=== pwm_capture ===
**config.mk**
```make
export PLATFORM = sky130hd
export DESIGN_NAME = pwm_capture
export DESIGN_NICKNAME = d
export VERILOG_FILES = /design/src/rtl/pwm_capture.sv
export SDC_FILE = /design/constraint.sdc
export NUM_CORES = 1
export LEC_CHECK = 0
export ABC_CLOCK_PERIOD_IN_PS = 2300
export CAP_MARGIN = 20
export CORE_UTILIZATION = 53
export CTS_BUF_LIST = sky130_fd_sc_hd__clkbuf_8
export CTS_CLUSTER_SIZE = 40
export DETAILED_ROUTE_END_ITERATION = 10
export PLACE_DENSITY = 0.81
export SYNTH_ARGS = -nofsm -noshare
export SYNTH_HDL_FRONTEND = slang
export SYNTH_SLANG_ARGS = --single-unit
export TNS_END_PERCENT = 50
```
**constraint.sdc**
```tcl
create_clock -name clock -period 2.3 [get_ports clock]
set_clock_uncertainty 0.05 [all_clocks]
set_input_delay 0.23 -clock clock [delete_from_list [all_inputs] [get_ports clock]]
set_output_delay 0.23 -clock clock [all_outputs]
set_load 0.01 [all_outputs]
```
**src/rtl/pwm_capture.sv**
```systemverilog
`default_nettype none
// ============================================================================
// Module   : pwm_capture
// Purpose  : Measures period and high time of an asynchronous PWM input and
//            exposes the results through a small register interface.
// Revision : 1.0 - initial release
// ============================================================================
module pwm_capture (
  input  logic        clock,
  input  logic        reset,
  input  logic        write_enable,
  input  logic        read_enable,
  input  logic [2:0]  address,
  input  logic [15:0] write_data_in,
  output logic [15:0] read_data_out,
  input  logic        pwm_in,
  output logic        capture_valid
);

  localparam logic [2:0]  c_addr_period  = 3'd0;
  localparam logic [2:0]  c_addr_high    = 3'd2;
  localparam logic [2:0]  c_addr_control = 3'd4;
  localparam logic [2:0]  c_addr_status  = 3'd6;
  localparam logic [15:0] c_cnt_max      = 16'hFFFF;

  typedef enum logic [1:0] {
    S_IDLE = 2'd0,
    S_HIGH = 2'd1,
    S_LOW  = 2'd2
  } state_t;

  state_t      r_state;
  logic [15:0] r_cnt;
  logic [15:0] r_high_shadow;
  logic [15:0] r_period;
  logic [15:0] r_high;
  logic [15:0] r_control;
  logic        r_valid;
  logic        r_overflow;
  logic        r_sync1;
  logic        r_sync2;
  logic        r_sync3;

  logic        w_rise;
  logic        w_fall;
  logic        w_cnt_max;
  logic [15:0] w_cnt_next;
  logic        w_status_rd;
  logic        w_enable;

  // Two-flop synchronizer followed by the edge-detect stage.
  always_ff @(posedge clock or posedge reset) begin
    if (reset) begin
      r_sync1 <= 1'b0;
      r_sync2 <= 1'b0;
      r_sync3 <= 1'b0;
    end else begin
      r_sync1 <= pwm_in;
      r_sync2 <= r_sync1;
      r_sync3 <= r_sync2;
    end
  end

  assign w_rise      = r_sync2 & ~r_sync3;
  assign w_fall      = ~r_sync2 & r_sync3;
  assign w_cnt_max   = (r_cnt == c_cnt_max);
  assign w_cnt_next  = w_cnt_max ? r_cnt : r_cnt + 16'd1;
  assign w_status_rd = read_enable && (address == c_addr_status);
  assign w_enable    = r_control[0];

  always_ff @(posedge clock or posedge reset) begin
    if (reset) begin
      r_control <= 16'h0000;
    end else if (write_enable && (address == c_addr_control)) begin
      r_control <= write_data_in;
    end
  end

  // Flag sets are placed after the clear so a same-cycle set wins.
  always_ff @(posedge clock or posedge reset) begin
    if (reset) begin
      r_state       <= S_IDLE;
      r_cnt         <= 16'h0000;
      r_high_shadow <= 16'h0000;
      r_period      <= 16'h0000;
      r_high        <= 16'h0000;
      r_valid       <= 1'b0;
      r_overflow    <= 1'b0;
    end else begin
      if (w_status_rd) begin
        r_valid    <= 1'b0;
        r_overflow <= 1'b0;
      end
      if (!w_enable) begin
        r_state <= S_IDLE;
        r_cnt   <= 16'h0000;
      end else begin
        case (r_state)
          S_IDLE: begin
            if (w_rise) begin
              r_cnt   <= 16'd1;
              r_state <= S_HIGH;
            end
          end
          S_HIGH: begin
            if (w_fall) begin
              r_high_shadow <= r_cnt;
              r_cnt         <= w_cnt_next;
              r_state       <= S_LOW;
            end else if (w_cnt_max) begin
              r_overflow <= 1'b1;
              r_state    <= S_IDLE;
            end else begin
              r_cnt <= w_cnt_next;
            end
          end
          S_LOW: begin
            if (w_rise) begin
              r_period <= r_cnt;
              r_high   <= r_high_shadow;
              r_valid  <= 1'b1;
              r_cnt    <= 16'd1;
              r_state  <= S_HIGH;
            end else if (w_cnt_max) begin
              r_overflow <= 1'b1;
              r_state    <= S_IDLE;
            end else begin
              r_cnt <= w_cnt_next;
            end
          end
          default: r_state <= S_IDLE;
        endcase
      end
    end
  end

  always_comb begin
    read_data_out = 16'h0000;
    if (read_enable) begin
      case (address)
        c_addr_period:  read_data_out = r_period;
        c_addr_high:    read_data_out = r_high;
        c_addr_control: read_data_out = r_control;
        c_addr_status:  read_data_out = {14'b0, r_overflow, r_valid};
        default:        read_data_out = 16'h0000;
      endcase
    end
  end

  assign capture_valid = r_valid;

endmodule
`default_nettype wire

```
=== vga_fb_arbiter ===
## src/rtl/vga_fb_pkg.sv

```systemverilog
// Shared constants, state encoding and address helper for the VGA
// frame-buffer write arbiter.
package vga_fb_pkg;

    localparam int H_RES    = 320;
    localparam int V_RES    = 240;
    localparam int FB_WORDS = H_RES * V_RES;
    localparam int ADDR_W   = 18;
    localparam int COLOR_W  = 24;

    typedef enum logic [1:0] {
        IDLE,
        WRITE,
        SWAP_WAIT
    } fb_state_t;

    typedef struct packed {
        logic [8:0]         x;
        logic [7:0]         y;
        logic [COLOR_W-1:0] color;
    } pixel_req_t;

    function automatic logic pix_in_range(input logic [8:0] x,
                                          input logic [7:0] y);
        return (x < 9'(H_RES)) && (y < 8'(V_RES));
    endfunction

    // y*320 as (y<<8)+(y<<6); the sum always fits in ADDR_W bits
    function automatic logic [ADDR_W-1:0] fb_addr(input logic       back,
                                                  input logic [8:0] x,
                                                  input logic [7:0] y);
        logic [ADDR_W-1:0] base;
        logic [ADDR_W-1:0] row;
        base = back ? ADDR_W'(FB_WORDS) : '0;
        row  = (ADDR_W'(y) << 8) + (ADDR_W'(y) << 6);
        return base + row + ADDR_W'(x);
    endfunction

endpackage

```

## src/rtl/vga_vsync_sync.sv

```systemverilog
// Brings the asynchronous active-low vsync into the clk domain and
// emits a one-cycle pulse on its falling edge.
module vga_vsync_sync (
    input  logic clk,
    input  logic rst,
    input  logic vs_async,
    output logic fall_pulse
);

    logic s1_q, s1_d;
    logic s2_q, s2_d;
    logic edge_q, edge_d;

    always_comb begin
        s1_d   = vs_async;
        s2_d   = s1_q;
        edge_d = s2_q;
    end

    always_ff @(posedge clk or posedge rst) begin
        if (rst) begin
            s1_q   <= 1'b1;
            s2_q   <= 1'b1;
            edge_q <= 1'b1;
        end else begin
            s1_q   <= s1_d;
            s2_q   <= s2_d;
            edge_q <= edge_d;
        end
    end

    assign fall_pulse = edge_q & ~s2_q;

endmodule

```

## src/rtl/vga_fb_arbiter.sv

```systemverilog
// Round-robin arbiter from two pixel requesters onto the pixel-buffer
// write port, with vsync-aligned front/back buffer swapping.
module vga_fb_arbiter
    import vga_fb_pkg::*;
(
    input  logic                    clk,
    input  logic                    reset,
    input  logic [1:0]              req_valid,
    output logic [1:0]              req_ready,
    input  logic [1:0][8:0]         req_x,
    input  logic [1:0][7:0]         req_y,
    input  logic [1:0][COLOR_W-1:0] req_color,
    output logic [ADDR_W-1:0]       mem_addr,
    output logic [COLOR_W-1:0]      mem_wdata,
    output logic                    mem_write,
    input  logic                    mem_waitrequest,
    input  logic                    vga_vs,
    input  logic                    swap_req,
    output logic                    swap_busy,
    output logic                    front_sel,
    output logic [7:0]              drop_count
);

    fb_state_t          state_q, state_d;
    logic               last_q, last_d;
    logic               pending_q, pending_d;
    logic               front_q, front_d;
    logic [7:0]         drop_q, drop_d;
    logic [ADDR_W-1:0]  addr_q, addr_d;
    logic [COLOR_W-1:0] wdata_q, wdata_d;
    logic [1:0]         ready;
    logic               win;
    logic               vs_fall;
    pixel_req_t         pix;

    vga_vsync_sync u_vs (
        .clk       (clk),
        .rst       (reset),
        .vs_async  (vga_vs),
        .fall_pulse(vs_fall)
    );

    always_comb begin
        state_d   = state_q;
        last_d    = last_q;
        pending_d = pending_q | swap_req;
        front_d   = front_q;
        drop_d    = drop_q;
        addr_d    = addr_q;
        wdata_d   = wdata_q;
        ready     = 2'b00;
        win       = 1'b0;
        pix       = '0;
        unique case (state_q)
            IDLE: begin
                // a pending swap freezes grants until the buffers flip
                if (pending_q || swap_req) begin
                    state_d = SWAP_WAIT;
                end else if (|req_valid) begin
                    win       = (&req_valid) ? ~last_q : req_valid[1];
                    pix.x     = req_x[win];
                    pix.y     = req_y[win];
                    pix.color = req_color[win];
                    ready[win] = 1'b1;
                    last_d    = win;
                    if (pix_in_range(pix.x, pix.y)) begin
                        addr_d  = fb_addr(~front_q, pix.x, pix.y);
                        wdata_d = pix.color;
                        state_d = WRITE;
                    end else if (drop_q != 8'hFF) begin
                        drop_d = drop_q + 8'd1;
                    end
                end
            end
            WRITE: begin
                if (!mem_waitrequest) state_d = IDLE;
            end
            SWAP_WAIT: begin
                if (vs_fall) begin
                    front_d   = ~front_q;
                    pending_d = 1'b0;
                    state_d   = IDLE;
                end
            end
            default: state_d = IDLE;
        endcase
    end

    always_ff @(posedge clk or posedge reset) begin
        if (reset) begin
            state_q   <= IDLE;
            last_q    <= 1'b1;
            pending_q <= 1'b0;
            front_q   <= 1'b0;
            drop_q    <= '0;
            addr_q    <= '0;
            wdata_q   <= '0;
        end else begin
            state_q   <= state_d;
            last_q    <= last_d;
            pending_q <= pending_d;
            front_q   <= front_d;
            drop_q    <= drop_d;
            addr_q    <= addr_d;
            wdata_q   <= wdata_d;
        end
    end

    assign req_ready  = ready & {2{~reset}};
    assign mem_write  = (state_q == WRITE);
    assign mem_addr   = addr_q;
    assign mem_wdata  = wdata_q;
    assign swap_busy  = pending_q;
    assign front_sel  = front_q;
    assign drop_count = drop_q;

endmodule
```

## config.mk

```make
export PLATFORM = sky130hd
export DESIGN_NAME = vga_fb_arbiter
export DESIGN_NICKNAME = d
export VERILOG_FILES = /design/src/rtl/vga_fb_pkg.sv /design/src/rtl/vga_vsync_sync.sv /design/src/rtl/vga_fb_arbiter.sv
export SDC_FILE = /design/constraint.sdc
export NUM_CORES = 1
export LEC_CHECK = 0
export ABC_AREA = 1
export ABC_CLOCK_PERIOD_IN_PS = 3700
export CAP_MARGIN = 0
export CORE_ASPECT_RATIO = 1.1
export CORE_MARGIN = 4
export CORE_UTILIZATION = 44
export CTS_CLUSTER_DIAMETER = 150
export DETAILED_ROUTE_END_ITERATION = 8
export HOLD_SLACK_MARGIN = 0.06
export PLACE_DENSITY = 0.82
export SYNTH_ARGS = -nofsm -noshare
export SYNTH_HDL_FRONTEND = slang
export SYNTH_SLANG_ARGS = --single-unit
```

## constraint.sdc

```tcl
create_clock -name clk -period 3.7 [get_ports clk]
set_input_delay 0.925 -clock clk [delete_from_list [all_inputs] [get_ports clk]]
set_output_delay 0.925 -clock clk [all_outputs]
set_load 0.01 [all_outputs]
```

=== cache2vias_ctrl ===
**config.mk**
```make
export PLATFORM = sky130hd
export DESIGN_NAME = cache2vias_ctrl
export DESIGN_NICKNAME = d
export VERILOG_FILES = /design/src/rtl/cache2vias_ctrl.sv
export SDC_FILE = /design/constraint.sdc
export NUM_CORES = 1
export LEC_CHECK = 0
export CORE_ASPECT_RATIO = 0.75
export CORE_MARGIN = 2
export CORE_UTILIZATION = 39
export DETAILED_ROUTE_END_ITERATION = 10
export PLACE_DENSITY = 0.58
export SYNTH_ARGS = -nofsm -noshare
export SYNTH_HDL_FRONTEND = slang
export SYNTH_SLANG_ARGS = --single-unit
export TNS_END_PERCENT = 1
```
**constraint.sdc**
```tcl
create_clock -name clock -period 6.1 [get_ports clock]
set_input_delay 0.915 -clock clock [delete_from_list [all_inputs] [get_ports clock]]
set_output_delay 0.915 -clock clock [all_outputs]
set_load 0.02 [all_outputs]
```
**src/rtl/cache2vias_ctrl.sv**
```systemverilog
// Sequencing controller for a 2-way set-associative, write-back / write-allocate cache
// with 1-bit LRU per set, a single-word line, and saturating hit/miss statistics.
module cache2vias_ctrl #(
    parameter int ADDR_W = 5,
    parameter int DATA_W = 8,
    parameter int IDX_W  = 3,
    parameter int CNT_W  = 8
) (
    input  logic              clock,
    input  logic              resetn,
    input  logic              cpu_req,
    input  logic              cpu_wren,
    input  logic [ADDR_W-1:0] cpu_addr,
    input  logic [DATA_W-1:0] cpu_wdata,
    output logic              cpu_ready,
    output logic              cpu_done,
    output logic              cpu_hit,
    output logic [DATA_W-1:0] cpu_rdata,
    output logic              mem_req,
    output logic              mem_wren,
    output logic [ADDR_W-1:0] mem_addr,
    output logic [DATA_W-1:0] mem_wdata,
    input  logic [DATA_W-1:0] mem_rdata,
    input  logic              mem_ack,
    output logic [CNT_W-1:0]  hit_cnt,
    output logic [CNT_W-1:0]  miss_cnt
);

    localparam int TAG_W = ADDR_W - IDX_W;
    localparam int SETS  = 2 ** IDX_W;

    typedef enum logic [2:0] {IDLE, LOOKUP, WB, FILL, RESP} state_t;

    state_t state, state_nxt;

    logic              req_wren;
    logic [ADDR_W-1:0] req_addr;
    logic [DATA_W-1:0] req_wdata;

    logic [1:0][SETS-1:0] valid_q;
    logic [1:0][SETS-1:0] dirty_q;
    logic [SETS-1:0]      lru_q;
    logic [TAG_W-1:0]     tag_mem  [2][SETS];
    logic [DATA_W-1:0]    data_mem [2][SETS];
    logic                 victim_q;

    logic [IDX_W-1:0]  req_set;
    logic [TAG_W-1:0]  req_tag;
    logic              hit0, hit1, hit, hit_way;
    logic              lookup_victim;
    logic [DATA_W-1:0] fill_data;

    function automatic logic [CNT_W-1:0] sat_inc(input logic [CNT_W-1:0] v);
        return (&v) ? v : v + 1'b1;
    endfunction

    assign req_set   = req_addr[IDX_W-1:0];
    assign req_tag   = req_addr[ADDR_W-1:IDX_W];
    assign hit0      = valid_q[0][req_set] && (tag_mem[0][req_set] == req_tag);
    assign hit1      = valid_q[1][req_set] && (tag_mem[1][req_set] == req_tag);
    assign hit       = hit0 || hit1;
    assign hit_way   = hit1;
    assign fill_data = req_wren ? req_wdata : mem_rdata;

    // Prefer an empty way (way 0 first); only evict by LRU when the set is full.
    assign lookup_victim = !valid_q[0][req_set] ? 1'b0 :
                           !valid_q[1][req_set] ? 1'b1 : lru_q[req_set];

    always_comb begin
        state_nxt = state;
        cpu_ready = 1'b0;
        cpu_done  = 1'b0;
        mem_req   = 1'b0;
        mem_wren  = 1'b0;
        mem_addr  = '0;
        mem_wdata = '0;
        case (state)
            IDLE: begin
                cpu_ready = 1'b1;
                if (cpu_req) state_nxt = LOOKUP;
            end
            LOOKUP: begin
                if (hit)
                    state_nxt = RESP;
                else if (valid_q[lookup_victim][req_set] && dirty_q[lookup_victim][req_set])
                    state_nxt = WB;
                else
                    state_nxt = FILL;
            end
            WB: begin
                mem_req   = 1'b1;
                mem_wren  = 1'b1;
                mem_addr  = {tag_mem[victim_q][req_set], req_set};
                mem_wdata = data_mem[victim_q][req_set];
                if (mem_ack) state_nxt = FILL;
            end
            FILL: begin
                mem_req  = 1'b1;
                mem_addr = req_addr;
                if (mem_ack) state_nxt = RESP;
            end
            RESP: begin
                cpu_done  = 1'b1;
                state_nxt = IDLE;
            end
            default: state_nxt = IDLE;
        endcase
    end

    always_ff @(posedge clock or negedge resetn) begin
        if (!resetn) begin
            state     <= IDLE;
            valid_q   <= '0;
            dirty_q   <= '0;
            lru_q     <= '0;
            victim_q  <= 1'b0;
            cpu_hit   <= 1'b0;
            cpu_rdata <= '0;
            hit_cnt   <= '0;
            miss_cnt  <= '0;
        end else begin
            state <= state_nxt;
            if (state == LOOKUP) begin
                if (hit) begin
                    cpu_hit        <= 1'b1;
                    cpu_rdata      <= req_wren ? req_wdata : data_mem[hit_way][req_set];
                    lru_q[req_set] <= ~hit_way;
                    hit_cnt        <= sat_inc(hit_cnt);
                    if (req_wren) dirty_q[hit_way][req_set] <= 1'b1;
                end else begin
                    cpu_hit  <= 1'b0;
                    victim_q <= lookup_victim;
                    miss_cnt <= sat_inc(miss_cnt);
                end
            end
            if (state == FILL && mem_ack) begin
                valid_q[victim_q][req_set] <= 1'b1;
                dirty_q[victim_q][req_set] <= req_wren;
                lru_q[req_set]             <= ~victim_q;
                cpu_rdata                  <= fill_data;
            end
        end
    end

    // Request latch and line storage carry no reset; validity is tracked by valid_q.
    always_ff @(posedge clock) begin
        if (state == IDLE && cpu_req) begin
            req_wren  <= cpu_wren;
            req_addr  <= cpu_addr;
            req_wdata <= cpu_wdata;
        end
        if (state == LOOKUP && hit && req_wren)
            data_mem[hit_way][req_set] <= req_wdata;
        if (state == FILL && mem_ack) begin
            tag_mem[victim_q][req_set]  <= req_tag;
            data_mem[victim_q][req_set] <= fill_data;
        end
    end

endmodule
```
=== pid_motor_scheduler ===
**config.mk**
```make
export PLATFORM = sky130hd
export DESIGN_NAME = pid_motor_scheduler
export DESIGN_NICKNAME = d
export VERILOG_FILES = /design/src/rtl/pid_motor_scheduler.sv
export SDC_FILE = /design/constraint.sdc
export NUM_CORES = 1
export LEC_CHECK = 0
export CORE_ASPECT_RATIO = 0.9
export CORE_MARGIN = 2
export CORE_UTILIZATION = 37
export CTS_CLUSTER_DIAMETER = 100
export CTS_CLUSTER_SIZE = 16
export DETAILED_ROUTE_END_ITERATION = 10
export PLACE_DENSITY = 0.68
export REMOVE_ABC_BUFFERS = 1
export SYNTH_ARGS = -nofsm -noshare
export SYNTH_HDL_FRONTEND = slang
export SYNTH_SLANG_ARGS = --single-unit
```
**constraint.sdc**
```tcl
create_clock -name clk -period 2.7 [get_ports clk]
set_input_delay 0.405 -clock clk [delete_from_list [all_inputs] [get_ports clk]]
set_output_delay 0.405 -clock clk [all_outputs]
set_load 0.02 [all_outputs]
```
**src/rtl/pid_motor_scheduler.sv**
```systemverilog
// Sequences one X/Y control update: launch both PID units, collect results, then drive X and Y motor commands.
// Optional build macro PID_SCHED_CLAMP_EN saturates captured PID results to +/-MOTOR_LIMIT.
module pid_motor_scheduler #(
  parameter int unsigned DATA_W         = 16,
  parameter int unsigned TIMEOUT_CYCLES = 50000,
  parameter int unsigned MOTOR_LIMIT    = 1000
) (
  input  logic                     clk,
  input  logic                     reset,
  input  logic                     start,
  input  logic                     x_pid_ready,
  input  logic                     y_pid_ready,
  input  logic signed [DATA_W-1:0] x_pid_out,
  input  logic signed [DATA_W-1:0] y_pid_out,
  input  logic                     motor_ready,
  output logic                     x_pid_en,
  output logic                     y_pid_en,
  output logic                     motor_driver,
  output logic                     motor_axis,
  output logic signed [DATA_W-1:0] motor_cmd,
  output logic                     busy,
  output logic                     done,
  output logic                     timeout_err
);

  localparam int unsigned CLOG_T  = $clog2(TIMEOUT_CYCLES);
  localparam int unsigned WD_W    = (CLOG_T > 16) ? CLOG_T : 16;
  localparam logic [WD_W-1:0] WD_LAST = WD_W'(TIMEOUT_CYCLES - 1);

  if (TIMEOUT_CYCLES < 2 || 64'(MOTOR_LIMIT) >= (64'd1 << (DATA_W - 1))) begin : g_param_check
    $error("pid_motor_scheduler: TIMEOUT_CYCLES must be >= 2 and MOTOR_LIMIT must fit DATA_W");
  end

`ifdef PID_SCHED_CLAMP_EN
  localparam logic signed [DATA_W-1:0] LIM_POS = DATA_W'(MOTOR_LIMIT);
  localparam logic signed [DATA_W-1:0] LIM_NEG = -LIM_POS;

  function automatic logic signed [DATA_W-1:0] sat(input logic signed [DATA_W-1:0] v);
    if (v > LIM_POS) return LIM_POS;
    if (v < LIM_NEG) return LIM_NEG;
    return v;
  endfunction
`else
  function automatic logic signed [DATA_W-1:0] sat(input logic signed [DATA_W-1:0] v);
    return v;
  endfunction
`endif

  typedef enum logic [2:0] {
    S_IDLE, S_LAUNCH, S_WAIT_PID, S_MOTOR_X, S_MOTOR_Y, S_DONE
  } state_t;

  state_t                     state, state_nx;
  logic                       x_flag, y_flag, x_flag_nx, y_flag_nx;
  logic signed [DATA_W-1:0]   x_cap, y_cap, x_cap_nx, y_cap_nx;
  logic [WD_W-1:0]            wdog;
  logic                       waiting, wd_hit, pid_both, motor_ack;
  logic                       x_pid_en_d, y_pid_en_d, motor_driver_d, motor_axis_d;
  logic                       busy_d, done_d, timeout_err_d;
  logic signed [DATA_W-1:0]   motor_cmd_d;

  // Motor handshake only counts while a command is actually presented (skips the inter-axis gap).
  assign motor_ack = motor_ready && motor_driver;
  assign pid_both  = (x_flag || x_pid_ready) && (y_flag || y_pid_ready);
  assign waiting   = (state == S_WAIT_PID) || (state == S_MOTOR_X) || (state == S_MOTOR_Y);
  assign wd_hit    = waiting && (wdog == WD_LAST);

  always_ff @(posedge clk) begin
    if (reset) state <= S_IDLE;
    else       state <= state_nx;
  end

  always_comb begin
    state_nx = state;
    case (state)
      S_IDLE:     if (start) state_nx = S_LAUNCH;
      S_LAUNCH:   state_nx = S_WAIT_PID;
      S_WAIT_PID: if (pid_both) state_nx = S_MOTOR_X;
                  else if (wd_hit) state_nx = S_DONE;
      S_MOTOR_X:  if (motor_ack) state_nx = S_MOTOR_Y;
                  else if (wd_hit) state_nx = S_DONE;
      S_MOTOR_Y:  if (motor_ack || wd_hit) state_nx = S_DONE;
      S_DONE:     state_nx = S_IDLE;
      default:    state_nx = S_IDLE;
    endcase
  end

  // Next values of captured results/flags; used directly so a same-cycle capture reaches motor_cmd.
  always_comb begin
    x_cap_nx  = x_cap;
    y_cap_nx  = y_cap;
    x_flag_nx = x_flag;
    y_flag_nx = y_flag;
    if (state == S_IDLE && start) begin
      x_flag_nx = 1'b0;
      y_flag_nx = 1'b0;
    end else if (state == S_WAIT_PID) begin
      if (x_pid_ready) begin
        x_flag_nx = 1'b1;
        x_cap_nx  = sat(x_pid_out);
      end
      if (y_pid_ready) begin
        y_flag_nx = 1'b1;
        y_cap_nx  = sat(y_pid_out);
      end
    end
  end

  always_comb begin
    x_pid_en_d     = (state_nx == S_LAUNCH);
    y_pid_en_d     = (state_nx == S_LAUNCH);
    motor_driver_d = (state_nx == S_MOTOR_X) || (state_nx == S_MOTOR_Y && state == S_MOTOR_Y);
    motor_axis_d   = (state_nx == S_MOTOR_Y);
    motor_cmd_d    = '0;
    if (state_nx == S_MOTOR_X) motor_cmd_d = x_cap_nx;
    if (state_nx == S_MOTOR_Y) motor_cmd_d = y_cap_nx;
    busy_d         = (state_nx != S_IDLE);
    done_d         = (state_nx == S_DONE);
    timeout_err_d  = timeout_err;
    if (state == S_IDLE && start) timeout_err_d = 1'b0;
    else if (wd_hit && state_nx == S_DONE && !motor_ack) timeout_err_d = 1'b1;
  end

  always_ff @(posedge clk) begin
    if (reset) begin
      x_pid_en     <= 1'b0;
      y_pid_en     <= 1'b0;
      motor_driver <= 1'b0;
      motor_axis   <= 1'b0;
      motor_cmd    <= '0;
      busy         <= 1'b0;
      done         <= 1'b0;
      timeout_err  <= 1'b0;
      x_cap        <= '0;
      y_cap        <= '0;
      x_flag       <= 1'b0;
      y_flag       <= 1'b0;
      wdog         <= '0;
    end else begin
      x_pid_en     <= x_pid_en_d;
      y_pid_en     <= y_pid_en_d;
      motor_driver <= motor_driver_d;
      motor_axis   <= motor_axis_d;
      motor_cmd    <= motor_cmd_d;
      busy         <= busy_d;
      done         <= done_d;
      timeout_err  <= timeout_err_d;
      x_cap        <= x_cap_nx;
      y_cap        <= y_cap_nx;
      x_flag       <= x_flag_nx;
      y_flag       <= y_flag_nx;
      if (state_nx != state) wdog <= '0;
      else if (waiting)      wdog <= wdog + 1'b1;
    end
  end

endmodule

```

==> gallery <==
Metal 2.
panel A
Bar = 20 µm.
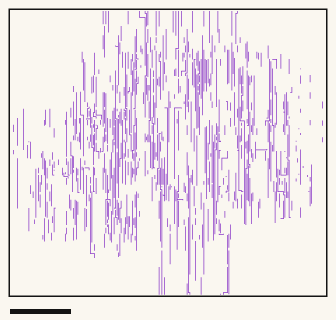
panel B
Bar = 50 µm.
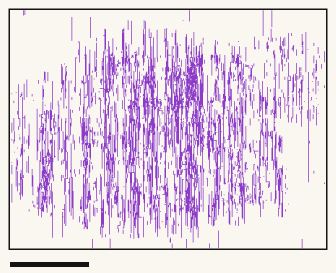
panel C
Bar = 20 µm.
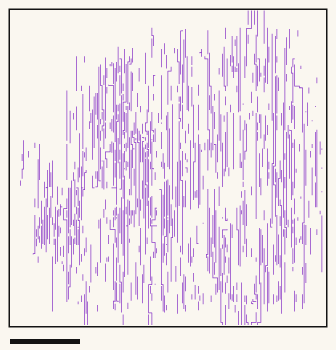
panel D
Bar = 20 µm.
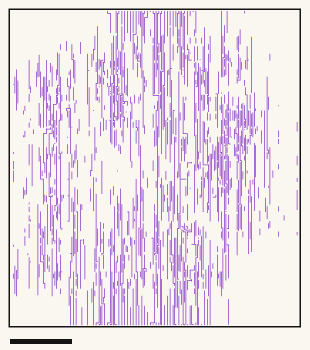
For pid_motor_scheduler, see panel A.
For pwm_capture, see panel C.
For cache2vias_ctrl, see panel B.
For vga_fb_arbiter, see panel D.

Key to panel B:
main direction: vertical
longest straight run: 70.0 µm
wire length on this layer: 12800 µm
share of all routed wire: 38%

Fig. 1: vga_fb_arbiter, M4 wires
Bar = 20 µm. Supply wires on this layer in gray.
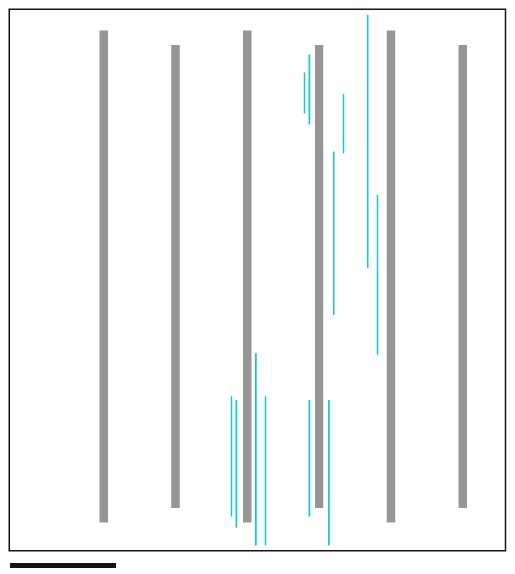
share of all routed wire: 3.0%
nets with wire on the layer: 11
main direction: vertical
longest straight run: 47.6 µm
wire length on this layer: 299 µm

==> impl_metrics.py, vga_fb_arbiter <==
# Synthesis and PnR figures
metrics = {
    "run_status": {
        "status": "complete, no violations",
    },
    "logic_synthesis": {
        "ys_sh_aoi": 0.0354,
        "top_cells_by_area": "dfrtp_1 (38%), nand2_1 (28%), ha_1 (5.0%)",
        "syn_inst": 492,
        "fa_ha_area_frac": 0.0721,
        "synthTopCellsByCount": "nand2_1 (265), dfrtp_1 (54), inv_1 (43)",
        "top_cell_area_share": 0.382,
        "synth.logic.top_family": "simple AND/OR/NAND/NOR gates",
    },
    "hold_path": {
        "hp-start": "u_vs.s1_q",
    },
    "clock_network": {
        "clock_sinks": 58,
        "htree_num_levels": 3,
        "clock_latency_ps": 340,
    },
    "detailed_routing": {
        "highest_layer": "met4",
        "routedWlPerCell_um": 13.1,
        "firstDrtPassIters": 4,
    },
    "floorplan": {
        "die_y_um": 102,
        "die_x_um": 93.5,
    },
    "global_routing": {
        "grtUsageMet2": 0.400,
        "grt_pass1_wl_um": 16100,
        "grt_remaining_overflow": 0,
        "grt_pass1_vias": 3672,
    },
    "setup_path": {
        "cp-start-kind": "input port",
        "r2r_slack_ps": 770,
        "endpoint_kind": "primary output",
        "worst_ep_arrival_time_ps": 2610,
        "slowest_delay_ps": 560,
        "required_ps": 2770,
        "reg2reg_depth": 16,
    },
    "finish": {
        "mostFrequentLayoutCell": "nand2_1",
        "final_core_util": 0.685,
        "layout_top_cells": "nand2_1 (265), clkdlybuf4s50_1 (143), dfrtp_1 (54), inv_1 (42), buf_4 (25)",
        "largest_reg_flops": 24,
    },
    "timing": {
        "finalSetupViolations": 0,
        "hold_viol_final": 0,
        "maxSlewHeadroom": 0.681,
        "fmax_mhz": 283,
        "whs_ps": 358,
        "worst_pin_slew_ps": 478,
        "rsz0062_at_grt": "no",
    },
    "power_and_ir_drop": {
        "p_leak_nw": 2.79,
        "power_top_consumer": "combinational logic",
        "powerClk_uw": 595,
    },
}
==> vga_fb_arbiter: final cells by class <==
class	count	area, µm²
fillers	645	2480
multi-input cells	372	1810
repair buffers	168	1620
flip-flops and latches	58	1460
inverters	45	169
clock buffers	12	155
well taps	108	135
clock inverters	4	50.0
==> vga_fb_arbiter: repair_timing <==
item,CTS,global route
setup buffers,0,0
setup endpoints to repair,0,2
gates resized,0,1
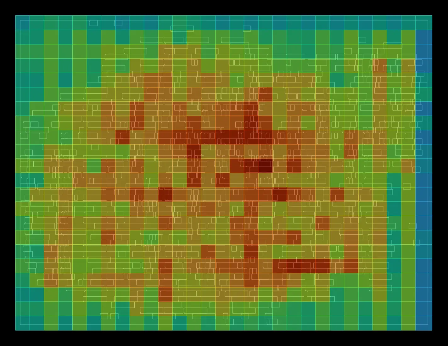
Fig. 2. Congestion heat map (cache2vias_ctrl).
GRT Max-Usage Layer: met1
M3 GR Usage: 0.0691

==> impl_metrics.py, cache2vias_ctrl <==
# Synthesis and PnR figures
metrics = {
    "run_status": {
        "status": "complete, no violations",
    },
    "clock_network": {
        "cts_tree": "yes",
        "postCtsHoldBufs": 0,
    },
    "power_and_ir_drop": {
        "p_comb_mw": 1.69,
        "ir_drop_mv": 0.195,
    },
    "placement": {
        "io_buffers": 67,
    },
    "hold_path": {
        "holdPathEnd": "miss_cnt[6]",
    },
    "flow_run": {
        "drv_cap": 0,
    },
    "detailed_routing": {
        "drt_iter0_markers": 1029,
        "drc": 0,
    },
    "finish": {
        "reg_top3": "data_mem (128), tag_mem (32)",
        "fin_area_um2": 13300,
        "stdcell_count": 1312,
    },
    "setup_path": {
        "critPathLaunch": "req_addr[1]",
        "worst_ep_arrival_time_ps": 3740,
    },
    "logic_synthesis": {
        "fp_nets": 865,
        "syn_inst": 837,
    },
    "global_routing": {
        "grt_pass1_wl_um": 50300,
    },
}
-- cache2vias_ctrl: worst max-delay path: stages (launching register included) --
cell and delay, ps:
edfxtp_1 440, buf_4 490, clkinv_1 490, nand2_1 540, o22ai_1 120, a211oi_1 340, a21oi_1 150, clkdlybuf4s50_1 620
-- cache2vias_ctrl: cell type report --
cell class | instances | share of cell area
clock buffer | 26 | 0.0480
multi-input combinational | 533 | 0.314
inverter | 14 | 0.00395
sequential | 243 | 0.522
timing repair buffer | 85 | 0.0603
clock inverter | 19 | 0.0149
tap | 392 | 0.0368
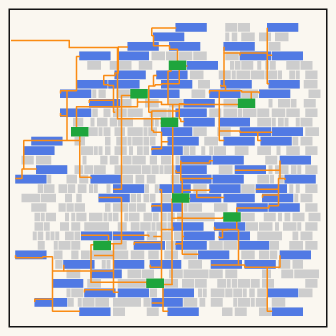
Fig. 3. Routed clock nets over the placement (pwm_capture).
legend:
  blue:
    item: flip-flops
    count: 87
  green:
    item: clock drivers
    count: 9
  orange:
    item: clock wires
    length: 988 µm
flops lie: all over the die

==> impl_metrics.py, pwm_capture <==
# Synthesis and PnR figures
metrics = {
    "logic_synthesis": {
        "syn_inst": 360,
        "top_cells_by_area": "dfrtp_1 (52%), mux2_2 (16%), mux2i_1 (4.1%)",
        "fp_nets": 389,
        "mux_share": 0.216,
        "ys_seq_share": 0.522,
    },
    "clock_network": {
        "cts_resized": 2,
        "cts_setup_buffers": 0,
    },
    "run_status": {
        "status": "complete, no violations",
    },
    "detailed_routing": {
        "routedWlPerCell_um": 16.6,
    },
    "setup_path": {
        "crit_path_top_delay_cell": "clkdlybuf4s50_1",
        "cp_max_fo": 14,
        "cp_common_cell": "clkdlybuf4s50_1",
        "critPathBufInv": 3,
        "worst_ep_arrival_time_ps": 1910,
        "required_ps": 2020,
    },
    "timing": {
        "worst_pin_slew_ps": 536,
        "min_period_ps": 2190,
        "whs_ps": 144,
    },
    "finish": {
        "num-multi-input-gates": 246,
        "seqCellArea_um2": 2180,
    },
}
==> pwm_capture: metal layers <==
metal	vias up	part of all wire	GRT usage	wire length [µm]
met2	60	0.49	0.374	4230
met5	-	0	0	0
met1	1482	0.46	0.296	3980
met3	9	0.035	0.0505	297
li1	1386	-	-	-
met4	0	0.0082	0.0591	70
==> pwm_capture: registers in the layout (all words and copies together) (netlist names) <==
name	count
r_cnt	16
r_control	16
r_high	16
r_high_shadow	16
r_period	16
r_state	2
capture_valid	1
r_overflow	1
r_sync1	1
r_sync2	1
r_sync3	1
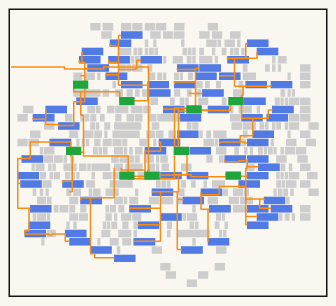
Fig. 4. Routed clock nets over the placement (pid_motor_scheduler).
legend:
  orange:
    item: clock wires
    length: 872 µm
  green:
    item: clock drivers
    count: 9
  blue:
    item: flip-flops
    count: 75
routed clock nets: 10
clk latency of the worst-skew pair: 340 ps
clock share of power: 0.361

==> impl_metrics.py, pid_motor_scheduler <==
# Synthesis and PnR figures
metrics = {
    "run_status": {
        "status": "complete, no violations",
    },
    "logic_synthesis": {
        "ys_sh_aoi": 0.186,
        "ff_type": "dfxtp_1",
        "async_flop_share": 0,
        "fa_ha_area_frac": 0.00377,
        "top_cell_area_share": 0.452,
        "mux_share": 0,
        "synth.logic.top_family": "simple AND/OR/NAND/NOR gates",
        "ys_area_um2": 3320,
    },
    "power_and_ir_drop": {
        "combPwrFrac": 0.140,
        "powerDensity_nw_per_um2": 550,
    },
    "setup_path": {
        "required_ps": 2920,
        "endpoint_kind": "flip-flop",
        "worstSetupPathType": "flip-flop to flip-flop",
        "cp-start-kind": "flip-flop",
        "worst_ep_arrival_time_ps": 2800,
        "reg2reg_depth": 5,
        "crit_cells": 5,
    },
    "timing": {
        "worst_pin_slew_ps": 772,
        "finalClockPeriodUsage": 0.953,
        "fin_skew_ps": 9.17,
        "min_period_ps": 2570,
        "worst_slack_ps": 127,
    },
    "clock_network": {
        "cts_resized": 0,
    },
    "finish": {
        "fin_nets": 464,
        "num-multi-input-gates": 260,
        "fin_area_um2": 4190,
        "clkbuf_count": 9,
    },
    "hold_path": {
        "hold_class": "flip-flop to flip-flop",
    },
    "floorplan": {
        "die_area_um2": 9750,
    },
    "global_routing": {
        "grt_pass1_wl_um": 13300,
    },
    "detailed_routing": {
        "wirelength_um": 7980,
        "m1WireLength_um": 3710,
        "drc": 0,
    },
}
pid_motor_scheduler: state kept, by name (all words and copies together) (netlist names):
| signal | flops |
|---|---|
| y_cap | 16 |
| busy | 1 |
| motor_axis | 1 |
| motor_cmd | 16 |
| timeout_err | 1 |
| wdog | 16 |
| x_flag | 1 |
| y_pid_en | 1 |
| x_cap | 16 |
| motor_driver | 1 |
| done | 1 |
| y_flag | 1 |
| state | 3 |

=== idct8_serial ===
**src/rtl/idct8_serial.sv**
```systemverilog
// 8-point serial 1-D inverse DCT: loads X[0..7], runs 64 MACs on one multiplier, streams x[0..7].
// Optional output saturation and sat_flag port are enabled by defining IDCT_SAT_EN.
module idct8_serial #(
  parameter int DW = 12,
  parameter int CW = 12,
  parameter int AW = 28
) (
  input  logic                 clk,
  input  logic                 rst,
  input  logic                 in_valid,
  output logic                 in_ready,
  input  logic signed [DW-1:0] in_data,
  output logic                 out_valid,
  input  logic                 out_ready,
  output logic [DW-1:0]        out_data,
  output logic                 out_last,
  output logic                 busy,
`ifdef IDCT_SAT_EN
  output logic                 sat_flag,
`endif
  output logic [1:0]           state_dbg
);

  // Handshake: a transfer happens on the rising edge where valid && ready are both high;
  // the source holds data/last stable while valid is high and ready is low.

  localparam logic [1:0] LOAD = 2'd0;
  localparam logic [1:0] CALC = 2'd1;
  localparam logic [1:0] OUT  = 2'd2;

  localparam logic [CW-1:0] C1 = CW'(2008);
  localparam logic [CW-1:0] C2 = CW'(1892);
  localparam logic [CW-1:0] C3 = CW'(1702);
  localparam logic [CW-1:0] C4 = CW'(1448);
  localparam logic [CW-1:0] C5 = CW'(1137);
  localparam logic [CW-1:0] C6 = CW'(783);
  localparam logic [CW-1:0] C7 = CW'(399);

  logic [1:0]           state;
  logic [2:0]           kcnt;
  logic [2:0]           ncnt;
  logic signed [AW-1:0] acc;
  logic signed [DW-1:0] coef   [8];
  logic [DW-1:0]        result [8];

  logic [4:0]           m5, mf, idx;
  logic                 neg;
  logic [CW-1:0]        mag;
  logic signed [CW:0]   wpos, wgt;
  logic signed [DW-1:0] coef_sel;
  logic signed [AW-1:0] prod, acc_base, acc_next;
  logic [DW-1:0]        res_fmt;

  // Cosine index m = (2n+1)k mod 32, folded onto c1..c7 with a sign.
  always_comb begin
    m5   = 5'({ncnt, 1'b1}) * 5'(kcnt);
    mf   = (m5 > 5'd16) ? 5'(6'd32 - {1'b0, m5}) : m5;
    neg  = (mf > 5'd8);
    idx  = neg ? (5'd16 - mf) : mf;
    case (idx)
      5'd1:    mag = C1;
      5'd2:    mag = C2;
      5'd3:    mag = C3;
      5'd4:    mag = C4;
      5'd5:    mag = C5;
      5'd6:    mag = C6;
      5'd7:    mag = C7;
      default: mag = '0;
    endcase
    if (kcnt == 3'd0) begin
      mag = C4;
      neg = 1'b0;
    end
    wpos = $signed({1'b0, mag});
    wgt  = neg ? -wpos : wpos;
  end

  always_comb begin
    coef_sel = coef[kcnt];
    prod     = AW'(coef_sel) * AW'(wgt);
    acc_base = (kcnt == 3'd0) ? '0 : acc;
    acc_next = acc_base + prod;
  end

`ifdef IDCT_SAT_EN
  localparam int SMAX = 2 ** (DW - 1) - 1;
  localparam int SMIN = -(2 ** (DW - 1));
  logic signed [AW-1:0] shifted;
  logic                 res_sat;
  logic [7:0]           sat_buf;

  always_comb begin
    shifted = acc_next >>> CW;
    res_sat = 1'b1;
    if (shifted > AW'(SMAX))      res_fmt = DW'(SMAX);
    else if (shifted < AW'(SMIN)) res_fmt = DW'(SMIN);
    else begin
      res_fmt = shifted[DW-1:0];
      res_sat = 1'b0;
    end
  end
`else
  always_comb res_fmt = acc_next[DW+CW-1:CW];
`endif

  always_ff @(posedge clk) begin
    if (rst) begin
      state <= LOAD;
      kcnt  <= '0;
      ncnt  <= '0;
      acc   <= '0;
      for (int i = 0; i < 8; i++) begin
        coef[i]   <= '0;
        result[i] <= '0;
      end
`ifdef IDCT_SAT_EN
      sat_buf <= '0;
`endif
    end else begin
      case (state)
        LOAD: begin
          if (in_valid) begin
            coef[kcnt] <= in_data;
            kcnt       <= kcnt + 3'd1;
            if (kcnt == 3'd7) state <= CALC;
          end
        end
        CALC: begin
          acc  <= acc_next;
          kcnt <= kcnt + 3'd1;
          if (kcnt == 3'd7) begin
            result[ncnt] <= res_fmt;
`ifdef IDCT_SAT_EN
            sat_buf[ncnt] <= res_sat;
`endif
            ncnt <= ncnt + 3'd1;
            if (ncnt == 3'd7) state <= OUT;
          end
        end
        OUT: begin
          if (out_ready) begin
            ncnt <= ncnt + 3'd1;
            if (ncnt == 3'd7) state <= LOAD;
          end
        end
        default: state <= LOAD;
      endcase
    end
  end

  // Outputs are forced to their reset values during the reset cycle itself.
  always_comb begin
    in_ready  = !rst && (state == LOAD);
    out_valid = !rst && (state == OUT);
    out_data  = out_valid ? result[ncnt] : '0;
    out_last  = out_valid && (ncnt == 3'd7);
    busy      = !rst && ((state == CALC) || (state == OUT));
    state_dbg = state;
  end

`ifdef IDCT_SAT_EN
  always_comb sat_flag = out_valid && sat_buf[ncnt];
`endif

endmodule

```
**config.mk**
```make
export PLATFORM = sky130hd
export DESIGN_NAME = idct8_serial
export DESIGN_NICKNAME = d
export VERILOG_FILES = /design/src/rtl/idct8_serial.sv
export SDC_FILE = /design/constraint.sdc
export NUM_CORES = 1
export LEC_CHECK = 0
export ABC_CLOCK_PERIOD_IN_PS = 13850
export CORE_MARGIN = 8
export CORE_UTILIZATION = 50
export CTS_BUF_LIST = sky130_fd_sc_hd__clkbuf_16
export CTS_CLUSTER_DIAMETER = 200
export CTS_CLUSTER_SIZE = 40
export DETAILED_ROUTE_END_ITERATION = 10
export PLACE_DENSITY = 0.66
export SLEW_MARGIN = 30
export SYNTH_ARGS = -nofsm -noshare
export SYNTH_HDL_FRONTEND = slang
export SYNTH_SLANG_ARGS = --single-unit
```
**constraint.sdc**
```tcl
create_clock -name clk -period 13.85 [get_ports clk]
set_input_delay 2.77 -clock clk [delete_from_list [all_inputs] [get_ports clk]]
set_output_delay 2.77 -clock clk [all_outputs]
set_load 0.005 [all_outputs]
```
=== reg_file_sb ===
==> src/rtl/reg_file_sb.sv <==
// Parametrised register file with a per-register busy scoreboard for RAW hazard detection.
// Optional write-first bypass on both read ports when REG_BYPASS_EN is defined.
module reg_file_sb_rport #(
  parameter int DATA_W = 32,
  parameter int NREG   = 32,
  parameter int ADDR_W = $clog2(NREG)
) (
  input  logic [NREG-1:0][DATA_W-1:0] mem_i,
  input  logic [NREG-1:0]             busy_i,
  input  logic [ADDR_W-1:0]           addr_i,
  input  logic                        byp_en_i,
  input  logic [ADDR_W-1:0]           waddr_i,
  input  logic [DATA_W-1:0]           wdata_i,
  output logic [DATA_W-1:0]           rdata_o,
  output logic                        busy_o
);
  logic hit;

  assign hit     = byp_en_i && (addr_i == waddr_i);
  assign rdata_o = hit ? wdata_i : ((addr_i == '0) ? '0 : mem_i[addr_i]);
  // A bypassed read already carries the pending value, so it is no longer a hazard.
  assign busy_o  = busy_i[addr_i] & ~hit;
endmodule

module reg_file_sb #(
  parameter int DATA_W = 32,
  parameter int NREG   = 32,
  parameter int ADDR_W = $clog2(NREG)
) (
  input  logic              clk,
  input  logic              reset,
  input  logic              we3,
  input  logic [ADDR_W-1:0] A1,
  input  logic [ADDR_W-1:0] A2,
  input  logic [ADDR_W-1:0] A3,
  input  logic [DATA_W-1:0] WD3,
  input  logic              mark_en,
  input  logic [ADDR_W-1:0] mark_addr,
  output logic [DATA_W-1:0] RD1,
  output logic [DATA_W-1:0] RD2,
  output logic              busy1,
  output logic              busy2,
  output logic              any_busy
);
  localparam int NPORT = 2;

  logic [NREG-1:0][DATA_W-1:0]  mem_q;
  logic [NREG-1:0]              busy_q, busy_d;
  logic [NREG-1:0]              wr_dec, mk_dec;
  logic [NPORT-1:0][ADDR_W-1:0] raddr;
  logic [NPORT-1:0][DATA_W-1:0] rdata;
  logic [NPORT-1:0]             rbusy;
  logic                         byp_en;

  always_comb begin
    wr_dec = '0;
    mk_dec = '0;
    if (we3)     wr_dec[A3]        = 1'b1;
    if (mark_en) mk_dec[mark_addr] = 1'b1;
    wr_dec[0] = 1'b0;
    mk_dec[0] = 1'b0;
  end

  // Mark is applied after clear: a newly issued producer owns the register.
  always_comb begin
    busy_d    = (busy_q & ~wr_dec) | mk_dec;
    busy_d[0] = 1'b0;
  end

  always_ff @(posedge clk or negedge reset) begin
    if (!reset) begin
      mem_q  <= '0;
      busy_q <= '0;
    end else begin
      for (int r = 1; r < NREG; r++)
        if (wr_dec[r]) mem_q[r] <= WD3;
      busy_q <= busy_d;
    end
  end

`ifdef REG_BYPASS_EN
  // Gated by reset so reads stay zero while reset is held.
  assign byp_en = reset && we3 && (A3 != '0);
`else
  assign byp_en = 1'b0;
`endif

  assign raddr[0] = A1;
  assign raddr[1] = A2;

  for (genvar p = 0; p < NPORT; p++) begin : g_rport
    reg_file_sb_rport #(
      .DATA_W(DATA_W), .NREG(NREG), .ADDR_W(ADDR_W)
    ) u_rport (
      .mem_i   (mem_q),
      .busy_i  (busy_q),
      .addr_i  (raddr[p]),
      .byp_en_i(byp_en),
      .waddr_i (A3),
      .wdata_i (WD3),
      .rdata_o (rdata[p]),
      .busy_o  (rbusy[p])
    );
  end

  assign RD1      = rdata[0];
  assign RD2      = rdata[1];
  assign busy1    = rbusy[0];
  assign busy2    = rbusy[1];
  assign any_busy = |busy_q;
endmodule

==> config.mk <==
export PLATFORM = sky130hd
export DESIGN_NAME = reg_file_sb
export DESIGN_NICKNAME = d
export VERILOG_FILES = /design/src/rtl/reg_file_sb.sv
export SDC_FILE = /design/constraint.sdc
export NUM_CORES = 2
export LEC_CHECK = 0
export CAP_MARGIN = 20
export CORE_UTILIZATION = 59
export CTS_BUF_LIST = sky130_fd_sc_hd__clkbuf_4 sky130_fd_sc_hd__clkbuf_8
export CTS_CLUSTER_DIAMETER = 50
export DETAILED_ROUTE_END_ITERATION = 8
export HOLD_SLACK_MARGIN = 0.12
export PLACE_DENSITY = 0.78
export SLEW_MARGIN = 0
export SYNTH_ARGS = -nofsm -noshare
export SYNTH_HDL_FRONTEND = slang
export SYNTH_SLANG_ARGS = --single-unit
==> constraint.sdc <==
create_clock -name clk -period 2.3 [get_ports clk]
set_clock_uncertainty 0.15 [all_clocks]
set_input_delay 0.46 -clock clk [delete_from_list [all_inputs] [get_ports clk]]
set_output_delay 0.46 -clock clk [all_outputs]
set_load 0.1 [all_outputs]
Fig. 5: idct8_serial, congestion heat map
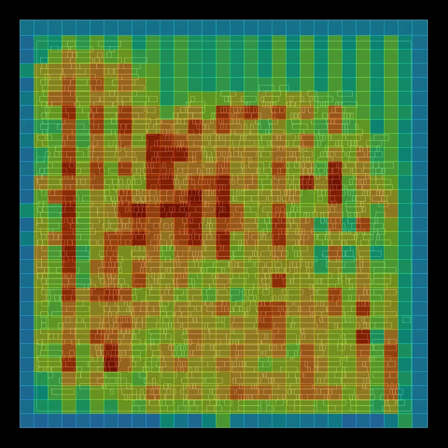
GR met1 Demand/Resource: 0.247
GRT Util Overall: 0.188
M3 GR Usage: 0.0210
GRT Max-Usage Layer: met2
met2 usage: 0.332

==> impl_metrics.py, idct8_serial <==
# Synthesis and PnR figures
metrics = {
    "run_status": {
        "status": "complete, no violations",
    },
    "logic_synthesis": {
        "ys_types": 59,
        "async_flop_share": 0,
        "ff_type": "edfxtp_1",
        "fa_ha_area_frac": 0.255,
        "ys_seq_share": 0.382,
        "synthTopCellsByCount": "nor2_1 (219), edfxtp_1 (192), fa_1 (168)",
    },
    "setup_path": {
        "cp-endpoint": "result[2][7]",
        "worstSetupPathType": "flip-flop to flip-flop",
        "reg2reg_to": "result[2][7]",
        "cp_max_fo": 21,
        "cp-start-kind": "flip-flop",
    },
    "clock_network": {
        "clock_latency_ps": 490,
        "root_buffer": "clkbuf_16",
        "htree_num_levels": 1,
        "cts_tree": "yes",
    },
    "finish": {
        "fin_area_um2": 18100,
        "flop-count": 230,
        "clkbuf_count": 9,
        "largest_cell_class": "multi-input combinational cells",
        "fillCellCount": 2920,
        "comb_area_um2": 9650,
    },
    "timing": {
        "slew_viol_final": 0,
        "maxSlewHeadroom": 0.333,
        "fin_tns_setup_ps": 0,
    },
    "floorplan": {
        "boundaryPins": 34,
    },
    "detailed_routing": {
        "drt_iter0_markers": 811,
        "routedWlPerCell_um": 19.4,
    },
    "hold_path": {
        "worstHoldPathCells": 2,
    },
    "placement": {
        "place_ws_ps": 1970,
    },
    "global_routing": {
        "grt_pass1_vias": 11400,
    },
}
==> idct8_serial: power breakdown <==
group / internal (mW) / leakage, nW / switching, mW
sequential: 0.773 / 2.27 / 0.00942
combinational: 0.568 / 5.05 / 1.13
clock: 0.122 / 0.128 / 0.203
==> idct8_serial: worst max-delay path, delay by kind of cell, from the launching register on <==
family                     cells  cell delay (ps)
buffers and inverters          4              190
adders and majority gates     11             4410
AOI/OAI and AO/OA              7             2350
xor gates and xnor gates       4             1460
and+or+nand+nor                9             2480
DFF                            1              770
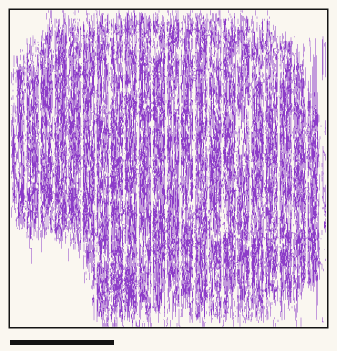
Fig. 6. Metal 2 (reg_file_sb).
Bar = 100 µm.
longest straight run: 78.0 µm
wire length on this layer: 84.1 mm
main direction: vertical
drt total wl: 183000 µm
DR vias: 39.7k

==> impl_metrics.py, reg_file_sb <==
# Synthesis and PnR figures
metrics = {
    "logic_synthesis": {
        "simple_gate_share": 0.0143,
        "ys_ff": 1023,
        "top_cells_by_area": "dfrtp_1 (47%), mux2_2 (21%), mux4_2 (14%)",
        "synth-edff-count": 0,
        "synth-xor-area-share": 0,
    },
    "clock_network": {
        "cts_resized": 60,
        "postCtsHoldBufs": 3,
        "htree_num_levels": 4,
        "numCtsBuffers": 171,
    },
    "finish": {
        "mostFrequentLayoutCell": "dfrtp_1",
        "flop-count": 1023,
        "layout_top_cells": "dfrtp_1 (1023), mux2_2 (990), buf_4 (460), mux4_2 (343), mux2i_1 (243)",
    },
    "floorplan": {
        "die_y_um": 306,
        "core_area_um2": 91500,
    },
    "placement": {
        "io_buffers": 122,
        "dpl_cell_area_um2": 63300,
        "place_ws_ps": -940,
    },
    "detailed_routing": {
        "highest_layer": "met5",
        "m1WireLength_um": 65800,
        "viasPerCell": 7.12,
        "firstDrtPassIters": 6,
    },
    "setup_path": {
        "required_ps": 1690,
        "critPathBufInv": 2,
        "worstSetupPathType": "flip-flop to primary output",
    },
    "timing": {
        "worst_slack_ps": -1110,
        "finalClockPeriodUsage": 1.48,
        "finalSetupViolations": 67,
        "rsz0062_at_grt": "yes",
    },
    "hold_path": {
        "worstHoldPathCells": 3,
    },
    "power_and_ir_drop": {
        "intPower_mw": 40.2,
        "powerDensity_nw_per_um2": 849,
    },
    "run_status": {
        "status": "finished with violations",
        "violations": "negative setup slack",
    },
    "global_routing": {
        "grtUsageMet2": 0.609,
    },
}
## reg_file_sb: flip-flops by register name, summed over array words and instances (netlist names)
register	cells
mem_q	992
busy_q	31
## reg_file_sb: power groups by stage
stage | logic [mW] | registers (mW) | clock network (mW)
floorplan | 9.97 | 23.5 | 0
global placement | 13.9 | 24.2 | 0
detailed placement | 14.3 | 24.5 | 0
CTS | 14.8 | 24.2 | 18.4
global route | 15.7 | 24.7 | 19.2
finish | 15.0 | 24.3 | 18.3
## reg_file_sb: worst register-to-register path, stage by stage, from the launching register on
cell,delay [ps]
dfrtp_1,390
buf_6,120
buf_4,120
mux2_1,280

=== aes_mix_seq ===
Fig. 7: aes_mix_seq, M4 wires
Bar = 50 µm. Supply wires on this layer in gray.
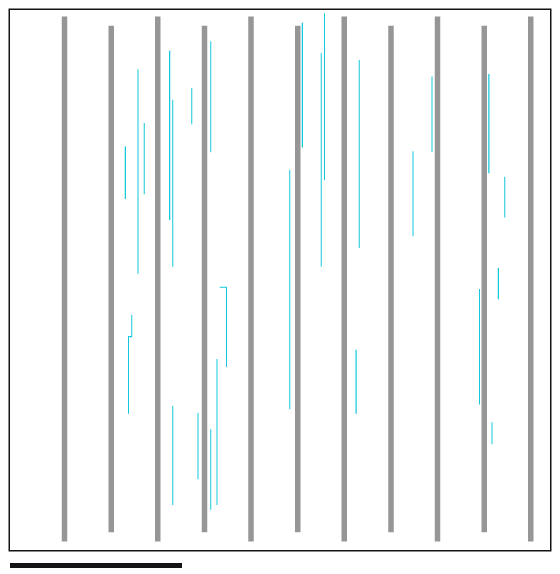

File: config.mk
export PLATFORM = sky130hd
export DESIGN_NAME = aes_mix_seq
export DESIGN_NICKNAME = d
export VERILOG_FILES = /design/src/rtl/aes_mix_seq_pkg.sv /design/src/rtl/aes_mix_col.sv /design/src/rtl/aes_mix_seq.sv
export SDC_FILE = /design/constraint.sdc
export NUM_CORES = 1
export LEC_CHECK = 0
export ABC_AREA = 0
export CORE_MARGIN = 2
export CORE_UTILIZATION = 51
export CTS_CLUSTER_DIAMETER = 40
export DETAILED_ROUTE_END_ITERATION = 6
export PLACE_DENSITY = 0.9
export SLEW_MARGIN = 30
export SYNTH_ARGS = -nofsm -noshare
export SYNTH_HDL_FRONTEND = slang
export SYNTH_SLANG_ARGS = --single-unit
File: constraint.sdc
create_clock -name clk -period 4.1 [get_ports clk]
set_input_delay 0.615 -clock clk [delete_from_list [all_inputs] [get_ports clk]]
set_output_delay 0.615 -clock clk [all_outputs]
set_load 0.02 [all_outputs]
File: src/rtl/aes_mix_seq_pkg.sv
// -----------------------------------------------------------------------------
// aes_pkg: shared types, MixColumns coefficient constants and GF(2^8) helpers
// used by the sequential MixColumns engine (aes_mix_seq) and its column mixer.
//   state_t     : 16-byte AES state, byte 15 is the most significant byte.
//                 Column c holds bytes 15-4c (row 0) down to 12-4c (row 3).
//   col_t       : one column, element [r] is row r.
//   mix_state_e : engine FSM encoding.
// -----------------------------------------------------------------------------
package aes_pkg;

    typedef logic [15:0][7:0] state_t;
    typedef logic [3:0][7:0]  col_t;

    typedef enum logic [1:0] {
        ST_IDLE = 2'd0,
        ST_BUSY = 2'd1,
        ST_DONE = 2'd2
    } mix_state_e;

    // Written in matrix-row order, so the coefficient for offset k sits at [3-k].
    localparam logic [3:0][3:0] MIX_FWD = {4'h2, 4'h3, 4'h1, 4'h1};
    localparam logic [3:0][3:0] MIX_INV = {4'hE, 4'hB, 4'hD, 4'h9};

    // Multiply by x modulo x^8+x^4+x^3+x+1.
    function automatic logic [7:0] gf_xtime(input logic [7:0] y);
        gf_xtime = y[7] ? ({y[6:0], 1'b0} ^ 8'h1B) : {y[6:0], 1'b0};
    endfunction

    // Multiply a byte by a 4-bit constant: XOR of y*x^i selected by coeff bits.
    function automatic logic [7:0] gf_mul(input logic [3:0] coeff, input logic [7:0] y);
        logic [7:0] x1;
        logic [7:0] x2;
        logic [7:0] x3;
        x1 = gf_xtime(y);
        x2 = gf_xtime(x1);
        x3 = gf_xtime(x2);
        gf_mul = ({8{coeff[0]}} & y)  ^ ({8{coeff[1]}} & x1) ^
                 ({8{coeff[2]}} & x2) ^ ({8{coeff[3]}} & x3);
    endfunction

    // Coefficient applied to input row j when producing output row r, k = (j-r) mod 4.
    function automatic logic [3:0] mix_coeff(input logic inv, input logic [1:0] k);
        mix_coeff = inv ? MIX_INV[2'd3 - k] : MIX_FWD[2'd3 - k];
    endfunction

endpackage

File: src/rtl/aes_mix_col.sv
// -----------------------------------------------------------------------------
// aes_mix_col: combinational single-column MixColumns / InvMixColumns.
//   col_i : input column, [r] = row r
//   inv_i : 0 = forward matrix, 1 = inverse matrix
//   col_o : mixed column, same layout
// -----------------------------------------------------------------------------
module aes_mix_col
    import aes_pkg::*;
(
    input  col_t col_i,
    input  logic inv_i,
    output col_t col_o
);

    // Circulant matrix product: each output row is a GF-weighted XOR of all rows.
    always_comb begin
        col_o = '0;
        for (int r = 0; r < 4; r++) begin
            for (int j = 0; j < 4; j++) begin
                col_o[r] = col_o[r] ^ gf_mul(mix_coeff(inv_i, 2'(j - r)), col_i[j]);
            end
        end
    end

endmodule

File: src/rtl/aes_mix_seq.sv
// -----------------------------------------------------------------------------
// aes_mix_seq: sequential MixColumns engine, COLS_PER_CYCLE columns per beat.
//   clk, rst_n            : clock, synchronous active-low reset
//   in_valid/in_ready     : input handshake (in_ready combinational from out_ready)
//   in_inv                : block mode, 0 = MixColumns, 1 = InvMixColumns
//   in_state              : 16-byte input state
//   out_valid/out_ready   : output handshake, result held while stalled
//   out_state             : mixed state (retains last result between blocks)
//   busy                  : high while columns are being mixed
// -----------------------------------------------------------------------------
module aes_mix_seq
    import aes_pkg::*;
#(
    parameter int COLS_PER_CYCLE = 1
) (
    input  logic   clk,
    input  logic   rst_n,
    input  logic   in_valid,
    output logic   in_ready,
    input  logic   in_inv,
    input  state_t in_state,
    output logic   out_valid,
    input  logic   out_ready,
    output state_t out_state,
    output logic   busy
);

    localparam int         NBEATS    = 4 / COLS_PER_CYCLE;
    localparam logic [1:0] BEAT_LAST = 2'(NBEATS - 1);

    if (COLS_PER_CYCLE != 1 && COLS_PER_CYCLE != 2 && COLS_PER_CYCLE != 4) begin : g_bad_cols
        $error("aes_mix_seq: COLS_PER_CYCLE must be 1, 2 or 4");
    end

    mix_state_e state_q, state_d;
    logic [1:0] beat_q, beat_d;
    state_t     src_q, src_d;
    state_t     res_q, res_d;
    logic       inv_q, inv_d;
    logic       accept_s;

    logic [COLS_PER_CYCLE-1:0][1:0] col_idx_s;
    col_t lane_in_s  [COLS_PER_CYCLE];
    col_t lane_out_s [COLS_PER_CYCLE];

    // Lane g mixes column beat*COLS+g; byte index 15-4c-r equals ~{c,r}.
    for (genvar g = 0; g < COLS_PER_CYCLE; g++) begin : g_lane
        assign col_idx_s[g] = beat_q * 2'(COLS_PER_CYCLE) + 2'(g);
        for (genvar r = 0; r < 4; r++) begin : g_row
            assign lane_in_s[g][r] = src_q[~{col_idx_s[g], 2'(r)}];
        end
        aes_mix_col u_mix (
            .col_i (lane_in_s[g]),
            .inv_i (inv_q),
            .col_o (lane_out_s[g])
        );
    end

    assign in_ready  = rst_n & ((state_q == ST_IDLE) | ((state_q == ST_DONE) & out_ready));
    assign accept_s  = in_valid & in_ready;
    assign out_valid = (state_q == ST_DONE);
    assign busy      = (state_q == ST_BUSY);
    assign out_state = res_q;

    // Next-state: FSM transitions, beat counter, source capture and result writes.
    always_comb begin
        state_d = state_q;
        beat_d  = beat_q;
        src_d   = src_q;
        inv_d   = inv_q;
        res_d   = res_q;
        case (state_q)
            ST_IDLE: begin
                if (accept_s) begin
                    state_d = ST_BUSY;
                end else begin
                    state_d = ST_IDLE;
                end
            end
            ST_BUSY: begin
                for (int g = 0; g < COLS_PER_CYCLE; g++) begin
                    for (int r = 0; r < 4; r++) begin
                        res_d[~{col_idx_s[g], 2'(r)}] = lane_out_s[g][r];
                    end
                end
                if (beat_q == BEAT_LAST) begin
                    state_d = ST_DONE;
                    beat_d  = 2'd0;
                end else begin
                    beat_d  = beat_q + 2'd1;
                end
            end
            ST_DONE: begin
                if (out_ready) begin
                    if (accept_s) begin
                        state_d = ST_BUSY;
                    end else begin
                        state_d = ST_IDLE;
                    end
                end else begin
                    state_d = ST_DONE;
                end
            end
            default: begin
                state_d = ST_IDLE;
                beat_d  = 2'd0;
            end
        endcase
        if (accept_s) begin
            src_d  = in_state;
            inv_d  = in_inv;
            beat_d = 2'd0;
        end else begin
            src_d  = src_q;
            inv_d  = inv_q;
        end
    end

    // State registers with synchronous active-low reset.
    always_ff @(posedge clk) begin
        if (!rst_n) begin
            state_q <= ST_IDLE;
            beat_q  <= 2'd0;
            src_q   <= '0;
            inv_q   <= 1'b0;
            res_q   <= '0;
        end else begin
            state_q <= state_d;
            beat_q  <= beat_d;
            src_q   <= src_d;
            inv_q   <= inv_d;
            res_q   <= res_d;
        end
    end

endmodule

=== disposition_sched ===
==> config.mk <==
export PLATFORM = sky130hd
export DESIGN_NAME = disposition_sched
export DESIGN_NICKNAME = d
export VERILOG_FILES = /design/src/rtl/disposition_sched.sv
export SDC_FILE = /design/constraint.sdc
export NUM_CORES = 1
export LEC_CHECK = 0
export CAP_MARGIN = 20
export CORE_ASPECT_RATIO = 1.2
export CORE_UTILIZATION = 37
export DETAILED_ROUTE_END_ITERATION = 10
export PLACE_DENSITY = 0.65
export SLEW_MARGIN = 5
export SYNTH_ARGS = -nofsm -noshare
export SYNTH_HDL_FRONTEND = slang
export SYNTH_SLANG_ARGS = --single-unit
==> constraint.sdc <==
create_clock -name clk -period 2.8 [get_ports clk]
set_input_delay 0.7 -clock clk [delete_from_list [all_inputs] [get_ports clk]]
set_output_delay 0.7 -clock clk [all_outputs]
set_load 0.01 [all_outputs]
==> src/rtl/disposition_sched.sv <==
// Round-robin scheduler feeding disposition operations from N_REQ requesters
// through an in-order issue FIFO; an empty FIFO presents the all-zero no-op.
module disposition_sched #(
  parameter int N_REQ  = 2,
  parameter int DISP_W = 32,
  parameter int DEPTH  = 4
) (
  input  logic                      clk,
  input  logic                      reset,
  input  logic [N_REQ-1:0]          req_valid,
  input  logic [N_REQ*DISP_W-1:0]   req_data,
  output logic [N_REQ-1:0]          req_ready,
  input  logic                      flush,
  output logic                      out_valid,
  output logic [DISP_W-1:0]         out_data,
  output logic                      out_nop,
  input  logic                      out_ready,
  output logic [$clog2(DEPTH):0]    level,
  output logic [15:0]               issue_cnt
);

  localparam int AW = $clog2(DEPTH);
  localparam int PW = $clog2(N_REQ);

  logic [DISP_W-1:0] r_mem [DEPTH];
  logic [AW-1:0]     r_wptr;
  logic [AW-1:0]     r_rptr;
  logic [AW:0]       r_level;
  logic [PW-1:0]     r_rr_ptr;
  logic [15:0]       r_issue_cnt;

  logic              w_hi_found;
  logic              w_lo_found;
  logic [PW-1:0]     w_hi_idx;
  logic [PW-1:0]     w_lo_idx;
  logic [PW-1:0]     w_gidx;
  logic              w_full;
  logic              w_pop;
  logic              w_space;
  logic              w_push;
  logic [DISP_W-1:0] w_push_data;

  // Two searches: first valid at or above rr_ptr, and first valid overall for the wrap case.
  always_comb begin
    w_hi_found = 1'b0;
    w_lo_found = 1'b0;
    w_hi_idx   = '0;
    w_lo_idx   = '0;
    for (int unsigned i = 0; i < N_REQ; i++) begin
      if (req_valid[i] && !w_lo_found) begin
        w_lo_found = 1'b1;
        w_lo_idx   = PW'(i);
      end
      if (req_valid[i] && (i >= 32'(r_rr_ptr)) && !w_hi_found) begin
        w_hi_found = 1'b1;
        w_hi_idx   = PW'(i);
      end
    end
    w_gidx = w_hi_found ? w_hi_idx : w_lo_idx;
  end

  assign out_valid = (r_level != '0);
  assign out_data  = out_valid ? r_mem[r_rptr] : '0;
  assign out_nop   = !out_valid;
  assign level     = r_level;
  assign issue_cnt = r_issue_cnt;

  assign w_full  = (r_level == (AW+1)'(DEPTH));
  assign w_pop   = out_valid && out_ready && !flush && !reset;
  assign w_space = !w_full || w_pop;

  always_comb begin
    req_ready = '0;
    if (!reset && !flush && w_lo_found && w_space)
      req_ready[w_gidx] = 1'b1;
  end

  assign w_push = |req_ready;

  always_comb begin
    w_push_data = '0;
    for (int unsigned i = 0; i < N_REQ; i++) begin
      if (PW'(i) == w_gidx)
        w_push_data = req_data[i*DISP_W +: DISP_W];
    end
  end

  always_ff @(posedge clk) begin
    if (w_push)
      r_mem[r_wptr] <= w_push_data;
  end

  always_ff @(posedge clk) begin
    if (reset) begin
      r_wptr      <= '0;
      r_rptr      <= '0;
      r_level     <= '0;
      r_rr_ptr    <= '0;
      r_issue_cnt <= '0;
    end else if (flush) begin
      r_wptr  <= '0;
      r_rptr  <= '0;
      r_level <= '0;
    end else begin
      if (w_push) begin
        r_wptr   <= r_wptr + 1'b1;
        r_rr_ptr <= (w_gidx == PW'(N_REQ-1)) ? '0 : w_gidx + 1'b1;
      end
      if (w_pop) begin
        r_rptr      <= r_rptr + 1'b1;
        r_issue_cnt <= r_issue_cnt + 16'd1;
      end
      case ({w_push, w_pop})
        2'b10:   r_level <= r_level + 1'b1;
        2'b01:   r_level <= r_level - 1'b1;
        default: r_level <= r_level;
      endcase
    end
  end

endmodule

=== me_search_ctrl ===
===== src/rtl/me_pkg.sv =====
// Shared types and default geometry for the motion-estimation search sequencer.
// Window width and candidate count are derived from block edge and search range.
package me_pkg;

  localparam int unsigned EDGE_LEN     = 8;
  localparam int unsigned BIT_DEPTH    = 8;
  localparam int unsigned SEARCH_RANGE = 8;
  localparam int unsigned WIN_COLS     = 2*SEARCH_RANGE + EDGE_LEN - 1;
  localparam int unsigned NUM_CAND     = WIN_COLS - EDGE_LEN + 1;
  localparam int unsigned AD_LATENCY   = 2;
  localparam int unsigned ADDR_W       = 5;

  typedef enum logic [2:0] {
    IDLE,
    LOAD_CUR,
    SCAN,
    DRAIN,
    DONE
  } state_e;

endpackage


===== src/rtl/me_valid_pipe.sv =====
// Valid + tag shift register that tracks batches through a fixed-latency pipeline.
// Advances only on en_i; clr_i empties it synchronously.
module me_valid_pipe #(
  parameter int unsigned DEPTH = 2,
  parameter int unsigned TAG_W = 5
) (
  input  logic             clk_i,
  input  logic             rst_n_i,
  input  logic             en_i,
  input  logic             clr_i,
  input  logic             valid_i,
  input  logic [TAG_W-1:0] tag_i,
  output logic             valid_o,
  output logic [TAG_W-1:0] tag_o,
  output logic             busy_o
);

  logic [DEPTH-1:0] vld;
  logic [TAG_W-1:0] tag [DEPTH];

  always_ff @(posedge clk_i) begin
    if (!rst_n_i || clr_i) begin
      vld <= '0;
      for (int i = 0; i < DEPTH; i++) tag[i] <= '0;
    end else if (en_i) begin
      vld[0] <= valid_i;
      tag[0] <= tag_i;
      for (int i = 1; i < DEPTH; i++) begin
        vld[i] <= vld[i-1];
        tag[i] <= tag[i-1];
      end
    end
  end

  assign valid_o = vld[DEPTH-1];
  assign tag_o   = tag[DEPTH-1];
  assign busy_o  = |vld;

endmodule


===== src/rtl/me_search_ctrl.sv =====
// Sequencer for the ME column datapath: block load, window scan, batch tagging.
// Define ME_SEARCH_ABORT_EN to add the abort_i / abort_ack_o search cancel.
module me_search_ctrl #(
  parameter int unsigned EDGE_LEN   = 8,
  parameter int unsigned WIN_COLS   = 23,
  parameter int unsigned AD_LATENCY = 2,
  parameter int unsigned ADDR_W     = 5
) (
  input  logic              clk_i,
  input  logic              rst_n_i,
  input  logic              start_i,
  input  logic              acc_ready_i,
  output logic              busy_o,
  output logic              done_o,
  output logic              cur_rd_en_o,
  output logic [ADDR_W-1:0] cur_row_o,
  output logic              cur_we_o,
  output logic              ref_rd_en_o,
  output logic [ADDR_W-1:0] ref_col_o,
  output logic              fifo_shift_o,
  output logic              pipe_en_o,
  output logic              psad_valid_o,
  output logic [ADDR_W-1:0] cand_x_o
`ifdef ME_SEARCH_ABORT_EN
  ,
  input  logic              abort_i,
  output logic              abort_ack_o
`endif
);

  import me_pkg::*;

  localparam logic [ADDR_W-1:0] LAST_ROW   = ADDR_W'(EDGE_LEN);
  localparam logic [ADDR_W-1:0] LAST_COL   = ADDR_W'(WIN_COLS - 1);
  localparam logic [ADDR_W-1:0] FIRST_CAND = ADDR_W'(EDGE_LEN - 1);

  state_e            state;
  state_e            state_nxt;
  logic [ADDR_W-1:0] row;
  logic [ADDR_W-1:0] col;
  logic [ADDR_W-1:0] shift_col;
  logic              cur_we;
  logic              shift_pend;
  logic              pipe_en;
  logic              abort;
  logic              pipe_busy;
  logic              vin;
  logic [ADDR_W-1:0] vtag;

`ifdef ME_SEARCH_ABORT_EN
  assign abort = abort_i && (state != IDLE);

  always_ff @(posedge clk_i) begin
    if (!rst_n_i) abort_ack_o <= 1'b0;
    else          abort_ack_o <= abort;
  end
`else
  assign abort = 1'b0;
`endif

  always_ff @(posedge clk_i) begin
    if (!rst_n_i) state <= IDLE;
    else          state <= state_nxt;
  end

  always_comb begin
    state_nxt = state;
    unique case (state)
      IDLE:     if (start_i) state_nxt = LOAD_CUR;
      LOAD_CUR: if (row == LAST_ROW) state_nxt = SCAN;
      SCAN:     if (pipe_en && col == LAST_COL) state_nxt = DRAIN;
      DRAIN:    if (!shift_pend && !pipe_busy) state_nxt = DONE;
      DONE:     state_nxt = IDLE;
      default:  state_nxt = IDLE;
    endcase
    if (abort) state_nxt = IDLE;
  end

  always_comb begin
    pipe_en     = 1'b1;
    cur_rd_en_o = 1'b0;
    ref_rd_en_o = 1'b0;
    done_o      = 1'b0;
    busy_o      = 1'b1;
    unique case (state)
      IDLE:     busy_o = 1'b0;
      LOAD_CUR: cur_rd_en_o = (row < LAST_ROW);
      SCAN: begin
        pipe_en     = acc_ready_i;
        ref_rd_en_o = acc_ready_i;
      end
      DRAIN:    pipe_en = acc_ready_i;
      DONE:     done_o = 1'b1;
      default:  busy_o = 1'b0;
    endcase
  end

  // shift_pend mirrors the held memory output: it only moves on enabled cycles
  always_ff @(posedge clk_i) begin
    if (!rst_n_i || abort) begin
      row        <= '0;
      col        <= '0;
      cur_we     <= 1'b0;
      shift_pend <= 1'b0;
      shift_col  <= '0;
    end else begin
      cur_we <= cur_rd_en_o;
      if (state == LOAD_CUR && row < LAST_ROW) row <= row + 1'b1;
      else                                     row <= '0;
      if (pipe_en) begin
        shift_pend <= ref_rd_en_o;
        shift_col  <= col;
        if (ref_rd_en_o) col <= (col == LAST_COL) ? '0 : col + 1'b1;
      end
    end
  end

  assign vin  = shift_pend && pipe_en && (shift_col >= FIRST_CAND);
  assign vtag = shift_col - FIRST_CAND;

  me_valid_pipe #(
    .DEPTH (AD_LATENCY),
    .TAG_W (ADDR_W)
  ) u_vpipe (
    .clk_i   (clk_i),
    .rst_n_i (rst_n_i),
    .en_i    (pipe_en),
    .clr_i   (abort),
    .valid_i (vin),
    .tag_i   (vtag),
    .valid_o (psad_valid_o),
    .tag_o   (cand_x_o),
    .busy_o  (pipe_busy)
  );

  assign cur_row_o    = row;
  assign cur_we_o     = cur_we;
  assign ref_col_o    = col;
  assign fifo_shift_o = shift_pend && pipe_en;
  assign pipe_en_o    = pipe_en;

endmodule


===== config.mk =====
export PLATFORM = sky130hd
export DESIGN_NAME = me_search_ctrl
export DESIGN_NICKNAME = d
export VERILOG_FILES = /design/src/rtl/me_pkg.sv /design/src/rtl/me_valid_pipe.sv /design/src/rtl/me_search_ctrl.sv
export SDC_FILE = /design/constraint.sdc
export NUM_CORES = 1
export LEC_CHECK = 0
export ABC_CLOCK_PERIOD_IN_PS = 2100
export CELL_PAD_IN_SITES_DETAIL_PLACEMENT = 0
export CELL_PAD_IN_SITES_GLOBAL_PLACEMENT = 1
export CORE_ASPECT_RATIO = 1.25
export CORE_UTILIZATION = 42
export DETAILED_ROUTE_END_ITERATION = 6
export PLACE_DENSITY_LB_ADDON = 0.1
export SLEW_MARGIN = 5
export SYNTH_ARGS = -nofsm -noshare
export SYNTH_HDL_FRONTEND = slang
export SYNTH_SLANG_ARGS = --single-unit

===== constraint.sdc =====
create_clock -name clk_i -period 2.1 [get_ports clk_i]
set_input_delay 0.315 -clock clk_i [delete_from_list [all_inputs] [get_ports clk_i]]
set_output_delay 0.315 -clock clk_i [all_outputs]
set_load 0.01 [all_outputs]

Fig. 8: aes_mix_seq, congestion heat map
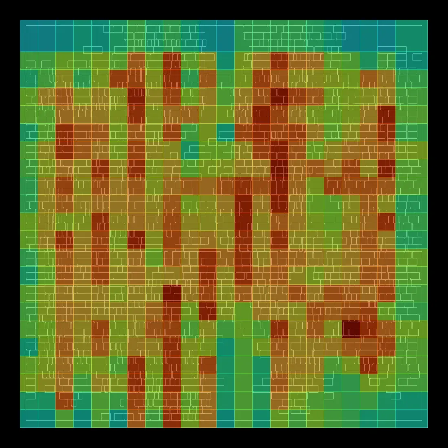
GRT Util Overall: 0.278
GRT Max-Usage Layer: met2

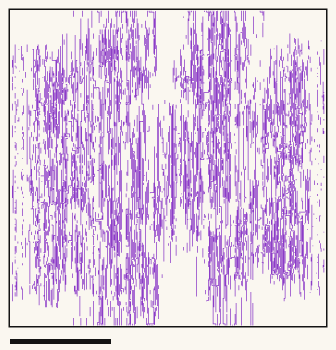
Fig. 9. Metal 2 (aes_mix_seq).
Bar = 50 µm.
longest straight run: 65.3 µm
main direction: vertical

About Fig. 7:
longest straight run: 69.4 µm
share of all routed wire: 2.4%
nets with wire on the layer: 20
main direction: vertical

==> impl_metrics.py, aes_mix_seq <==
# Synthesis and PnR figures
metrics = {
    "run_status": {
        "status": "complete, no violations",
    },
    "clock_network": {
        "cts_setup_buffers": 0,
        "postCtsHoldBufs": 0,
        "ctsLongestPathBuffers": 3,
        "clock_latency_ps": 550,
        "cts_resized": 0,
    },
    "logic_synthesis": {
        "top_cells_by_area": "dfxtp_1 (44%), nand2_1 (10%), xnor2_1 (9.7%)",
        "yosys.cell_count.top_type": "nand2_1",
        "synth.logic.top_family": "XOR/XNOR gates",
        "ff_type": "dfxtp_1",
        "synth-xor-area-share": 0.178,
    },
    "hold_path": {
        "worstHoldPathCells": 2,
    },
    "setup_path": {
        "cp-start-kind": "flip-flop",
        "cp_max_fo": 15,
        "critPathBufInv": 1,
        "slowest_delay_ps": 630,
        "worstSetupPathType": "flip-flop to flip-flop",
        "critPathLaunch": "beat_q[0]",
        "r2r-start": "beat_q[0]",
    },
    "floorplan": {
        "die_area_um2": 24700,
        "die_y_um": 157,
    },
    "global_routing": {
        "grt_max_degree": 81,
        "grt_pass1_vias": 9970,
    },
    "timing": {
        "finalClockPeriodUsage": 0.893,
        "rsz0062_at_grt": "no",
        "finalSetupViolations": 0,
        "worst_pin_slew_ps": 937,
    },
    "flow_run": {
        "drv_cap": 0,
    },
    "power_and_ir_drop": {
        "ir_drop_mv": 0.285,
        "p_seq_mw": 2.70,
    },
    "finish": {
        "seq_area_frac": 0.331,
        "stdcell_count": 1893,
        "layout_top_cells": "nand2_1 (318), clkdlybuf4s50_1 (262), dfxtp_1 (259), a21oi_1 (172), xnor2_1 (133)",
    },
    "detailed_routing": {
        "drt_iter0_markers": 914,
        "vias": 10400,
    },
    "placement": {
        "hpwl_um": 25600,
    },
}
[aes_mix_seq: logic make-up (layout without fill, tap and decap cells)]
kind of cell / count (synthesis) / after routing
xor+xnor: 209 / 209
compound gates: 301 / 301
flops: 261 / 261
mux: 35 / 35
buf+inv: 114 / 345
simple gates: 419 / 419
fa+ha+maj: 4 / 4
[aes_mix_seq: routing by layer]
metal  GRT usage  wire length, µm
met5           0                0
met4      0.0848              824
met3      0.0430             2940
met2       0.466            16700
met1       0.372            14400
[aes_mix_seq: state kept, by name (all words and copies together) (netlist names)]
register / count
out_state: 128
src_q: 128
beat_q: 2
state_q: 2
inv_q: 1
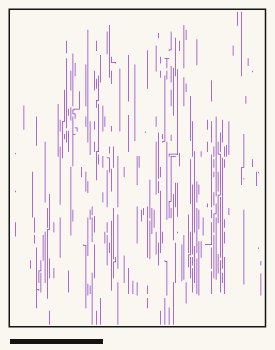
Fig. 10. Metal 2 (me_search_ctrl).
Bar = 20 µm.
main direction: vertical
share of all routed wire: 47%
nets with wire on the layer: 157
longest straight run: 24.1 µm

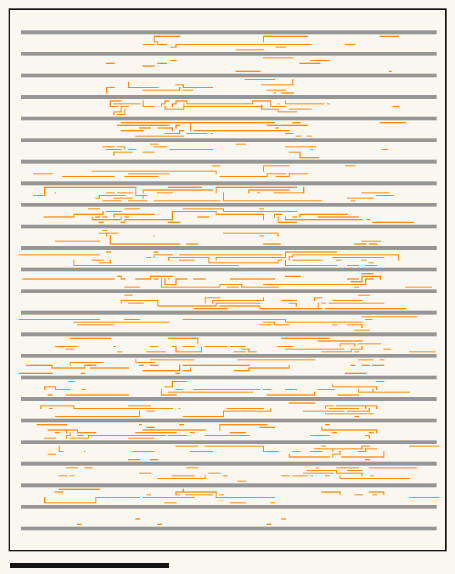
Fig. 11. Met1 routing (me_search_ctrl).
Bar = 20 µm. Supply wires on this layer in gray.
nets with wire on the layer: 171
wire length on this layer: 1380 µm

==> impl_metrics.py, me_search_ctrl <==
# Synthesis and PnR figures
metrics = {
    "run_status": {
        "status": "complete, no violations",
    },
    "finish": {
        "layout_top_cells": "clkdlybuf4s50_1 (26), dfxtp_1 (21), nand2_1 (19), nor2_1 (11), a21oi_1 (11)",
        "flop-count": 32,
        "stdcell_count": 216,
        "sh_comb_area": 0.336,
        "inv_count": 9,
    },
    "timing": {
        "hold_viol_final": 0,
    },
    "power_and_ir_drop": {
        "power_top_consumer": "sequential cells",
        "pwr-share-seq": 0.557,
        "combPwrFrac": 0.058,
    },
    "logic_synthesis": {
        "fp_nets": 157,
        "ys_sh_aoi": 0.0946,
        "ff_type": "dfxtp_1",
        "fa_ha_area_frac": 0.0426,
    },
    "hold_path": {
        "holdPathEnd": "cur_row_o[0]",
    },
    "detailed_routing": {
        "vias": 1138,
        "drc": 0,
        "drt_iter0_markers": 38,
    },
    "placement": {
        "io_buffers": 26,
    },
    "setup_path": {
        "cp-endpoint": "ref_rd_en_o",
    },
    "floorplan": {
        "die_y_um": 68.1,
        "rows": 23,
        "die_x_um": 54.9,
    },
}
## me_search_ctrl: sequential cells by signal, summed over array words and instances (netlist names)
name,count
shift_pend,1
cur_row_o,5
state,3
ref_col_o,5
cur_we_o,1
shift_col,5
u_vpipe.vld,2
u_vpipe.tag,10
## me_search_ctrl: routing by layer
metal  wire length [µm]  vias up  GRT usage
met3                113        5     0.0756
met1               1380      544      0.217
met4                 44        0     0.0865
met2               1370       21      0.273
li1                   -      568          -
met5                  0        -          0
## me_search_ctrl: what timing repair did
action | 4_1_cts | 5_1_grt
endpoints found under the setup margin | 0 | 1
setup buffers | 0 | 0
resized | 0 | 1
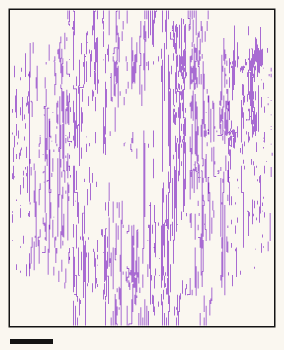
Fig. 12. Metal 2 (disposition_sched).
Bar = 20 µm.
wire length on this layer: 6770 µm
longest straight run: 60.5 µm
nets with wire on the layer: 546
DR vias: 3805
met2 usage: 0.270
drt total wl: 12900 µm

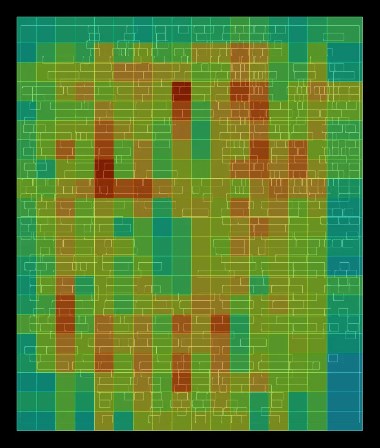
Fig. 13. Congestion heat map (disposition_sched).
GRT Max-Usage Layer: met2
M3 GR Usage: 0.0462
GR met1 Demand/Resource: 0.182
Final Util: 0.513
GRT Util Overall: 0.156

==> impl_metrics.py, disposition_sched <==
# Synthesis and PnR figures
metrics = {
    "finish": {
        "clkbuf_count": 19,
        "fin_nets": 610,
        "mostFrequentLayoutCell": "edfxtp_1",
        "seq_area_frac": 0.499,
    },
    "hold_path": {
        "holdPathEnd": "issue_cnt[13]",
        "hold_class": "flip-flop to flip-flop",
    },
    "global_routing": {
        "grt_pass1_vias": 4011,
        "antenna_found_initial": 0,
    },
    "detailed_routing": {
        "firstDrtPassIters": 4,
    },
    "setup_path": {
        "worstSetupPathType": "input port to primary output",
        "reg2reg_to": "level[2]",
        "crit_cells": 5,
        "endpoint_kind": "primary output",
        "cpLargestDelayFamily": "buffers and inverters",
    },
    "power_and_ir_drop": {
        "ir_drop_mv": 0.389,
        "p_leak_nw": 3.05,
    },
    "logic_synthesis": {
        "ys_sh_aoi": 0.0173,
        "simple_gate_share": 0.0912,
        "yosysWarnings": 0,
        "fp_nets": 464,
        "syn-cell-area_um2": 6500,
        "top_cell_area_share": 0.591,
        "top_cells_by_area": "edfxtp_1 (59%), mux4_2 (11%), dfxtp_1 (8.0%)",
    },
    "clock_network": {
        "ctsLongestPathBuffers": 2,
        "htree_num_levels": 4,
    },
    "timing": {
        "whs_ps": 504,
        "rsz0062_at_grt": "no",
    },
    "floorplan": {
        "core_area_um2": 17000,
        "tap_cells": 216,
    },
    "run_status": {
        "status": "complete, no violations",
    },
    "placement": {
        "io_buffers": 124,
    },
}
[disposition_sched: state kept, by name, indices dropped and copies added, names as in the netlist, named ones only]
signal / flops
r_mem: 128
issue_cnt: 16
r_rptr: 2
r_wptr: 2
r_rr_ptr: 1
level: 3
[disposition_sched: power by group]
group	switching (mW)	leakage, nW	internal [mW]
clock	0.818	0.273	1.37
sequential	0.00955	1.37	2.53
combinational	0.134	1.41	0.191
total	0.962	3.05	4.10
[disposition_sched: metal layers]
metal,wire (µm),GRT usage,vias up
met5,0,0,-
met4,142,0.0542,0
met3,665,0.0462,17
met2,6770,0.270,119
met1,5350,0.182,1890
li1,-,-,1779

==> gallery <==
The metal 3 layer.
Cells faint in the background.
image #1
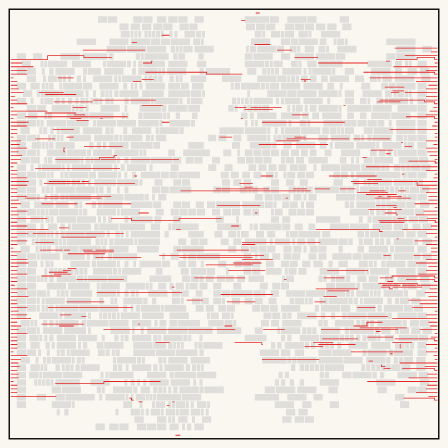
image #2
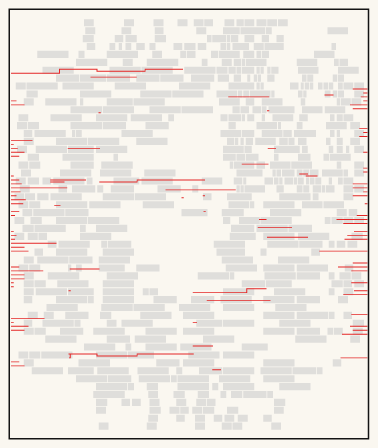
image #3
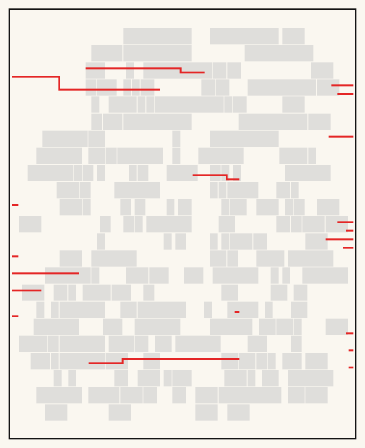
- image #2 = disposition_sched
- image #1 = aes_mix_seq
- image #3 = me_search_ctrl


=== combo_lock_ctrl ===
Fig. 14: combo_lock_ctrl, metal 2
Bar = 50 µm.
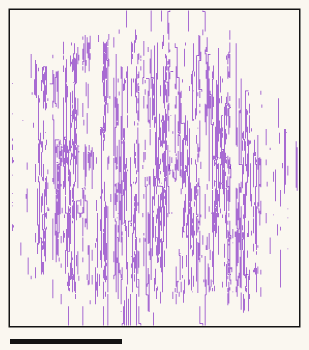

**config.mk**
```make
export PLATFORM = sky130hd
export DESIGN_NAME = combo_lock_ctrl
export DESIGN_NICKNAME = d
export VERILOG_FILES = /design/src/rtl/combo_lock_ctrl.sv
export SDC_FILE = /design/constraint.sdc
export NUM_CORES = 1
export LEC_CHECK = 0
export CAP_MARGIN = 20
export CELL_PAD_IN_SITES_DETAIL_PLACEMENT = 1
export CELL_PAD_IN_SITES_GLOBAL_PLACEMENT = 1
export CORE_ASPECT_RATIO = 1.1
export CORE_MARGIN = 4
export CORE_UTILIZATION = 28
export CTS_CLUSTER_SIZE = 24
export DETAILED_ROUTE_END_ITERATION = 12
export HOLD_SLACK_MARGIN = 0.05
export PLACE_DENSITY = 0.54
export SYNTH_ARGS = -nofsm -noshare
export SYNTH_HDL_FRONTEND = slang
export SYNTH_SLANG_ARGS = --single-unit
```
**constraint.sdc**
```tcl
create_clock -name clk -period 3.8 [get_ports clk]
set_input_delay 0.76 -clock clk [delete_from_list [all_inputs] [get_ports clk]]
set_output_delay 0.76 -clock clk [all_outputs]
set_load 0.02 [all_outputs]
```
**src/rtl/combo_lock_ctrl.sv**
```systemverilog
// Keypad combination-lock controller with a runtime-programmable code,
// consecutive-failure counting and a timed lockout after too many wrong digits.
module combo_lock_ctrl #(
    parameter int                          DIGITS   = 8,
    parameter int                          KEY_W    = 4,
    parameter logic [DIGITS*KEY_W-1:0]     SEQ_INIT = 32'h12345678,
    parameter int                          MAX_FAIL = 3,
    parameter int                          LOCK_CYC = 500,
    localparam int                         IDX_W    = (DIGITS > 1) ? $clog2(DIGITS) : 1,
    localparam int                         FAIL_W   = $clog2(MAX_FAIL + 1),
    localparam int                         SEQ_W    = DIGITS * KEY_W
) (
    input  logic              clk,
    input  logic              rst_n,
    input  logic              key_strb,
    input  logic [KEY_W-1:0]  key_code,
    input  logic              key_start,
    input  logic              key_prog,
    output logic [2:0]        state,
    output logic [IDX_W-1:0]  digit_idx,
    output logic [FAIL_W-1:0] fail_cnt,
    output logic              unlocked,
    output logic              alarm,
    output logic              locked_out,
    output logic [SEQ_W-1:0]  seq_out
);

    localparam int TMR_W = (LOCK_CYC > 1) ? $clog2(LOCK_CYC) : 1;

    typedef enum logic [2:0] {
        INIT    = 3'd0,
        ENTRY   = 3'd1,
        OPEN    = 3'd2,
        ALARM   = 3'd3,
        LOCKOUT = 3'd4,
        PROG    = 3'd5
    } state_t;

    state_t              state_q, state_d;
    logic [IDX_W-1:0]    idx_q, idx_d;
    logic [FAIL_W-1:0]   fail_q, fail_d;
    logic [SEQ_W-1:0]    seq_q, seq_d;
    logic [SEQ_W-1:0]    shadow_q, shadow_d;
    logic [TMR_W-1:0]    timer_q, timer_d;
    logic                strb_q;

    logic                press;
    logic                isDigit;
    logic                lastIdx;
    logic [KEY_W-1:0]    storedDigit;
    logic [SEQ_W-1:0]    shadowWr;
    logic [FAIL_W-1:0]   failInc;

    assign press   = key_strb & ~strb_q;
    assign isDigit = ~key_start & ~key_prog;
    assign lastIdx = (idx_q == IDX_W'(DIGITS - 1));
    assign failInc = (fail_q == FAIL_W'(MAX_FAIL)) ? fail_q : fail_q + FAIL_W'(1);

    // Digit 0 lives in the MSBs; select the expected digit and build the
    // shadow code with the pressed key written at the current position.
    always_comb begin
        storedDigit = '0;
        shadowWr    = shadow_q;
        for (int i = 0; i < DIGITS; i++) begin
            if (idx_q == IDX_W'(i)) begin
                storedDigit = seq_q[(DIGITS-i)*KEY_W-1 -: KEY_W];
                shadowWr[(DIGITS-i)*KEY_W-1 -: KEY_W] = key_code;
            end
        end
    end

    always_comb begin
        state_d  = state_q;
        idx_d    = idx_q;
        fail_d   = fail_q;
        seq_d    = seq_q;
        shadow_d = shadow_q;
        timer_d  = timer_q;
        case (state_q)
            INIT: begin
                if (press && key_start) begin
                    state_d = ENTRY;
                    idx_d   = '0;
                end
            end
            ENTRY: begin
                if (press && key_start) begin
                    idx_d = '0;
                end else if (press && isDigit) begin
                    if (key_code == storedDigit) begin
                        if (lastIdx) begin
                            state_d = OPEN;
                            idx_d   = '0;
                            fail_d  = '0;
                        end else begin
                            idx_d = idx_q + IDX_W'(1);
                        end
                    end else begin
                        idx_d  = '0;
                        fail_d = failInc;
                        if (failInc == FAIL_W'(MAX_FAIL)) begin
                            state_d = LOCKOUT;
                            timer_d = TMR_W'(LOCK_CYC - 1);
                        end else begin
                            state_d = ALARM;
                        end
                    end
                end
            end
            ALARM: begin
                if (press && key_start) begin
                    state_d = ENTRY;
                    idx_d   = '0;
                end
            end
            OPEN: begin
                if (press && key_start) begin
                    state_d = ENTRY;
                    idx_d   = '0;
                end else if (press && key_prog) begin
                    state_d  = PROG;
                    idx_d    = '0;
                    shadow_d = seq_q;
                end
            end
            PROG: begin
                // The live code only changes once the final digit is entered,
                // so an abort leaves the previous code untouched.
                if (press && key_start) begin
                    state_d = OPEN;
                    idx_d   = '0;
                end else if (press && isDigit) begin
                    shadow_d = shadowWr;
                    if (lastIdx) begin
                        seq_d   = shadowWr;
                        state_d = OPEN;
                        idx_d   = '0;
                    end else begin
                        idx_d = idx_q + IDX_W'(1);
                    end
                end
            end
            LOCKOUT: begin
                if (timer_q == '0) begin
                    state_d = INIT;
                    fail_d  = '0;
                end else begin
                    timer_d = timer_q - TMR_W'(1);
                end
            end
            default: begin
                state_d = INIT;
                idx_d   = '0;
            end
        endcase
    end

    always_ff @(posedge clk) begin
        if (!rst_n) begin
            state_q  <= INIT;
            idx_q    <= '0;
            fail_q   <= '0;
            seq_q    <= SEQ_INIT;
            shadow_q <= SEQ_INIT;
            timer_q  <= '0;
            strb_q   <= 1'b0;
        end else begin
            state_q  <= state_d;
            idx_q    <= idx_d;
            fail_q   <= fail_d;
            seq_q    <= seq_d;
            shadow_q <= shadow_d;
            timer_q  <= timer_d;
            strb_q   <= key_strb;
        end
    end

    assign state      = state_q;
    assign digit_idx  = idx_q;
    assign fail_cnt   = fail_q;
    assign unlocked   = (state_q == OPEN);
    assign alarm      = (state_q == ALARM);
    assign locked_out = (state_q == LOCKOUT);
    assign seq_out    = seq_q;

endmodule
```
=== i2c_master_seq_flat ===
**config.mk**
```make
export PLATFORM = sky130hd
export DESIGN_NAME = i2c_master_seq_flat
export DESIGN_NICKNAME = d
export VERILOG_FILES = /design/src/rtl/i2c_master_seq_if.sv /design/src/rtl/i2c_master_seq.sv /design/src/flat_wrapper.sv
export SDC_FILE = /design/constraint.sdc
export NUM_CORES = 1
export LEC_CHECK = 0
export ABC_AREA = 1
export CAP_MARGIN = 15
export CORE_ASPECT_RATIO = 0.75
export CORE_MARGIN = 2
export CORE_UTILIZATION = 55
export DETAILED_ROUTE_END_ITERATION = 10
export DONT_BUFFER_PORTS = 1
export PLACE_DENSITY_LB_ADDON = 0.2
export SYNTH_ARGS = -nofsm -noshare
export SYNTH_HDL_FRONTEND = slang
export SYNTH_SLANG_ARGS = --single-unit
```
**constraint.sdc**
```tcl
create_clock -name clk -period 2.1 [get_ports clk]
set_input_delay 0.21 -clock clk [delete_from_list [all_inputs] [get_ports clk]]
set_output_delay 0.21 -clock clk [all_outputs]
set_load 0.05 [all_outputs]
```
**src/rtl/i2c_master_seq_if.sv**
```systemverilog
// i2c_master_seq_if: host/phase-generator/pin bundle for the I2C bit/byte sequencer
//   master modport (sequencer side):
//     in : data_clk, switch_range, ena, addr, rw, wr_data, sda_in
//     out: scl_not_ena, sda_oe, busy, wr_req, rd_data, rd_valid, ack_err
//   slave modport (host/phase generator/pin side): the same signals, reversed
interface i2c_master_seq_if #(
    parameter int ADDR_W = 7,
    parameter int DATA_W = 8
);
    logic              data_clk;
    logic              switch_range;
    logic              ena;
    logic [ADDR_W-1:0] addr;
    logic              rw;
    logic [DATA_W-1:0] wr_data;
    logic              sda_in;
    logic              scl_not_ena;
    logic              sda_oe;
    logic              busy;
    logic              wr_req;
    logic [DATA_W-1:0] rd_data;
    logic              rd_valid;
    logic              ack_err;

    modport master (
        input  data_clk, switch_range, ena, addr, rw, wr_data, sda_in,
        output scl_not_ena, sda_oe, busy, wr_req, rd_data, rd_valid, ack_err
    );

    modport slave (
        output data_clk, switch_range, ena, addr, rw, wr_data, sda_in,
        input  scl_not_ena, sda_oe, busy, wr_req, rd_data, rd_valid, ack_err
    );
endinterface

```
**src/rtl/i2c_master_seq.sv**
```systemverilog
// i2c_master_seq: I2C master bit/byte sequencer (START, addr+R/W, ACK, data, Sr, STOP)
//   clk, rst : system clock, asynchronous active-high reset
//   bus      : i2c_master_seq_if.master -- phase inputs (data_clk, switch_range),
//              host command (ena, addr, rw, wr_data), pin (sda_in, sda_oe, scl_not_ena),
//              status (busy, wr_req, rd_data, rd_valid, ack_err); all outputs registered
module i2c_master_seq #(
    parameter int ADDR_W = 7,
    parameter int DATA_W = 8
) (
    input logic clk,
    input logic rst,
    i2c_master_seq_if.master bus
);
    localparam int BW = $clog2(DATA_W);

    typedef enum logic [3:0] {IDLE, START, ADDR, ACK1, WR, RD, MACK, ACK2, STOP} state_t;

    state_t            state, state_d;
    logic              dc_q, sw_q;
    logic [ADDR_W:0]   addr_rw, addr_rw_d;
    logic [DATA_W-1:0] wdat, wdat_d, sh, sh_d, rd_d;
    logic [BW-1:0]     cnt, cnt_d, cnt_m1;
    logic              scl_d, sda_d, busy_d, wr_req_d, rv_d, err_d;
    logic              dc_rise, smp, same;

    assign dc_rise = bus.data_clk & ~dc_q;
    assign smp     = bus.switch_range & ~sw_q;
    assign cnt_m1  = cnt - BW'(1);
    // "same" = host wants to keep talking to the slave currently addressed
    assign same    = bus.ena && ({bus.addr, bus.rw} == addr_rw);

    always_ff @(posedge clk or posedge rst) begin
        if (rst) begin
            state           <= IDLE;
            dc_q            <= 1'b0;
            sw_q            <= 1'b0;
            addr_rw         <= '0;
            wdat            <= '0;
            sh              <= '0;
            cnt             <= '0;
            bus.scl_not_ena <= 1'b1;
            bus.sda_oe      <= 1'b0;
            bus.busy        <= 1'b0;
            bus.wr_req      <= 1'b0;
            bus.rd_data     <= '0;
            bus.rd_valid    <= 1'b0;
            bus.ack_err     <= 1'b0;
        end else begin
            state           <= state_d;
            dc_q            <= bus.data_clk;
            sw_q            <= bus.switch_range;
            addr_rw         <= addr_rw_d;
            wdat            <= wdat_d;
            sh              <= sh_d;
            cnt             <= cnt_d;
            bus.scl_not_ena <= scl_d;
            bus.sda_oe      <= sda_d;
            bus.busy        <= busy_d;
            bus.wr_req      <= wr_req_d;
            bus.rd_data     <= rd_d;
            bus.rd_valid    <= rv_d;
            bus.ack_err     <= err_d;
        end
    end

    always_comb begin
        state_d   = state;
        addr_rw_d = addr_rw;
        wdat_d    = wdat;
        sh_d      = sh;
        cnt_d     = cnt;
        scl_d     = bus.scl_not_ena;
        sda_d     = bus.sda_oe;
        busy_d    = bus.busy;
        wr_req_d  = 1'b0;
        rd_d      = bus.rd_data;
        rv_d      = 1'b0;
        err_d     = bus.ack_err;
        // sampling looks at the state before any same-cycle transition
        if (smp) begin
            if ((state == ACK1 || state == ACK2) && bus.sda_in) err_d = 1'b1;
            if (state == RD) sh_d = {sh[DATA_W-2:0], bus.sda_in};
        end
        if (dc_rise) begin
            case (state)
                IDLE: if (bus.ena) begin
                    addr_rw_d = {bus.addr, bus.rw};
                    wdat_d    = bus.wr_data;
                    wr_req_d  = 1'b1;
                    busy_d    = 1'b1;
                    err_d     = 1'b0;
                    sda_d     = 1'b1;
                    state_d   = START;
                end
                START: begin
                    scl_d   = 1'b0;
                    cnt_d   = BW'(ADDR_W);
                    sda_d   = ~addr_rw[ADDR_W];
                    state_d = ADDR;
                end
                ADDR: begin
                    cnt_d   = (cnt != 0) ? cnt_m1 : cnt;
                    sda_d   = (cnt != 0) ? ~addr_rw[cnt_m1] : 1'b0;
                    state_d = (cnt != 0) ? ADDR : ACK1;
                end
                ACK1: begin
                    cnt_d   = BW'(DATA_W - 1);
                    sda_d   = addr_rw[0] ? 1'b0 : ~wdat[DATA_W-1];
                    state_d = addr_rw[0] ? RD : WR;
                end
                WR: begin
                    cnt_d   = (cnt != 0) ? cnt_m1 : cnt;
                    sda_d   = (cnt != 0) ? ~wdat[cnt_m1] : 1'b0;
                    state_d = (cnt != 0) ? WR : ACK2;
                end
                RD: begin
                    cnt_d   = (cnt != 0) ? cnt_m1 : cnt;
                    // master ACKs only if the host wants another byte from this slave
                    sda_d   = (cnt != 0) ? 1'b0 : same;
                    state_d = (cnt != 0) ? RD : MACK;
                    if (cnt == 0) begin
                        rd_d = sh;
                        rv_d = 1'b1;
                    end
                end
                ACK2, MACK: begin
                    if (same) begin
                        cnt_d   = BW'(DATA_W - 1);
                        state_d = (state == ACK2) ? WR : RD;
                        sda_d   = (state == ACK2) ? ~bus.wr_data[DATA_W-1] : 1'b0;
                        if (state == ACK2) begin
                            wdat_d   = bus.wr_data;
                            wr_req_d = 1'b1;
                        end
                    end else if (bus.ena) begin
                        // new target or direction: repeated START without STOP
                        addr_rw_d = {bus.addr, bus.rw};
                        wdat_d    = bus.wr_data;
                        wr_req_d  = 1'b1;
                        sda_d     = 1'b0;
                        state_d   = START;
                    end else begin
                        scl_d   = 1'b1;
                        sda_d   = 1'b1;
                        state_d = STOP;
                    end
                end
                STOP: begin
                    sda_d   = 1'b0;
                    busy_d  = 1'b0;
                    state_d = IDLE;
                end
                default: state_d = IDLE;
            endcase
        end
    end
endmodule

```
**src/flat_wrapper.sv**
```systemverilog
// flat-port wrapper written by rule: the top's interface ports become plain ports
module i2c_master_seq_flat 
#(
    parameter int ADDR_W = 7,
    parameter int DATA_W = 8
)
  (clk, rst, bus_data_clk, bus_switch_range, bus_ena, bus_addr, bus_rw, bus_wr_data, bus_sda_in, bus_scl_not_ena, bus_sda_oe, bus_busy, bus_wr_req, bus_rd_data, bus_rd_valid, bus_ack_err);
  i2c_master_seq_if #(.ADDR_W(ADDR_W), .DATA_W(DATA_W)) bus_i ();
  input logic clk;
  input logic rst;
  input wire logic [$bits(bus_i.data_clk)-1:0] bus_data_clk;
  input wire logic [$bits(bus_i.switch_range)-1:0] bus_switch_range;
  input wire logic [$bits(bus_i.ena)-1:0] bus_ena;
  input wire logic [$bits(bus_i.addr)-1:0] bus_addr;
  input wire logic [$bits(bus_i.rw)-1:0] bus_rw;
  input wire logic [$bits(bus_i.wr_data)-1:0] bus_wr_data;
  input wire logic [$bits(bus_i.sda_in)-1:0] bus_sda_in;
  output wire logic [$bits(bus_i.scl_not_ena)-1:0] bus_scl_not_ena;
  output wire logic [$bits(bus_i.sda_oe)-1:0] bus_sda_oe;
  output wire logic [$bits(bus_i.busy)-1:0] bus_busy;
  output wire logic [$bits(bus_i.wr_req)-1:0] bus_wr_req;
  output wire logic [$bits(bus_i.rd_data)-1:0] bus_rd_data;
  output wire logic [$bits(bus_i.rd_valid)-1:0] bus_rd_valid;
  output wire logic [$bits(bus_i.ack_err)-1:0] bus_ack_err;
  assign bus_i.data_clk = bus_data_clk;
  assign bus_i.switch_range = bus_switch_range;
  assign bus_i.ena = bus_ena;
  assign bus_i.addr = bus_addr;
  assign bus_i.rw = bus_rw;
  assign bus_i.wr_data = bus_wr_data;
  assign bus_i.sda_in = bus_sda_in;
  assign bus_scl_not_ena = bus_i.scl_not_ena;
  assign bus_sda_oe = bus_i.sda_oe;
  assign bus_busy = bus_i.busy;
  assign bus_wr_req = bus_i.wr_req;
  assign bus_rd_data = bus_i.rd_data;
  assign bus_rd_valid = bus_i.rd_valid;
  assign bus_ack_err = bus_i.ack_err;
  i2c_master_seq #(.ADDR_W(ADDR_W), .DATA_W(DATA_W)) u_core (.clk(clk), .rst(rst), .bus(bus_i));
endmodule
```
=== uart_tx_serializer ===
$ cat src/rtl/uart_tx_serializer.sv
// Pulls bytes from the 24-to-8 unloader over a rden/valid handshake and shifts
// each one out as an 8N1 frame (optional parity) timed by a clocks-per-bit counter.
module uart_tx_serializer #(
    parameter int CLKS_PER_BIT = 868,
    parameter bit PARITY_EN    = 1'b0,
    parameter bit PARITY_ODD   = 1'b0
) (
    input  logic       clk,
    input  logic       rst,
    input  logic       enable,
    input  logic       src_valid,
    output logic       src_rden,
    input  logic [7:0] src_data,
    output logic       tx,
    output logic       busy,
    output logic       tx_done
);

    localparam int CNT_W = (CLKS_PER_BIT > 1) ? $clog2(CLKS_PER_BIT) : 1;
    localparam logic [CNT_W-1:0] CNT_LAST   = CNT_W'(CLKS_PER_BIT - 1);
    localparam logic [CNT_W-1:0] CNT_PENULT = CNT_W'(CLKS_PER_BIT - 2);

    typedef enum logic [2:0] {
        IDLE,
        FETCH,
        LOAD,
        START,
        DATA,
        PARITY,
        STOP
    } state_t;

    state_t           state;
    logic [CNT_W-1:0] cnt;
    logic [2:0]       bit_idx;
    logic [7:0]       shreg;
    logic             parity_acc;
    logic             bit_end;

    assign bit_end = (cnt == CNT_LAST);

    // Every output is set for the state being entered, so tx and the strobes
    // come straight from flops and line up with the state register.
    always_ff @(posedge clk or posedge rst) begin
        if (rst) begin
            state      <= IDLE;
            cnt        <= '0;
            bit_idx    <= '0;
            shreg      <= '0;
            parity_acc <= 1'b0;
            tx         <= 1'b1;
            src_rden   <= 1'b0;
            busy       <= 1'b0;
            tx_done    <= 1'b0;
        end else begin
            src_rden <= 1'b0;
            tx_done  <= 1'b0;
            case (state)
                IDLE: begin
                    tx   <= 1'b1;
                    busy <= 1'b0;
                    cnt  <= '0;
                    if (enable && src_valid) begin
                        state    <= FETCH;
                        src_rden <= 1'b1;
                        busy     <= 1'b1;
                    end
                end
                FETCH: begin
                    state <= LOAD;
                end
                LOAD: begin
                    shreg      <= src_data;
                    parity_acc <= 1'b0;
                    bit_idx    <= '0;
                    tx         <= 1'b0;
                    state      <= START;
                end
                START: begin
                    if (bit_end) begin
                        cnt        <= '0;
                        tx         <= shreg[0];
                        parity_acc <= parity_acc ^ shreg[0];
                        shreg      <= {1'b0, shreg[7:1]};
                        state      <= DATA;
                    end else begin
                        cnt <= cnt + 1'b1;
                    end
                end
                // The shifter always presents the next bit at shreg[0]; the
                // parity accumulator folds in each bit as it goes onto the line.
                DATA: begin
                    if (bit_end) begin
                        cnt <= '0;
                        if (bit_idx == 3'd7) begin
                            if (PARITY_EN) begin
                                tx    <= parity_acc ^ PARITY_ODD;
                                state <= PARITY;
                            end else begin
                                tx    <= 1'b1;
                                state <= STOP;
                            end
                        end else begin
                            bit_idx    <= bit_idx + 1'b1;
                            tx         <= shreg[0];
                            parity_acc <= parity_acc ^ shreg[0];
                            shreg      <= {1'b0, shreg[7:1]};
                        end
                    end else begin
                        cnt <= cnt + 1'b1;
                    end
                end
                PARITY: begin
                    if (bit_end) begin
                        cnt   <= '0;
                        tx    <= 1'b1;
                        state <= STOP;
                    end else begin
                        cnt <= cnt + 1'b1;
                    end
                end
                // tx_done is raised one cycle early so the registered pulse
                // lands on the final stop-bit cycle.
                STOP: begin
                    if (bit_end) begin
                        cnt <= '0;
                        if (enable && src_valid) begin
                            state    <= FETCH;
                            src_rden <= 1'b1;
                        end else begin
                            state <= IDLE;
                            busy  <= 1'b0;
                        end
                    end else begin
                        cnt <= cnt + 1'b1;
                        if (cnt == CNT_PENULT) begin
                            tx_done <= 1'b1;
                        end
                    end
                end
                default: begin
                    state <= IDLE;
                    cnt   <= '0;
                    tx    <= 1'b1;
                    busy  <= 1'b0;
                end
            endcase
        end
    end

endmodule

$ cat config.mk
export PLATFORM = sky130hd
export DESIGN_NAME = uart_tx_serializer
export DESIGN_NICKNAME = d
export VERILOG_FILES = /design/src/rtl/uart_tx_serializer.sv
export SDC_FILE = /design/constraint.sdc
export NUM_CORES = 1
export LEC_CHECK = 0
export CAP_MARGIN = 20
export CORE_MARGIN = 4
export CORE_UTILIZATION = 57
export CTS_CLUSTER_DIAMETER = 150
export DETAILED_ROUTE_END_ITERATION = 16
export GPL_ROUTABILITY_DRIVEN = 0
export PLACE_DENSITY = 0.88
export SYNTH_ARGS = -nofsm -noshare
export SYNTH_HDL_FRONTEND = slang
export SYNTH_SLANG_ARGS = --single-unit
$ cat constraint.sdc
create_clock -name clk -period 2.15 [get_ports clk]
set_input_delay 0.43 -clock clk [delete_from_list [all_inputs] [get_ports clk]]
set_output_delay 0.43 -clock clk [all_outputs]
set_load 0.01 [all_outputs]
Fig. 15: uart_tx_serializer, metal 2
Bar = 20 µm.
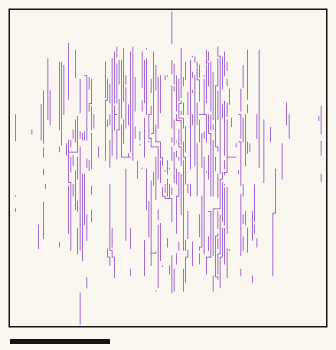
main direction: vertical
share of all routed wire: 46%
nets with wire on the layer: 159
longest straight run: 23.6 µm
wire length on this layer: 1600 µm

==> impl_metrics.py, uart_tx_serializer <==
# Synthesis and PnR figures
metrics = {
    "setup_path": {
        "cp-start-kind": "flip-flop",
        "crit_cells": 6,
        "r2r-start": "bit_idx[0]",
    },
    "clock_network": {
        "cts_resized": 0,
        "numCtsBuffers": 3,
        "cts_tree": "yes",
    },
    "detailed_routing": {
        "vias": 1321,
        "wirelength_um": 3440,
        "drtAntennaViolNets": 0,
    },
    "logic_synthesis": {
        "fp_nets": 177,
        "synth.avg_cell_area_um2": 10.8,
        "yosys_cells": 161,
    },
    "power_and_ir_drop": {
        "ir_drop_mv": 0.267,
        "combPwrFrac": 0.062,
        "pwr-share-seq": 0.653,
    },
    "run_status": {
        "status": "complete, no violations",
    },
    "timing": {
        "whs_ps": 420,
    },
    "finish": {
        "final_core_util": 0.684,
        "fillCellCount": 214,
        "buffers": 23,
        "largest_cell_class": "multi-input combinational cells",
        "fin_area_um2": 1940,
    },
    "hold_path": {
        "hold_class": "input port to async pin",
    },
    "flow_run": {
        "drv_cap": 0,
    },
    "placement": {
        "dp.cells": 204,
    },
    "global_routing": {
        "grt_util_met3": 0.0266,
    },
}
## uart_tx_serializer: state kept, by name, indices dropped and copies added, names as in the netlist
| signal | flops |
|---|---|
| state | 3 |
| shreg | 8 |
| busy | 1 |
| src_rden | 1 |
| tx | 1 |
| bit_idx | 3 |
| cnt | 10 |
| tx_done | 1 |
## uart_tx_serializer: power by group through the flow
stage,logic [mW],registers [mW],clock network (mW)
after global routing,0.0564,0.540,0.265
final,0.0509,0.539,0.236
after floorplan,0.0254,0.547,0
after global placement,0.0498,0.548,0
after detailed placement,0.0521,0.548,0
after CTS,0.0522,0.539,0.237
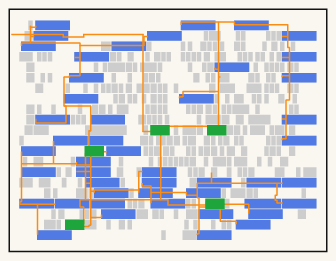
Fig. 16. Routed clock nets over the placement (i2c_master_seq_flat).
legend:
  green:
    item: clock drivers
    count: 5
  blue:
    item: flip-flops
    count: 47
  orange:
    item: clock wires
    length: 567 µm
routed clock nets: 6
flops lie: all over the die

==> impl_metrics.py, i2c_master_seq_flat <==
# Synthesis and PnR figures
metrics = {
    "run_status": {
        "status": "complete, no violations",
    },
    "finish": {
        "fin_area_um2": 2730,
    },
    "logic_synthesis": {
        "ys_sh_aoi": 0.0884,
        "yosysWarnings": 0,
        "synthTopCellsByCount": "nand2_1 (100), dfrtp_1 (46), nor2_1 (37)",
        "fa_ha_area_frac": 0.00999,
    },
    "setup_path": {
        "cp_common_cell": "nor2_1",
        "crit_path_top_delay_cell": "ha_1",
        "cp_max_fo": 10,
    },
    "timing": {
        "fin_tns_setup_ps": 0,
        "fin_skew_ps": 5.63,
    },
    "power_and_ir_drop": {
        "ir_drop_mv": 0.685,
    },
    "global_routing": {
        "grt_remaining_overflow": 0,
    },
    "placement": {
        "hpwl_um": 3720,
    },
    "floorplan": {
        "fp_util": 0.567,
    },
    "clock_network": {
        "numCtsBuffers": 5,
    },
    "flow_run": {
        "warning_count": 27,
    },
    "detailed_routing": {
        "routedWlPerCell_um": 12.6,
    },
}
## i2c_master_seq_flat: per-layer routing
metal | vias to the layer above | wire length [µm] | track usage | part of all wire
met3 | 4 | 352 | 0.0549 | 0.070
met4 | 0 | 42 | 0.0563 | 0.0084
met1 | 928 | 2490 | 0.335 | 0.50
li1 | 1038 | - | - | -
met2 | 53 | 2120 | 0.313 | 0.42
met5 | - | 0 | 0 | 0
## i2c_master_seq_flat: where the power goes
group          switching (mW)  internal [mW]  total (mW)
logic                   0.953          0.516        1.47
registers               0.491           1.21        1.70
clock network           0.312          0.355       0.666
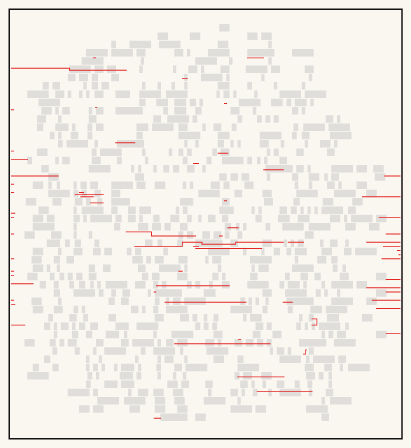
Fig. 17. The metal 3 layer (combo_lock_ctrl).
Cells faint in the background.
nets with wire on the layer: 49
longest straight run: 31.3 µm
share of all routed wire: 2.8%
DR vias: 4506
M3 GR Usage: 0.0252

About Fig. 14:
nets with wire on the layer: 541
longest straight run: 62.2 µm
share of all routed wire: 47%
wire length on this layer: 7760 µm
met2 usage: 0.303
drt total wl: 16500 µm

==> impl_metrics.py, combo_lock_ctrl <==
# Synthesis and PnR figures
metrics = {
    "finish": {
        "bufAreaShareNonClock": 0.122,
        "sh_comb_area": 0.476,
        "num-multi-input-gates": 416,
        "mostFrequentLayoutCell": "dfxtp_1",
        "flop-count": 78,
    },
    "clock_network": {
        "ctsLongestPathBuffers": 2,
        "cts_tree": "yes",
    },
    "timing": {
        "min_period_ps": 3240,
        "worst_pin_slew_ps": 979,
    },
    "logic_synthesis": {
        "mux_share": 0.0246,
        "ys_area_um2": 4470,
        "largest_area_cell": "dfxtp_1",
        "simple_gate_share": 0.228,
        "async_flop_share": 0,
        "synth-xor-area-share": 0.0137,
        "syn-cell-area_um2": 4470,
    },
    "detailed_routing": {
        "highest_layer": "met4",
    },
    "run_status": {
        "status": "complete, no violations",
    },
    "flow_run": {
        "drv_cap": 0,
    },
    "setup_path": {
        "cp-start-kind": "flip-flop",
        "slowest_delay_ps": 480,
    },
}
combo_lock_ctrl: tightest hold or removal path, stage by stage (launching register included):
cell and delay [ps]:
dfxtp_1 310, nand2_1 50, a311oi_1 80
combo_lock_ctrl: power by group:
group	internal [mW]	total, mW	switching, mW	leakage, nW
registers	0.821	0.825	0.00473	0.630
clock network	0.458	0.827	0.369	0.132
logic	0.0330	0.0988	0.0658	1.38
combo_lock_ctrl: per-stage QoR:
step,std cells,worst slack (ps)
2_1_floorplan,572,1080
3_3_place_gp,795,659
3_5_place_dp,795,559
4_1_cts,811,529
5_1_grt,811,289
6_report,811,564

==> layout pictures side by side <==
Congestion heat map.
shot_01.png
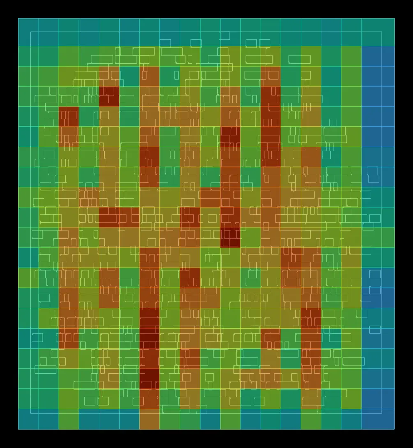
shot_02.png
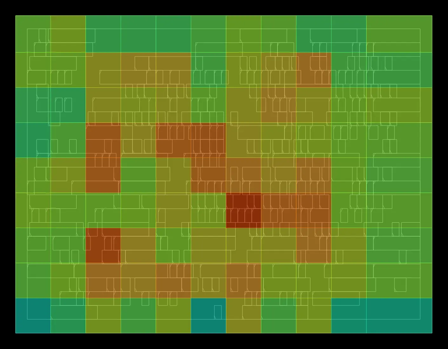
shot_03.png
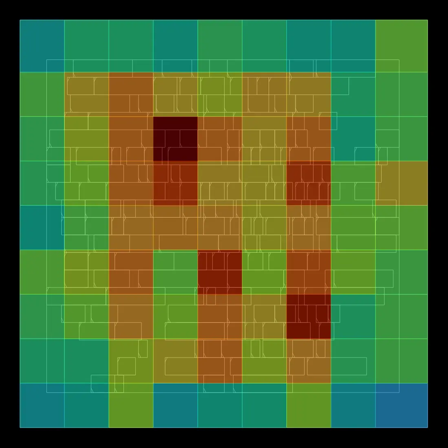
shot_02.png comes from i2c_master_seq_flat.
shot_01.png comes from combo_lock_ctrl.
shot_03.png comes from uart_tx_serializer.
Of these, most wire per cell: shot_01.png
Of these, least wire per cell: shot_02.png


=== regfile_mp ===
Fig. 18: regfile_mp, congestion heat map
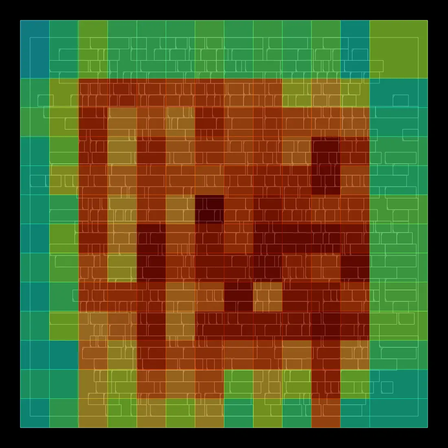
File: src/rtl/regfile_mp.sv
// Multi-port register file with two prioritised write ports and a per-register busy scoreboard.
// Reads are combinational. Optional write-to-read forwarding and an optional hardwired-zero R0.
module regfile_mp #(
  parameter int DATA_WIDTH = 8,
  parameter int NUM_REGS   = 8,
  parameter int NUM_READ   = 2,
  parameter bit ZERO_REG   = 1'b1,
  parameter bit BYPASS     = 1'b1,
  localparam int AW        = $clog2(NUM_REGS)
) (
  input  logic                           clk,
  input  logic                           rst_n,
  input  logic                           we0,
  input  logic [AW-1:0]                  waddr0,
  input  logic [DATA_WIDTH-1:0]          wdata0,
  input  logic                           we1,
  input  logic [AW-1:0]                  waddr1,
  input  logic [DATA_WIDTH-1:0]          wdata1,
  input  logic [NUM_READ*AW-1:0]         raddr,
  output logic [NUM_READ*DATA_WIDTH-1:0] rdata,
  output logic [NUM_READ-1:0]            rbusy,
  input  logic                           bset,
  input  logic [AW-1:0]                  bset_addr,
  output logic [NUM_REGS-1:0]            busy_vec,
  output logic                           wcollide
);

  logic [DATA_WIDTH-1:0] mem [NUM_REGS];
  logic we0_eff, we1_eff, bset_eff, collide;

  // Writes and sets aimed at a hardwired R0 are dropped before anything else sees them.
  assign we0_eff  = we0  && !(ZERO_REG && (waddr0 == '0));
  assign we1_eff  = we1  && !(ZERO_REG && (waddr1 == '0));
  assign bset_eff = bset && !(ZERO_REG && (bset_addr == '0));
  assign collide  = we0_eff && we1_eff && (waddr0 == waddr1);

  always_ff @(posedge clk or negedge rst_n) begin
    if (!rst_n) begin
      for (int r = 0; r < NUM_REGS; r++) mem[r] <= '0;
      busy_vec <= '0;
      wcollide <= 1'b0;
    end else begin
      if (we0_eff) mem[waddr0] <= wdata0;
      if (we1_eff) mem[waddr1] <= wdata1;
      wcollide <= collide;
      // A set and a clearing writeback on the same register leave it busy.
      for (int r = 0; r < NUM_REGS; r++) begin
        if (bset_eff && (bset_addr == AW'(r)))
          busy_vec[r] <= 1'b1;
        else if ((we0_eff && (waddr0 == AW'(r))) || (we1_eff && (waddr1 == AW'(r))))
          busy_vec[r] <= 1'b0;
      end
    end
  end

  logic [AW-1:0]         ra;
  logic [DATA_WIDTH-1:0] rd;
  logic                  rb;
  logic                  hit;

  always_comb begin
    rdata = '0;
    rbusy = '0;
    ra    = '0;
    rd    = '0;
    rb    = 1'b0;
    hit   = 1'b0;
    for (int i = 0; i < NUM_READ; i++) begin
      ra  = raddr[i*AW +: AW];
      rd  = mem[ra];
      rb  = busy_vec[ra];
      hit = 1'b0;
      // Forwarding is held off during reset so reads stay at zero while rst_n is low.
      if (BYPASS && rst_n) begin
        if (we1_eff && (waddr1 == ra)) begin
          rd  = wdata1;
          hit = 1'b1;
        end else if (we0_eff && (waddr0 == ra)) begin
          rd  = wdata0;
          hit = 1'b1;
        end
        if (hit && !(bset_eff && (bset_addr == ra))) rb = 1'b0;
      end
      if (ZERO_REG && (ra == '0)) begin
        rd = '0;
        rb = 1'b0;
      end
      rdata[i*DATA_WIDTH +: DATA_WIDTH] = rd;
      rbusy[i] = rb;
    end
  end

endmodule
File: config.mk
export PLATFORM = sky130hd
export DESIGN_NAME = regfile_mp
export DESIGN_NICKNAME = d
export VERILOG_FILES = /design/src/rtl/regfile_mp.sv
export SDC_FILE = /design/constraint.sdc
export NUM_CORES = 1
export LEC_CHECK = 0
export CAP_MARGIN = 20
export CORE_MARGIN = 2
export CORE_UTILIZATION = 63
export CTS_BUF_LIST = sky130_fd_sc_hd__clkbuf_4
export DETAILED_ROUTE_END_ITERATION = 10
export PLACE_DENSITY = 0.89
export SYNTH_ARGS = -nofsm -noshare
export SYNTH_HDL_FRONTEND = slang
export SYNTH_SLANG_ARGS = --single-unit
File: constraint.sdc
create_clock -name clk -period 6.62 [get_ports clk]
set_input_delay 1.655 -clock clk [delete_from_list [all_inputs] [get_ports clk]]
set_output_delay 1.655 -clock clk [all_outputs]
set_load 0.05 [all_outputs]
==> impl_metrics.py <==
# Synthesis and PnR figures
metrics = {
    "setup_path": {
        "r2r-start": "busy_vec[2]",
        "crit_cells": 6,
        "reg2reg_depth": 2,
    },
    "timing": {
        "min_period_ps": 5900,
        "fin_skew_ps": 0,
    },
    "run_status": {
        "status": "complete, no violations",
    },
    "hold_path": {
        "hp-start": "busy_vec[0]",
        "worstHoldPathCells": 0,
    },
    "floorplan": {
        "die_area_um2": 9320,
    },
    "finish": {
        "buffers": 81,
        "inv_count": 1,
    },
    "power_and_ir_drop": {
        "ir_drop_mv": 0.159,
        "intPower_uw": 966,
    },
    "logic_synthesis": {
        "largest_area_cell": "dfrtp_1",
        "synth-xor-area-share": 0.0508,
        "ys_ff": 73,
        "ys_types": 41,
    },
    "detailed_routing": {
        "drt_iter0_markers": 603,
    },
}
Notes on Fig. 18 above:
M3 GR Usage: 0.109
drt wl/cell: 25.7 µm
GRT Util Overall: 0.372

==> registers in the layout, indices dropped and copies added, names as in the netlist <==
register  cells
wcollide      1
busy_vec      8
mem          64
==> layer usage <==
| layer | global-route usage | share of wire | vias up |
|---|---|---|---|
| met5 | 0 | 0 | - |
| met2 | 0.575 | 0.46 | 403 |
| met4 | 0.250 | 0.070 | 0 |
| li1 | - | - | 1953 |
| met3 | 0.109 | 0.13 | 120 |
| met1 | 0.454 | 0.34 | 2278 |


==> screenshots <==
M4 wires.
Plate I
Bar = 50 µm. Supply wires on this layer in gray.
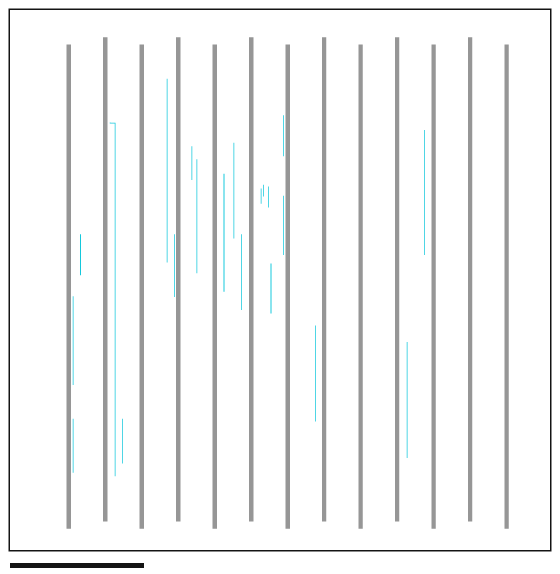
Plate II
Bar = 50 µm. Supply wires on this layer in gray.
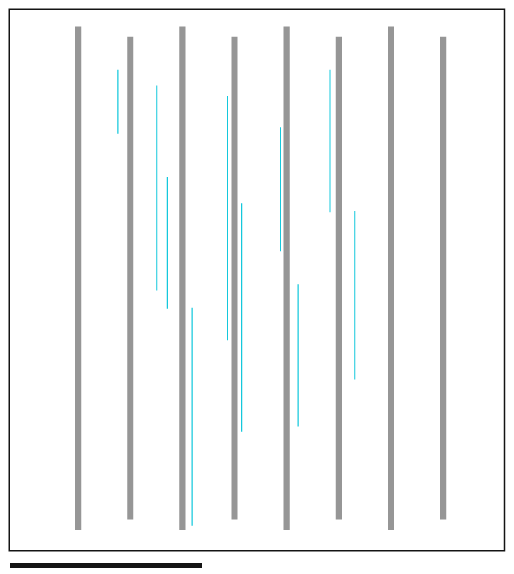
Plate III
Bar = 20 µm. Supply wires on this layer in gray.
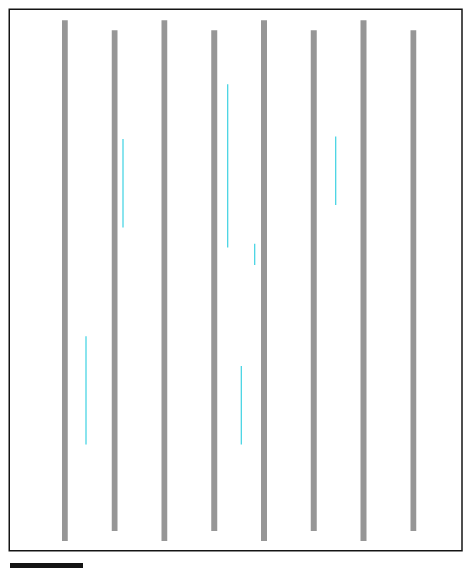
Plate IV
Bar = 100 µm. Supply wires on this layer in gray.
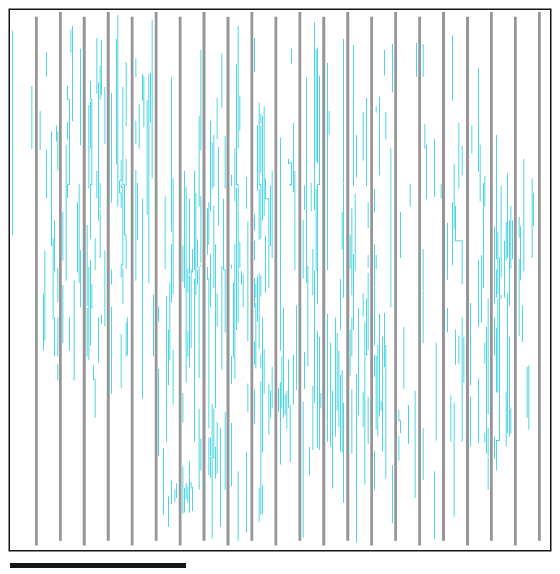
Plate V
Bar = 20 µm. Supply wires on this layer in gray.
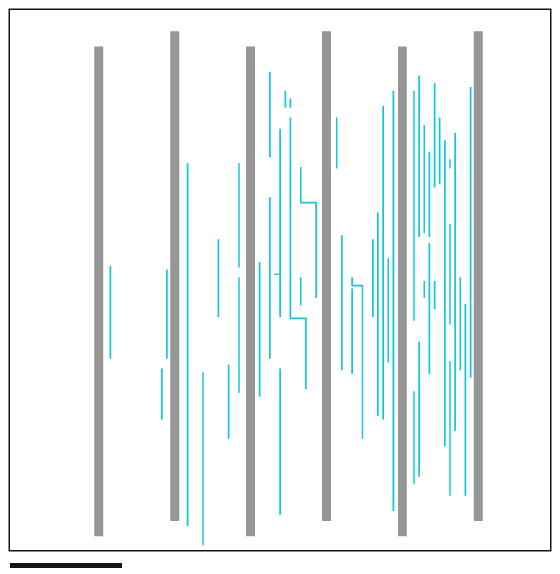
Plate VI
Bar = 50 µm. Supply wires on this layer in gray.
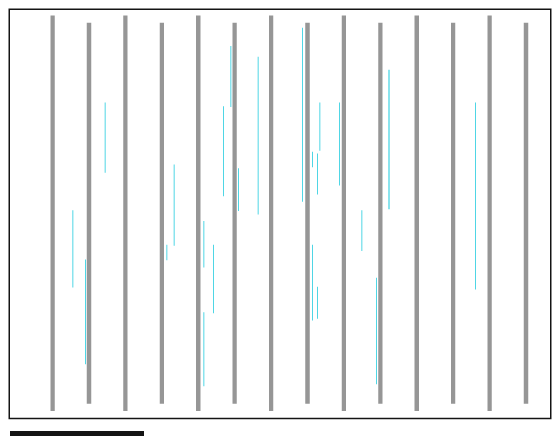
| from | picture |
|---|---|
| combo_lock_ctrl | Plate II |
| idct8_serial | Plate I |
| disposition_sched | Plate III |
| regfile_mp | Plate V |
| reg_file_sb | Plate IV |
| cache2vias_ctrl | Plate VI |
Of these, largest die: Plate IV
Of these, smallest die: Plate V

Key to Plate IV:
nets with wire on the layer: 184
longest straight run: 120 µm
main direction: vertical


==> layout pictures side by side <==
Metal 2.
picture 1
Bar = 50 µm.
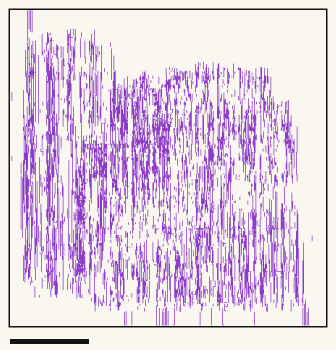
picture 2
Bar = 20 µm.
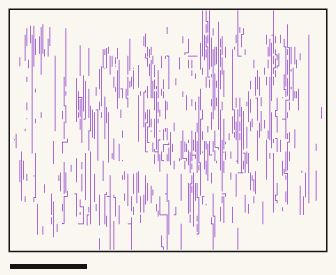
picture 3
Bar = 20 µm.
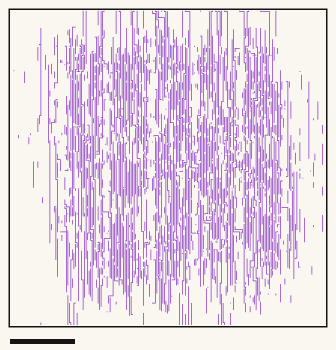
| from | picture |
|---|---|
| i2c_master_seq_flat | picture 2 |
| idct8_serial | picture 1 |
| regfile_mp | picture 3 |

Power figures rest on the tool's default switching activity, not on a simulated workload.
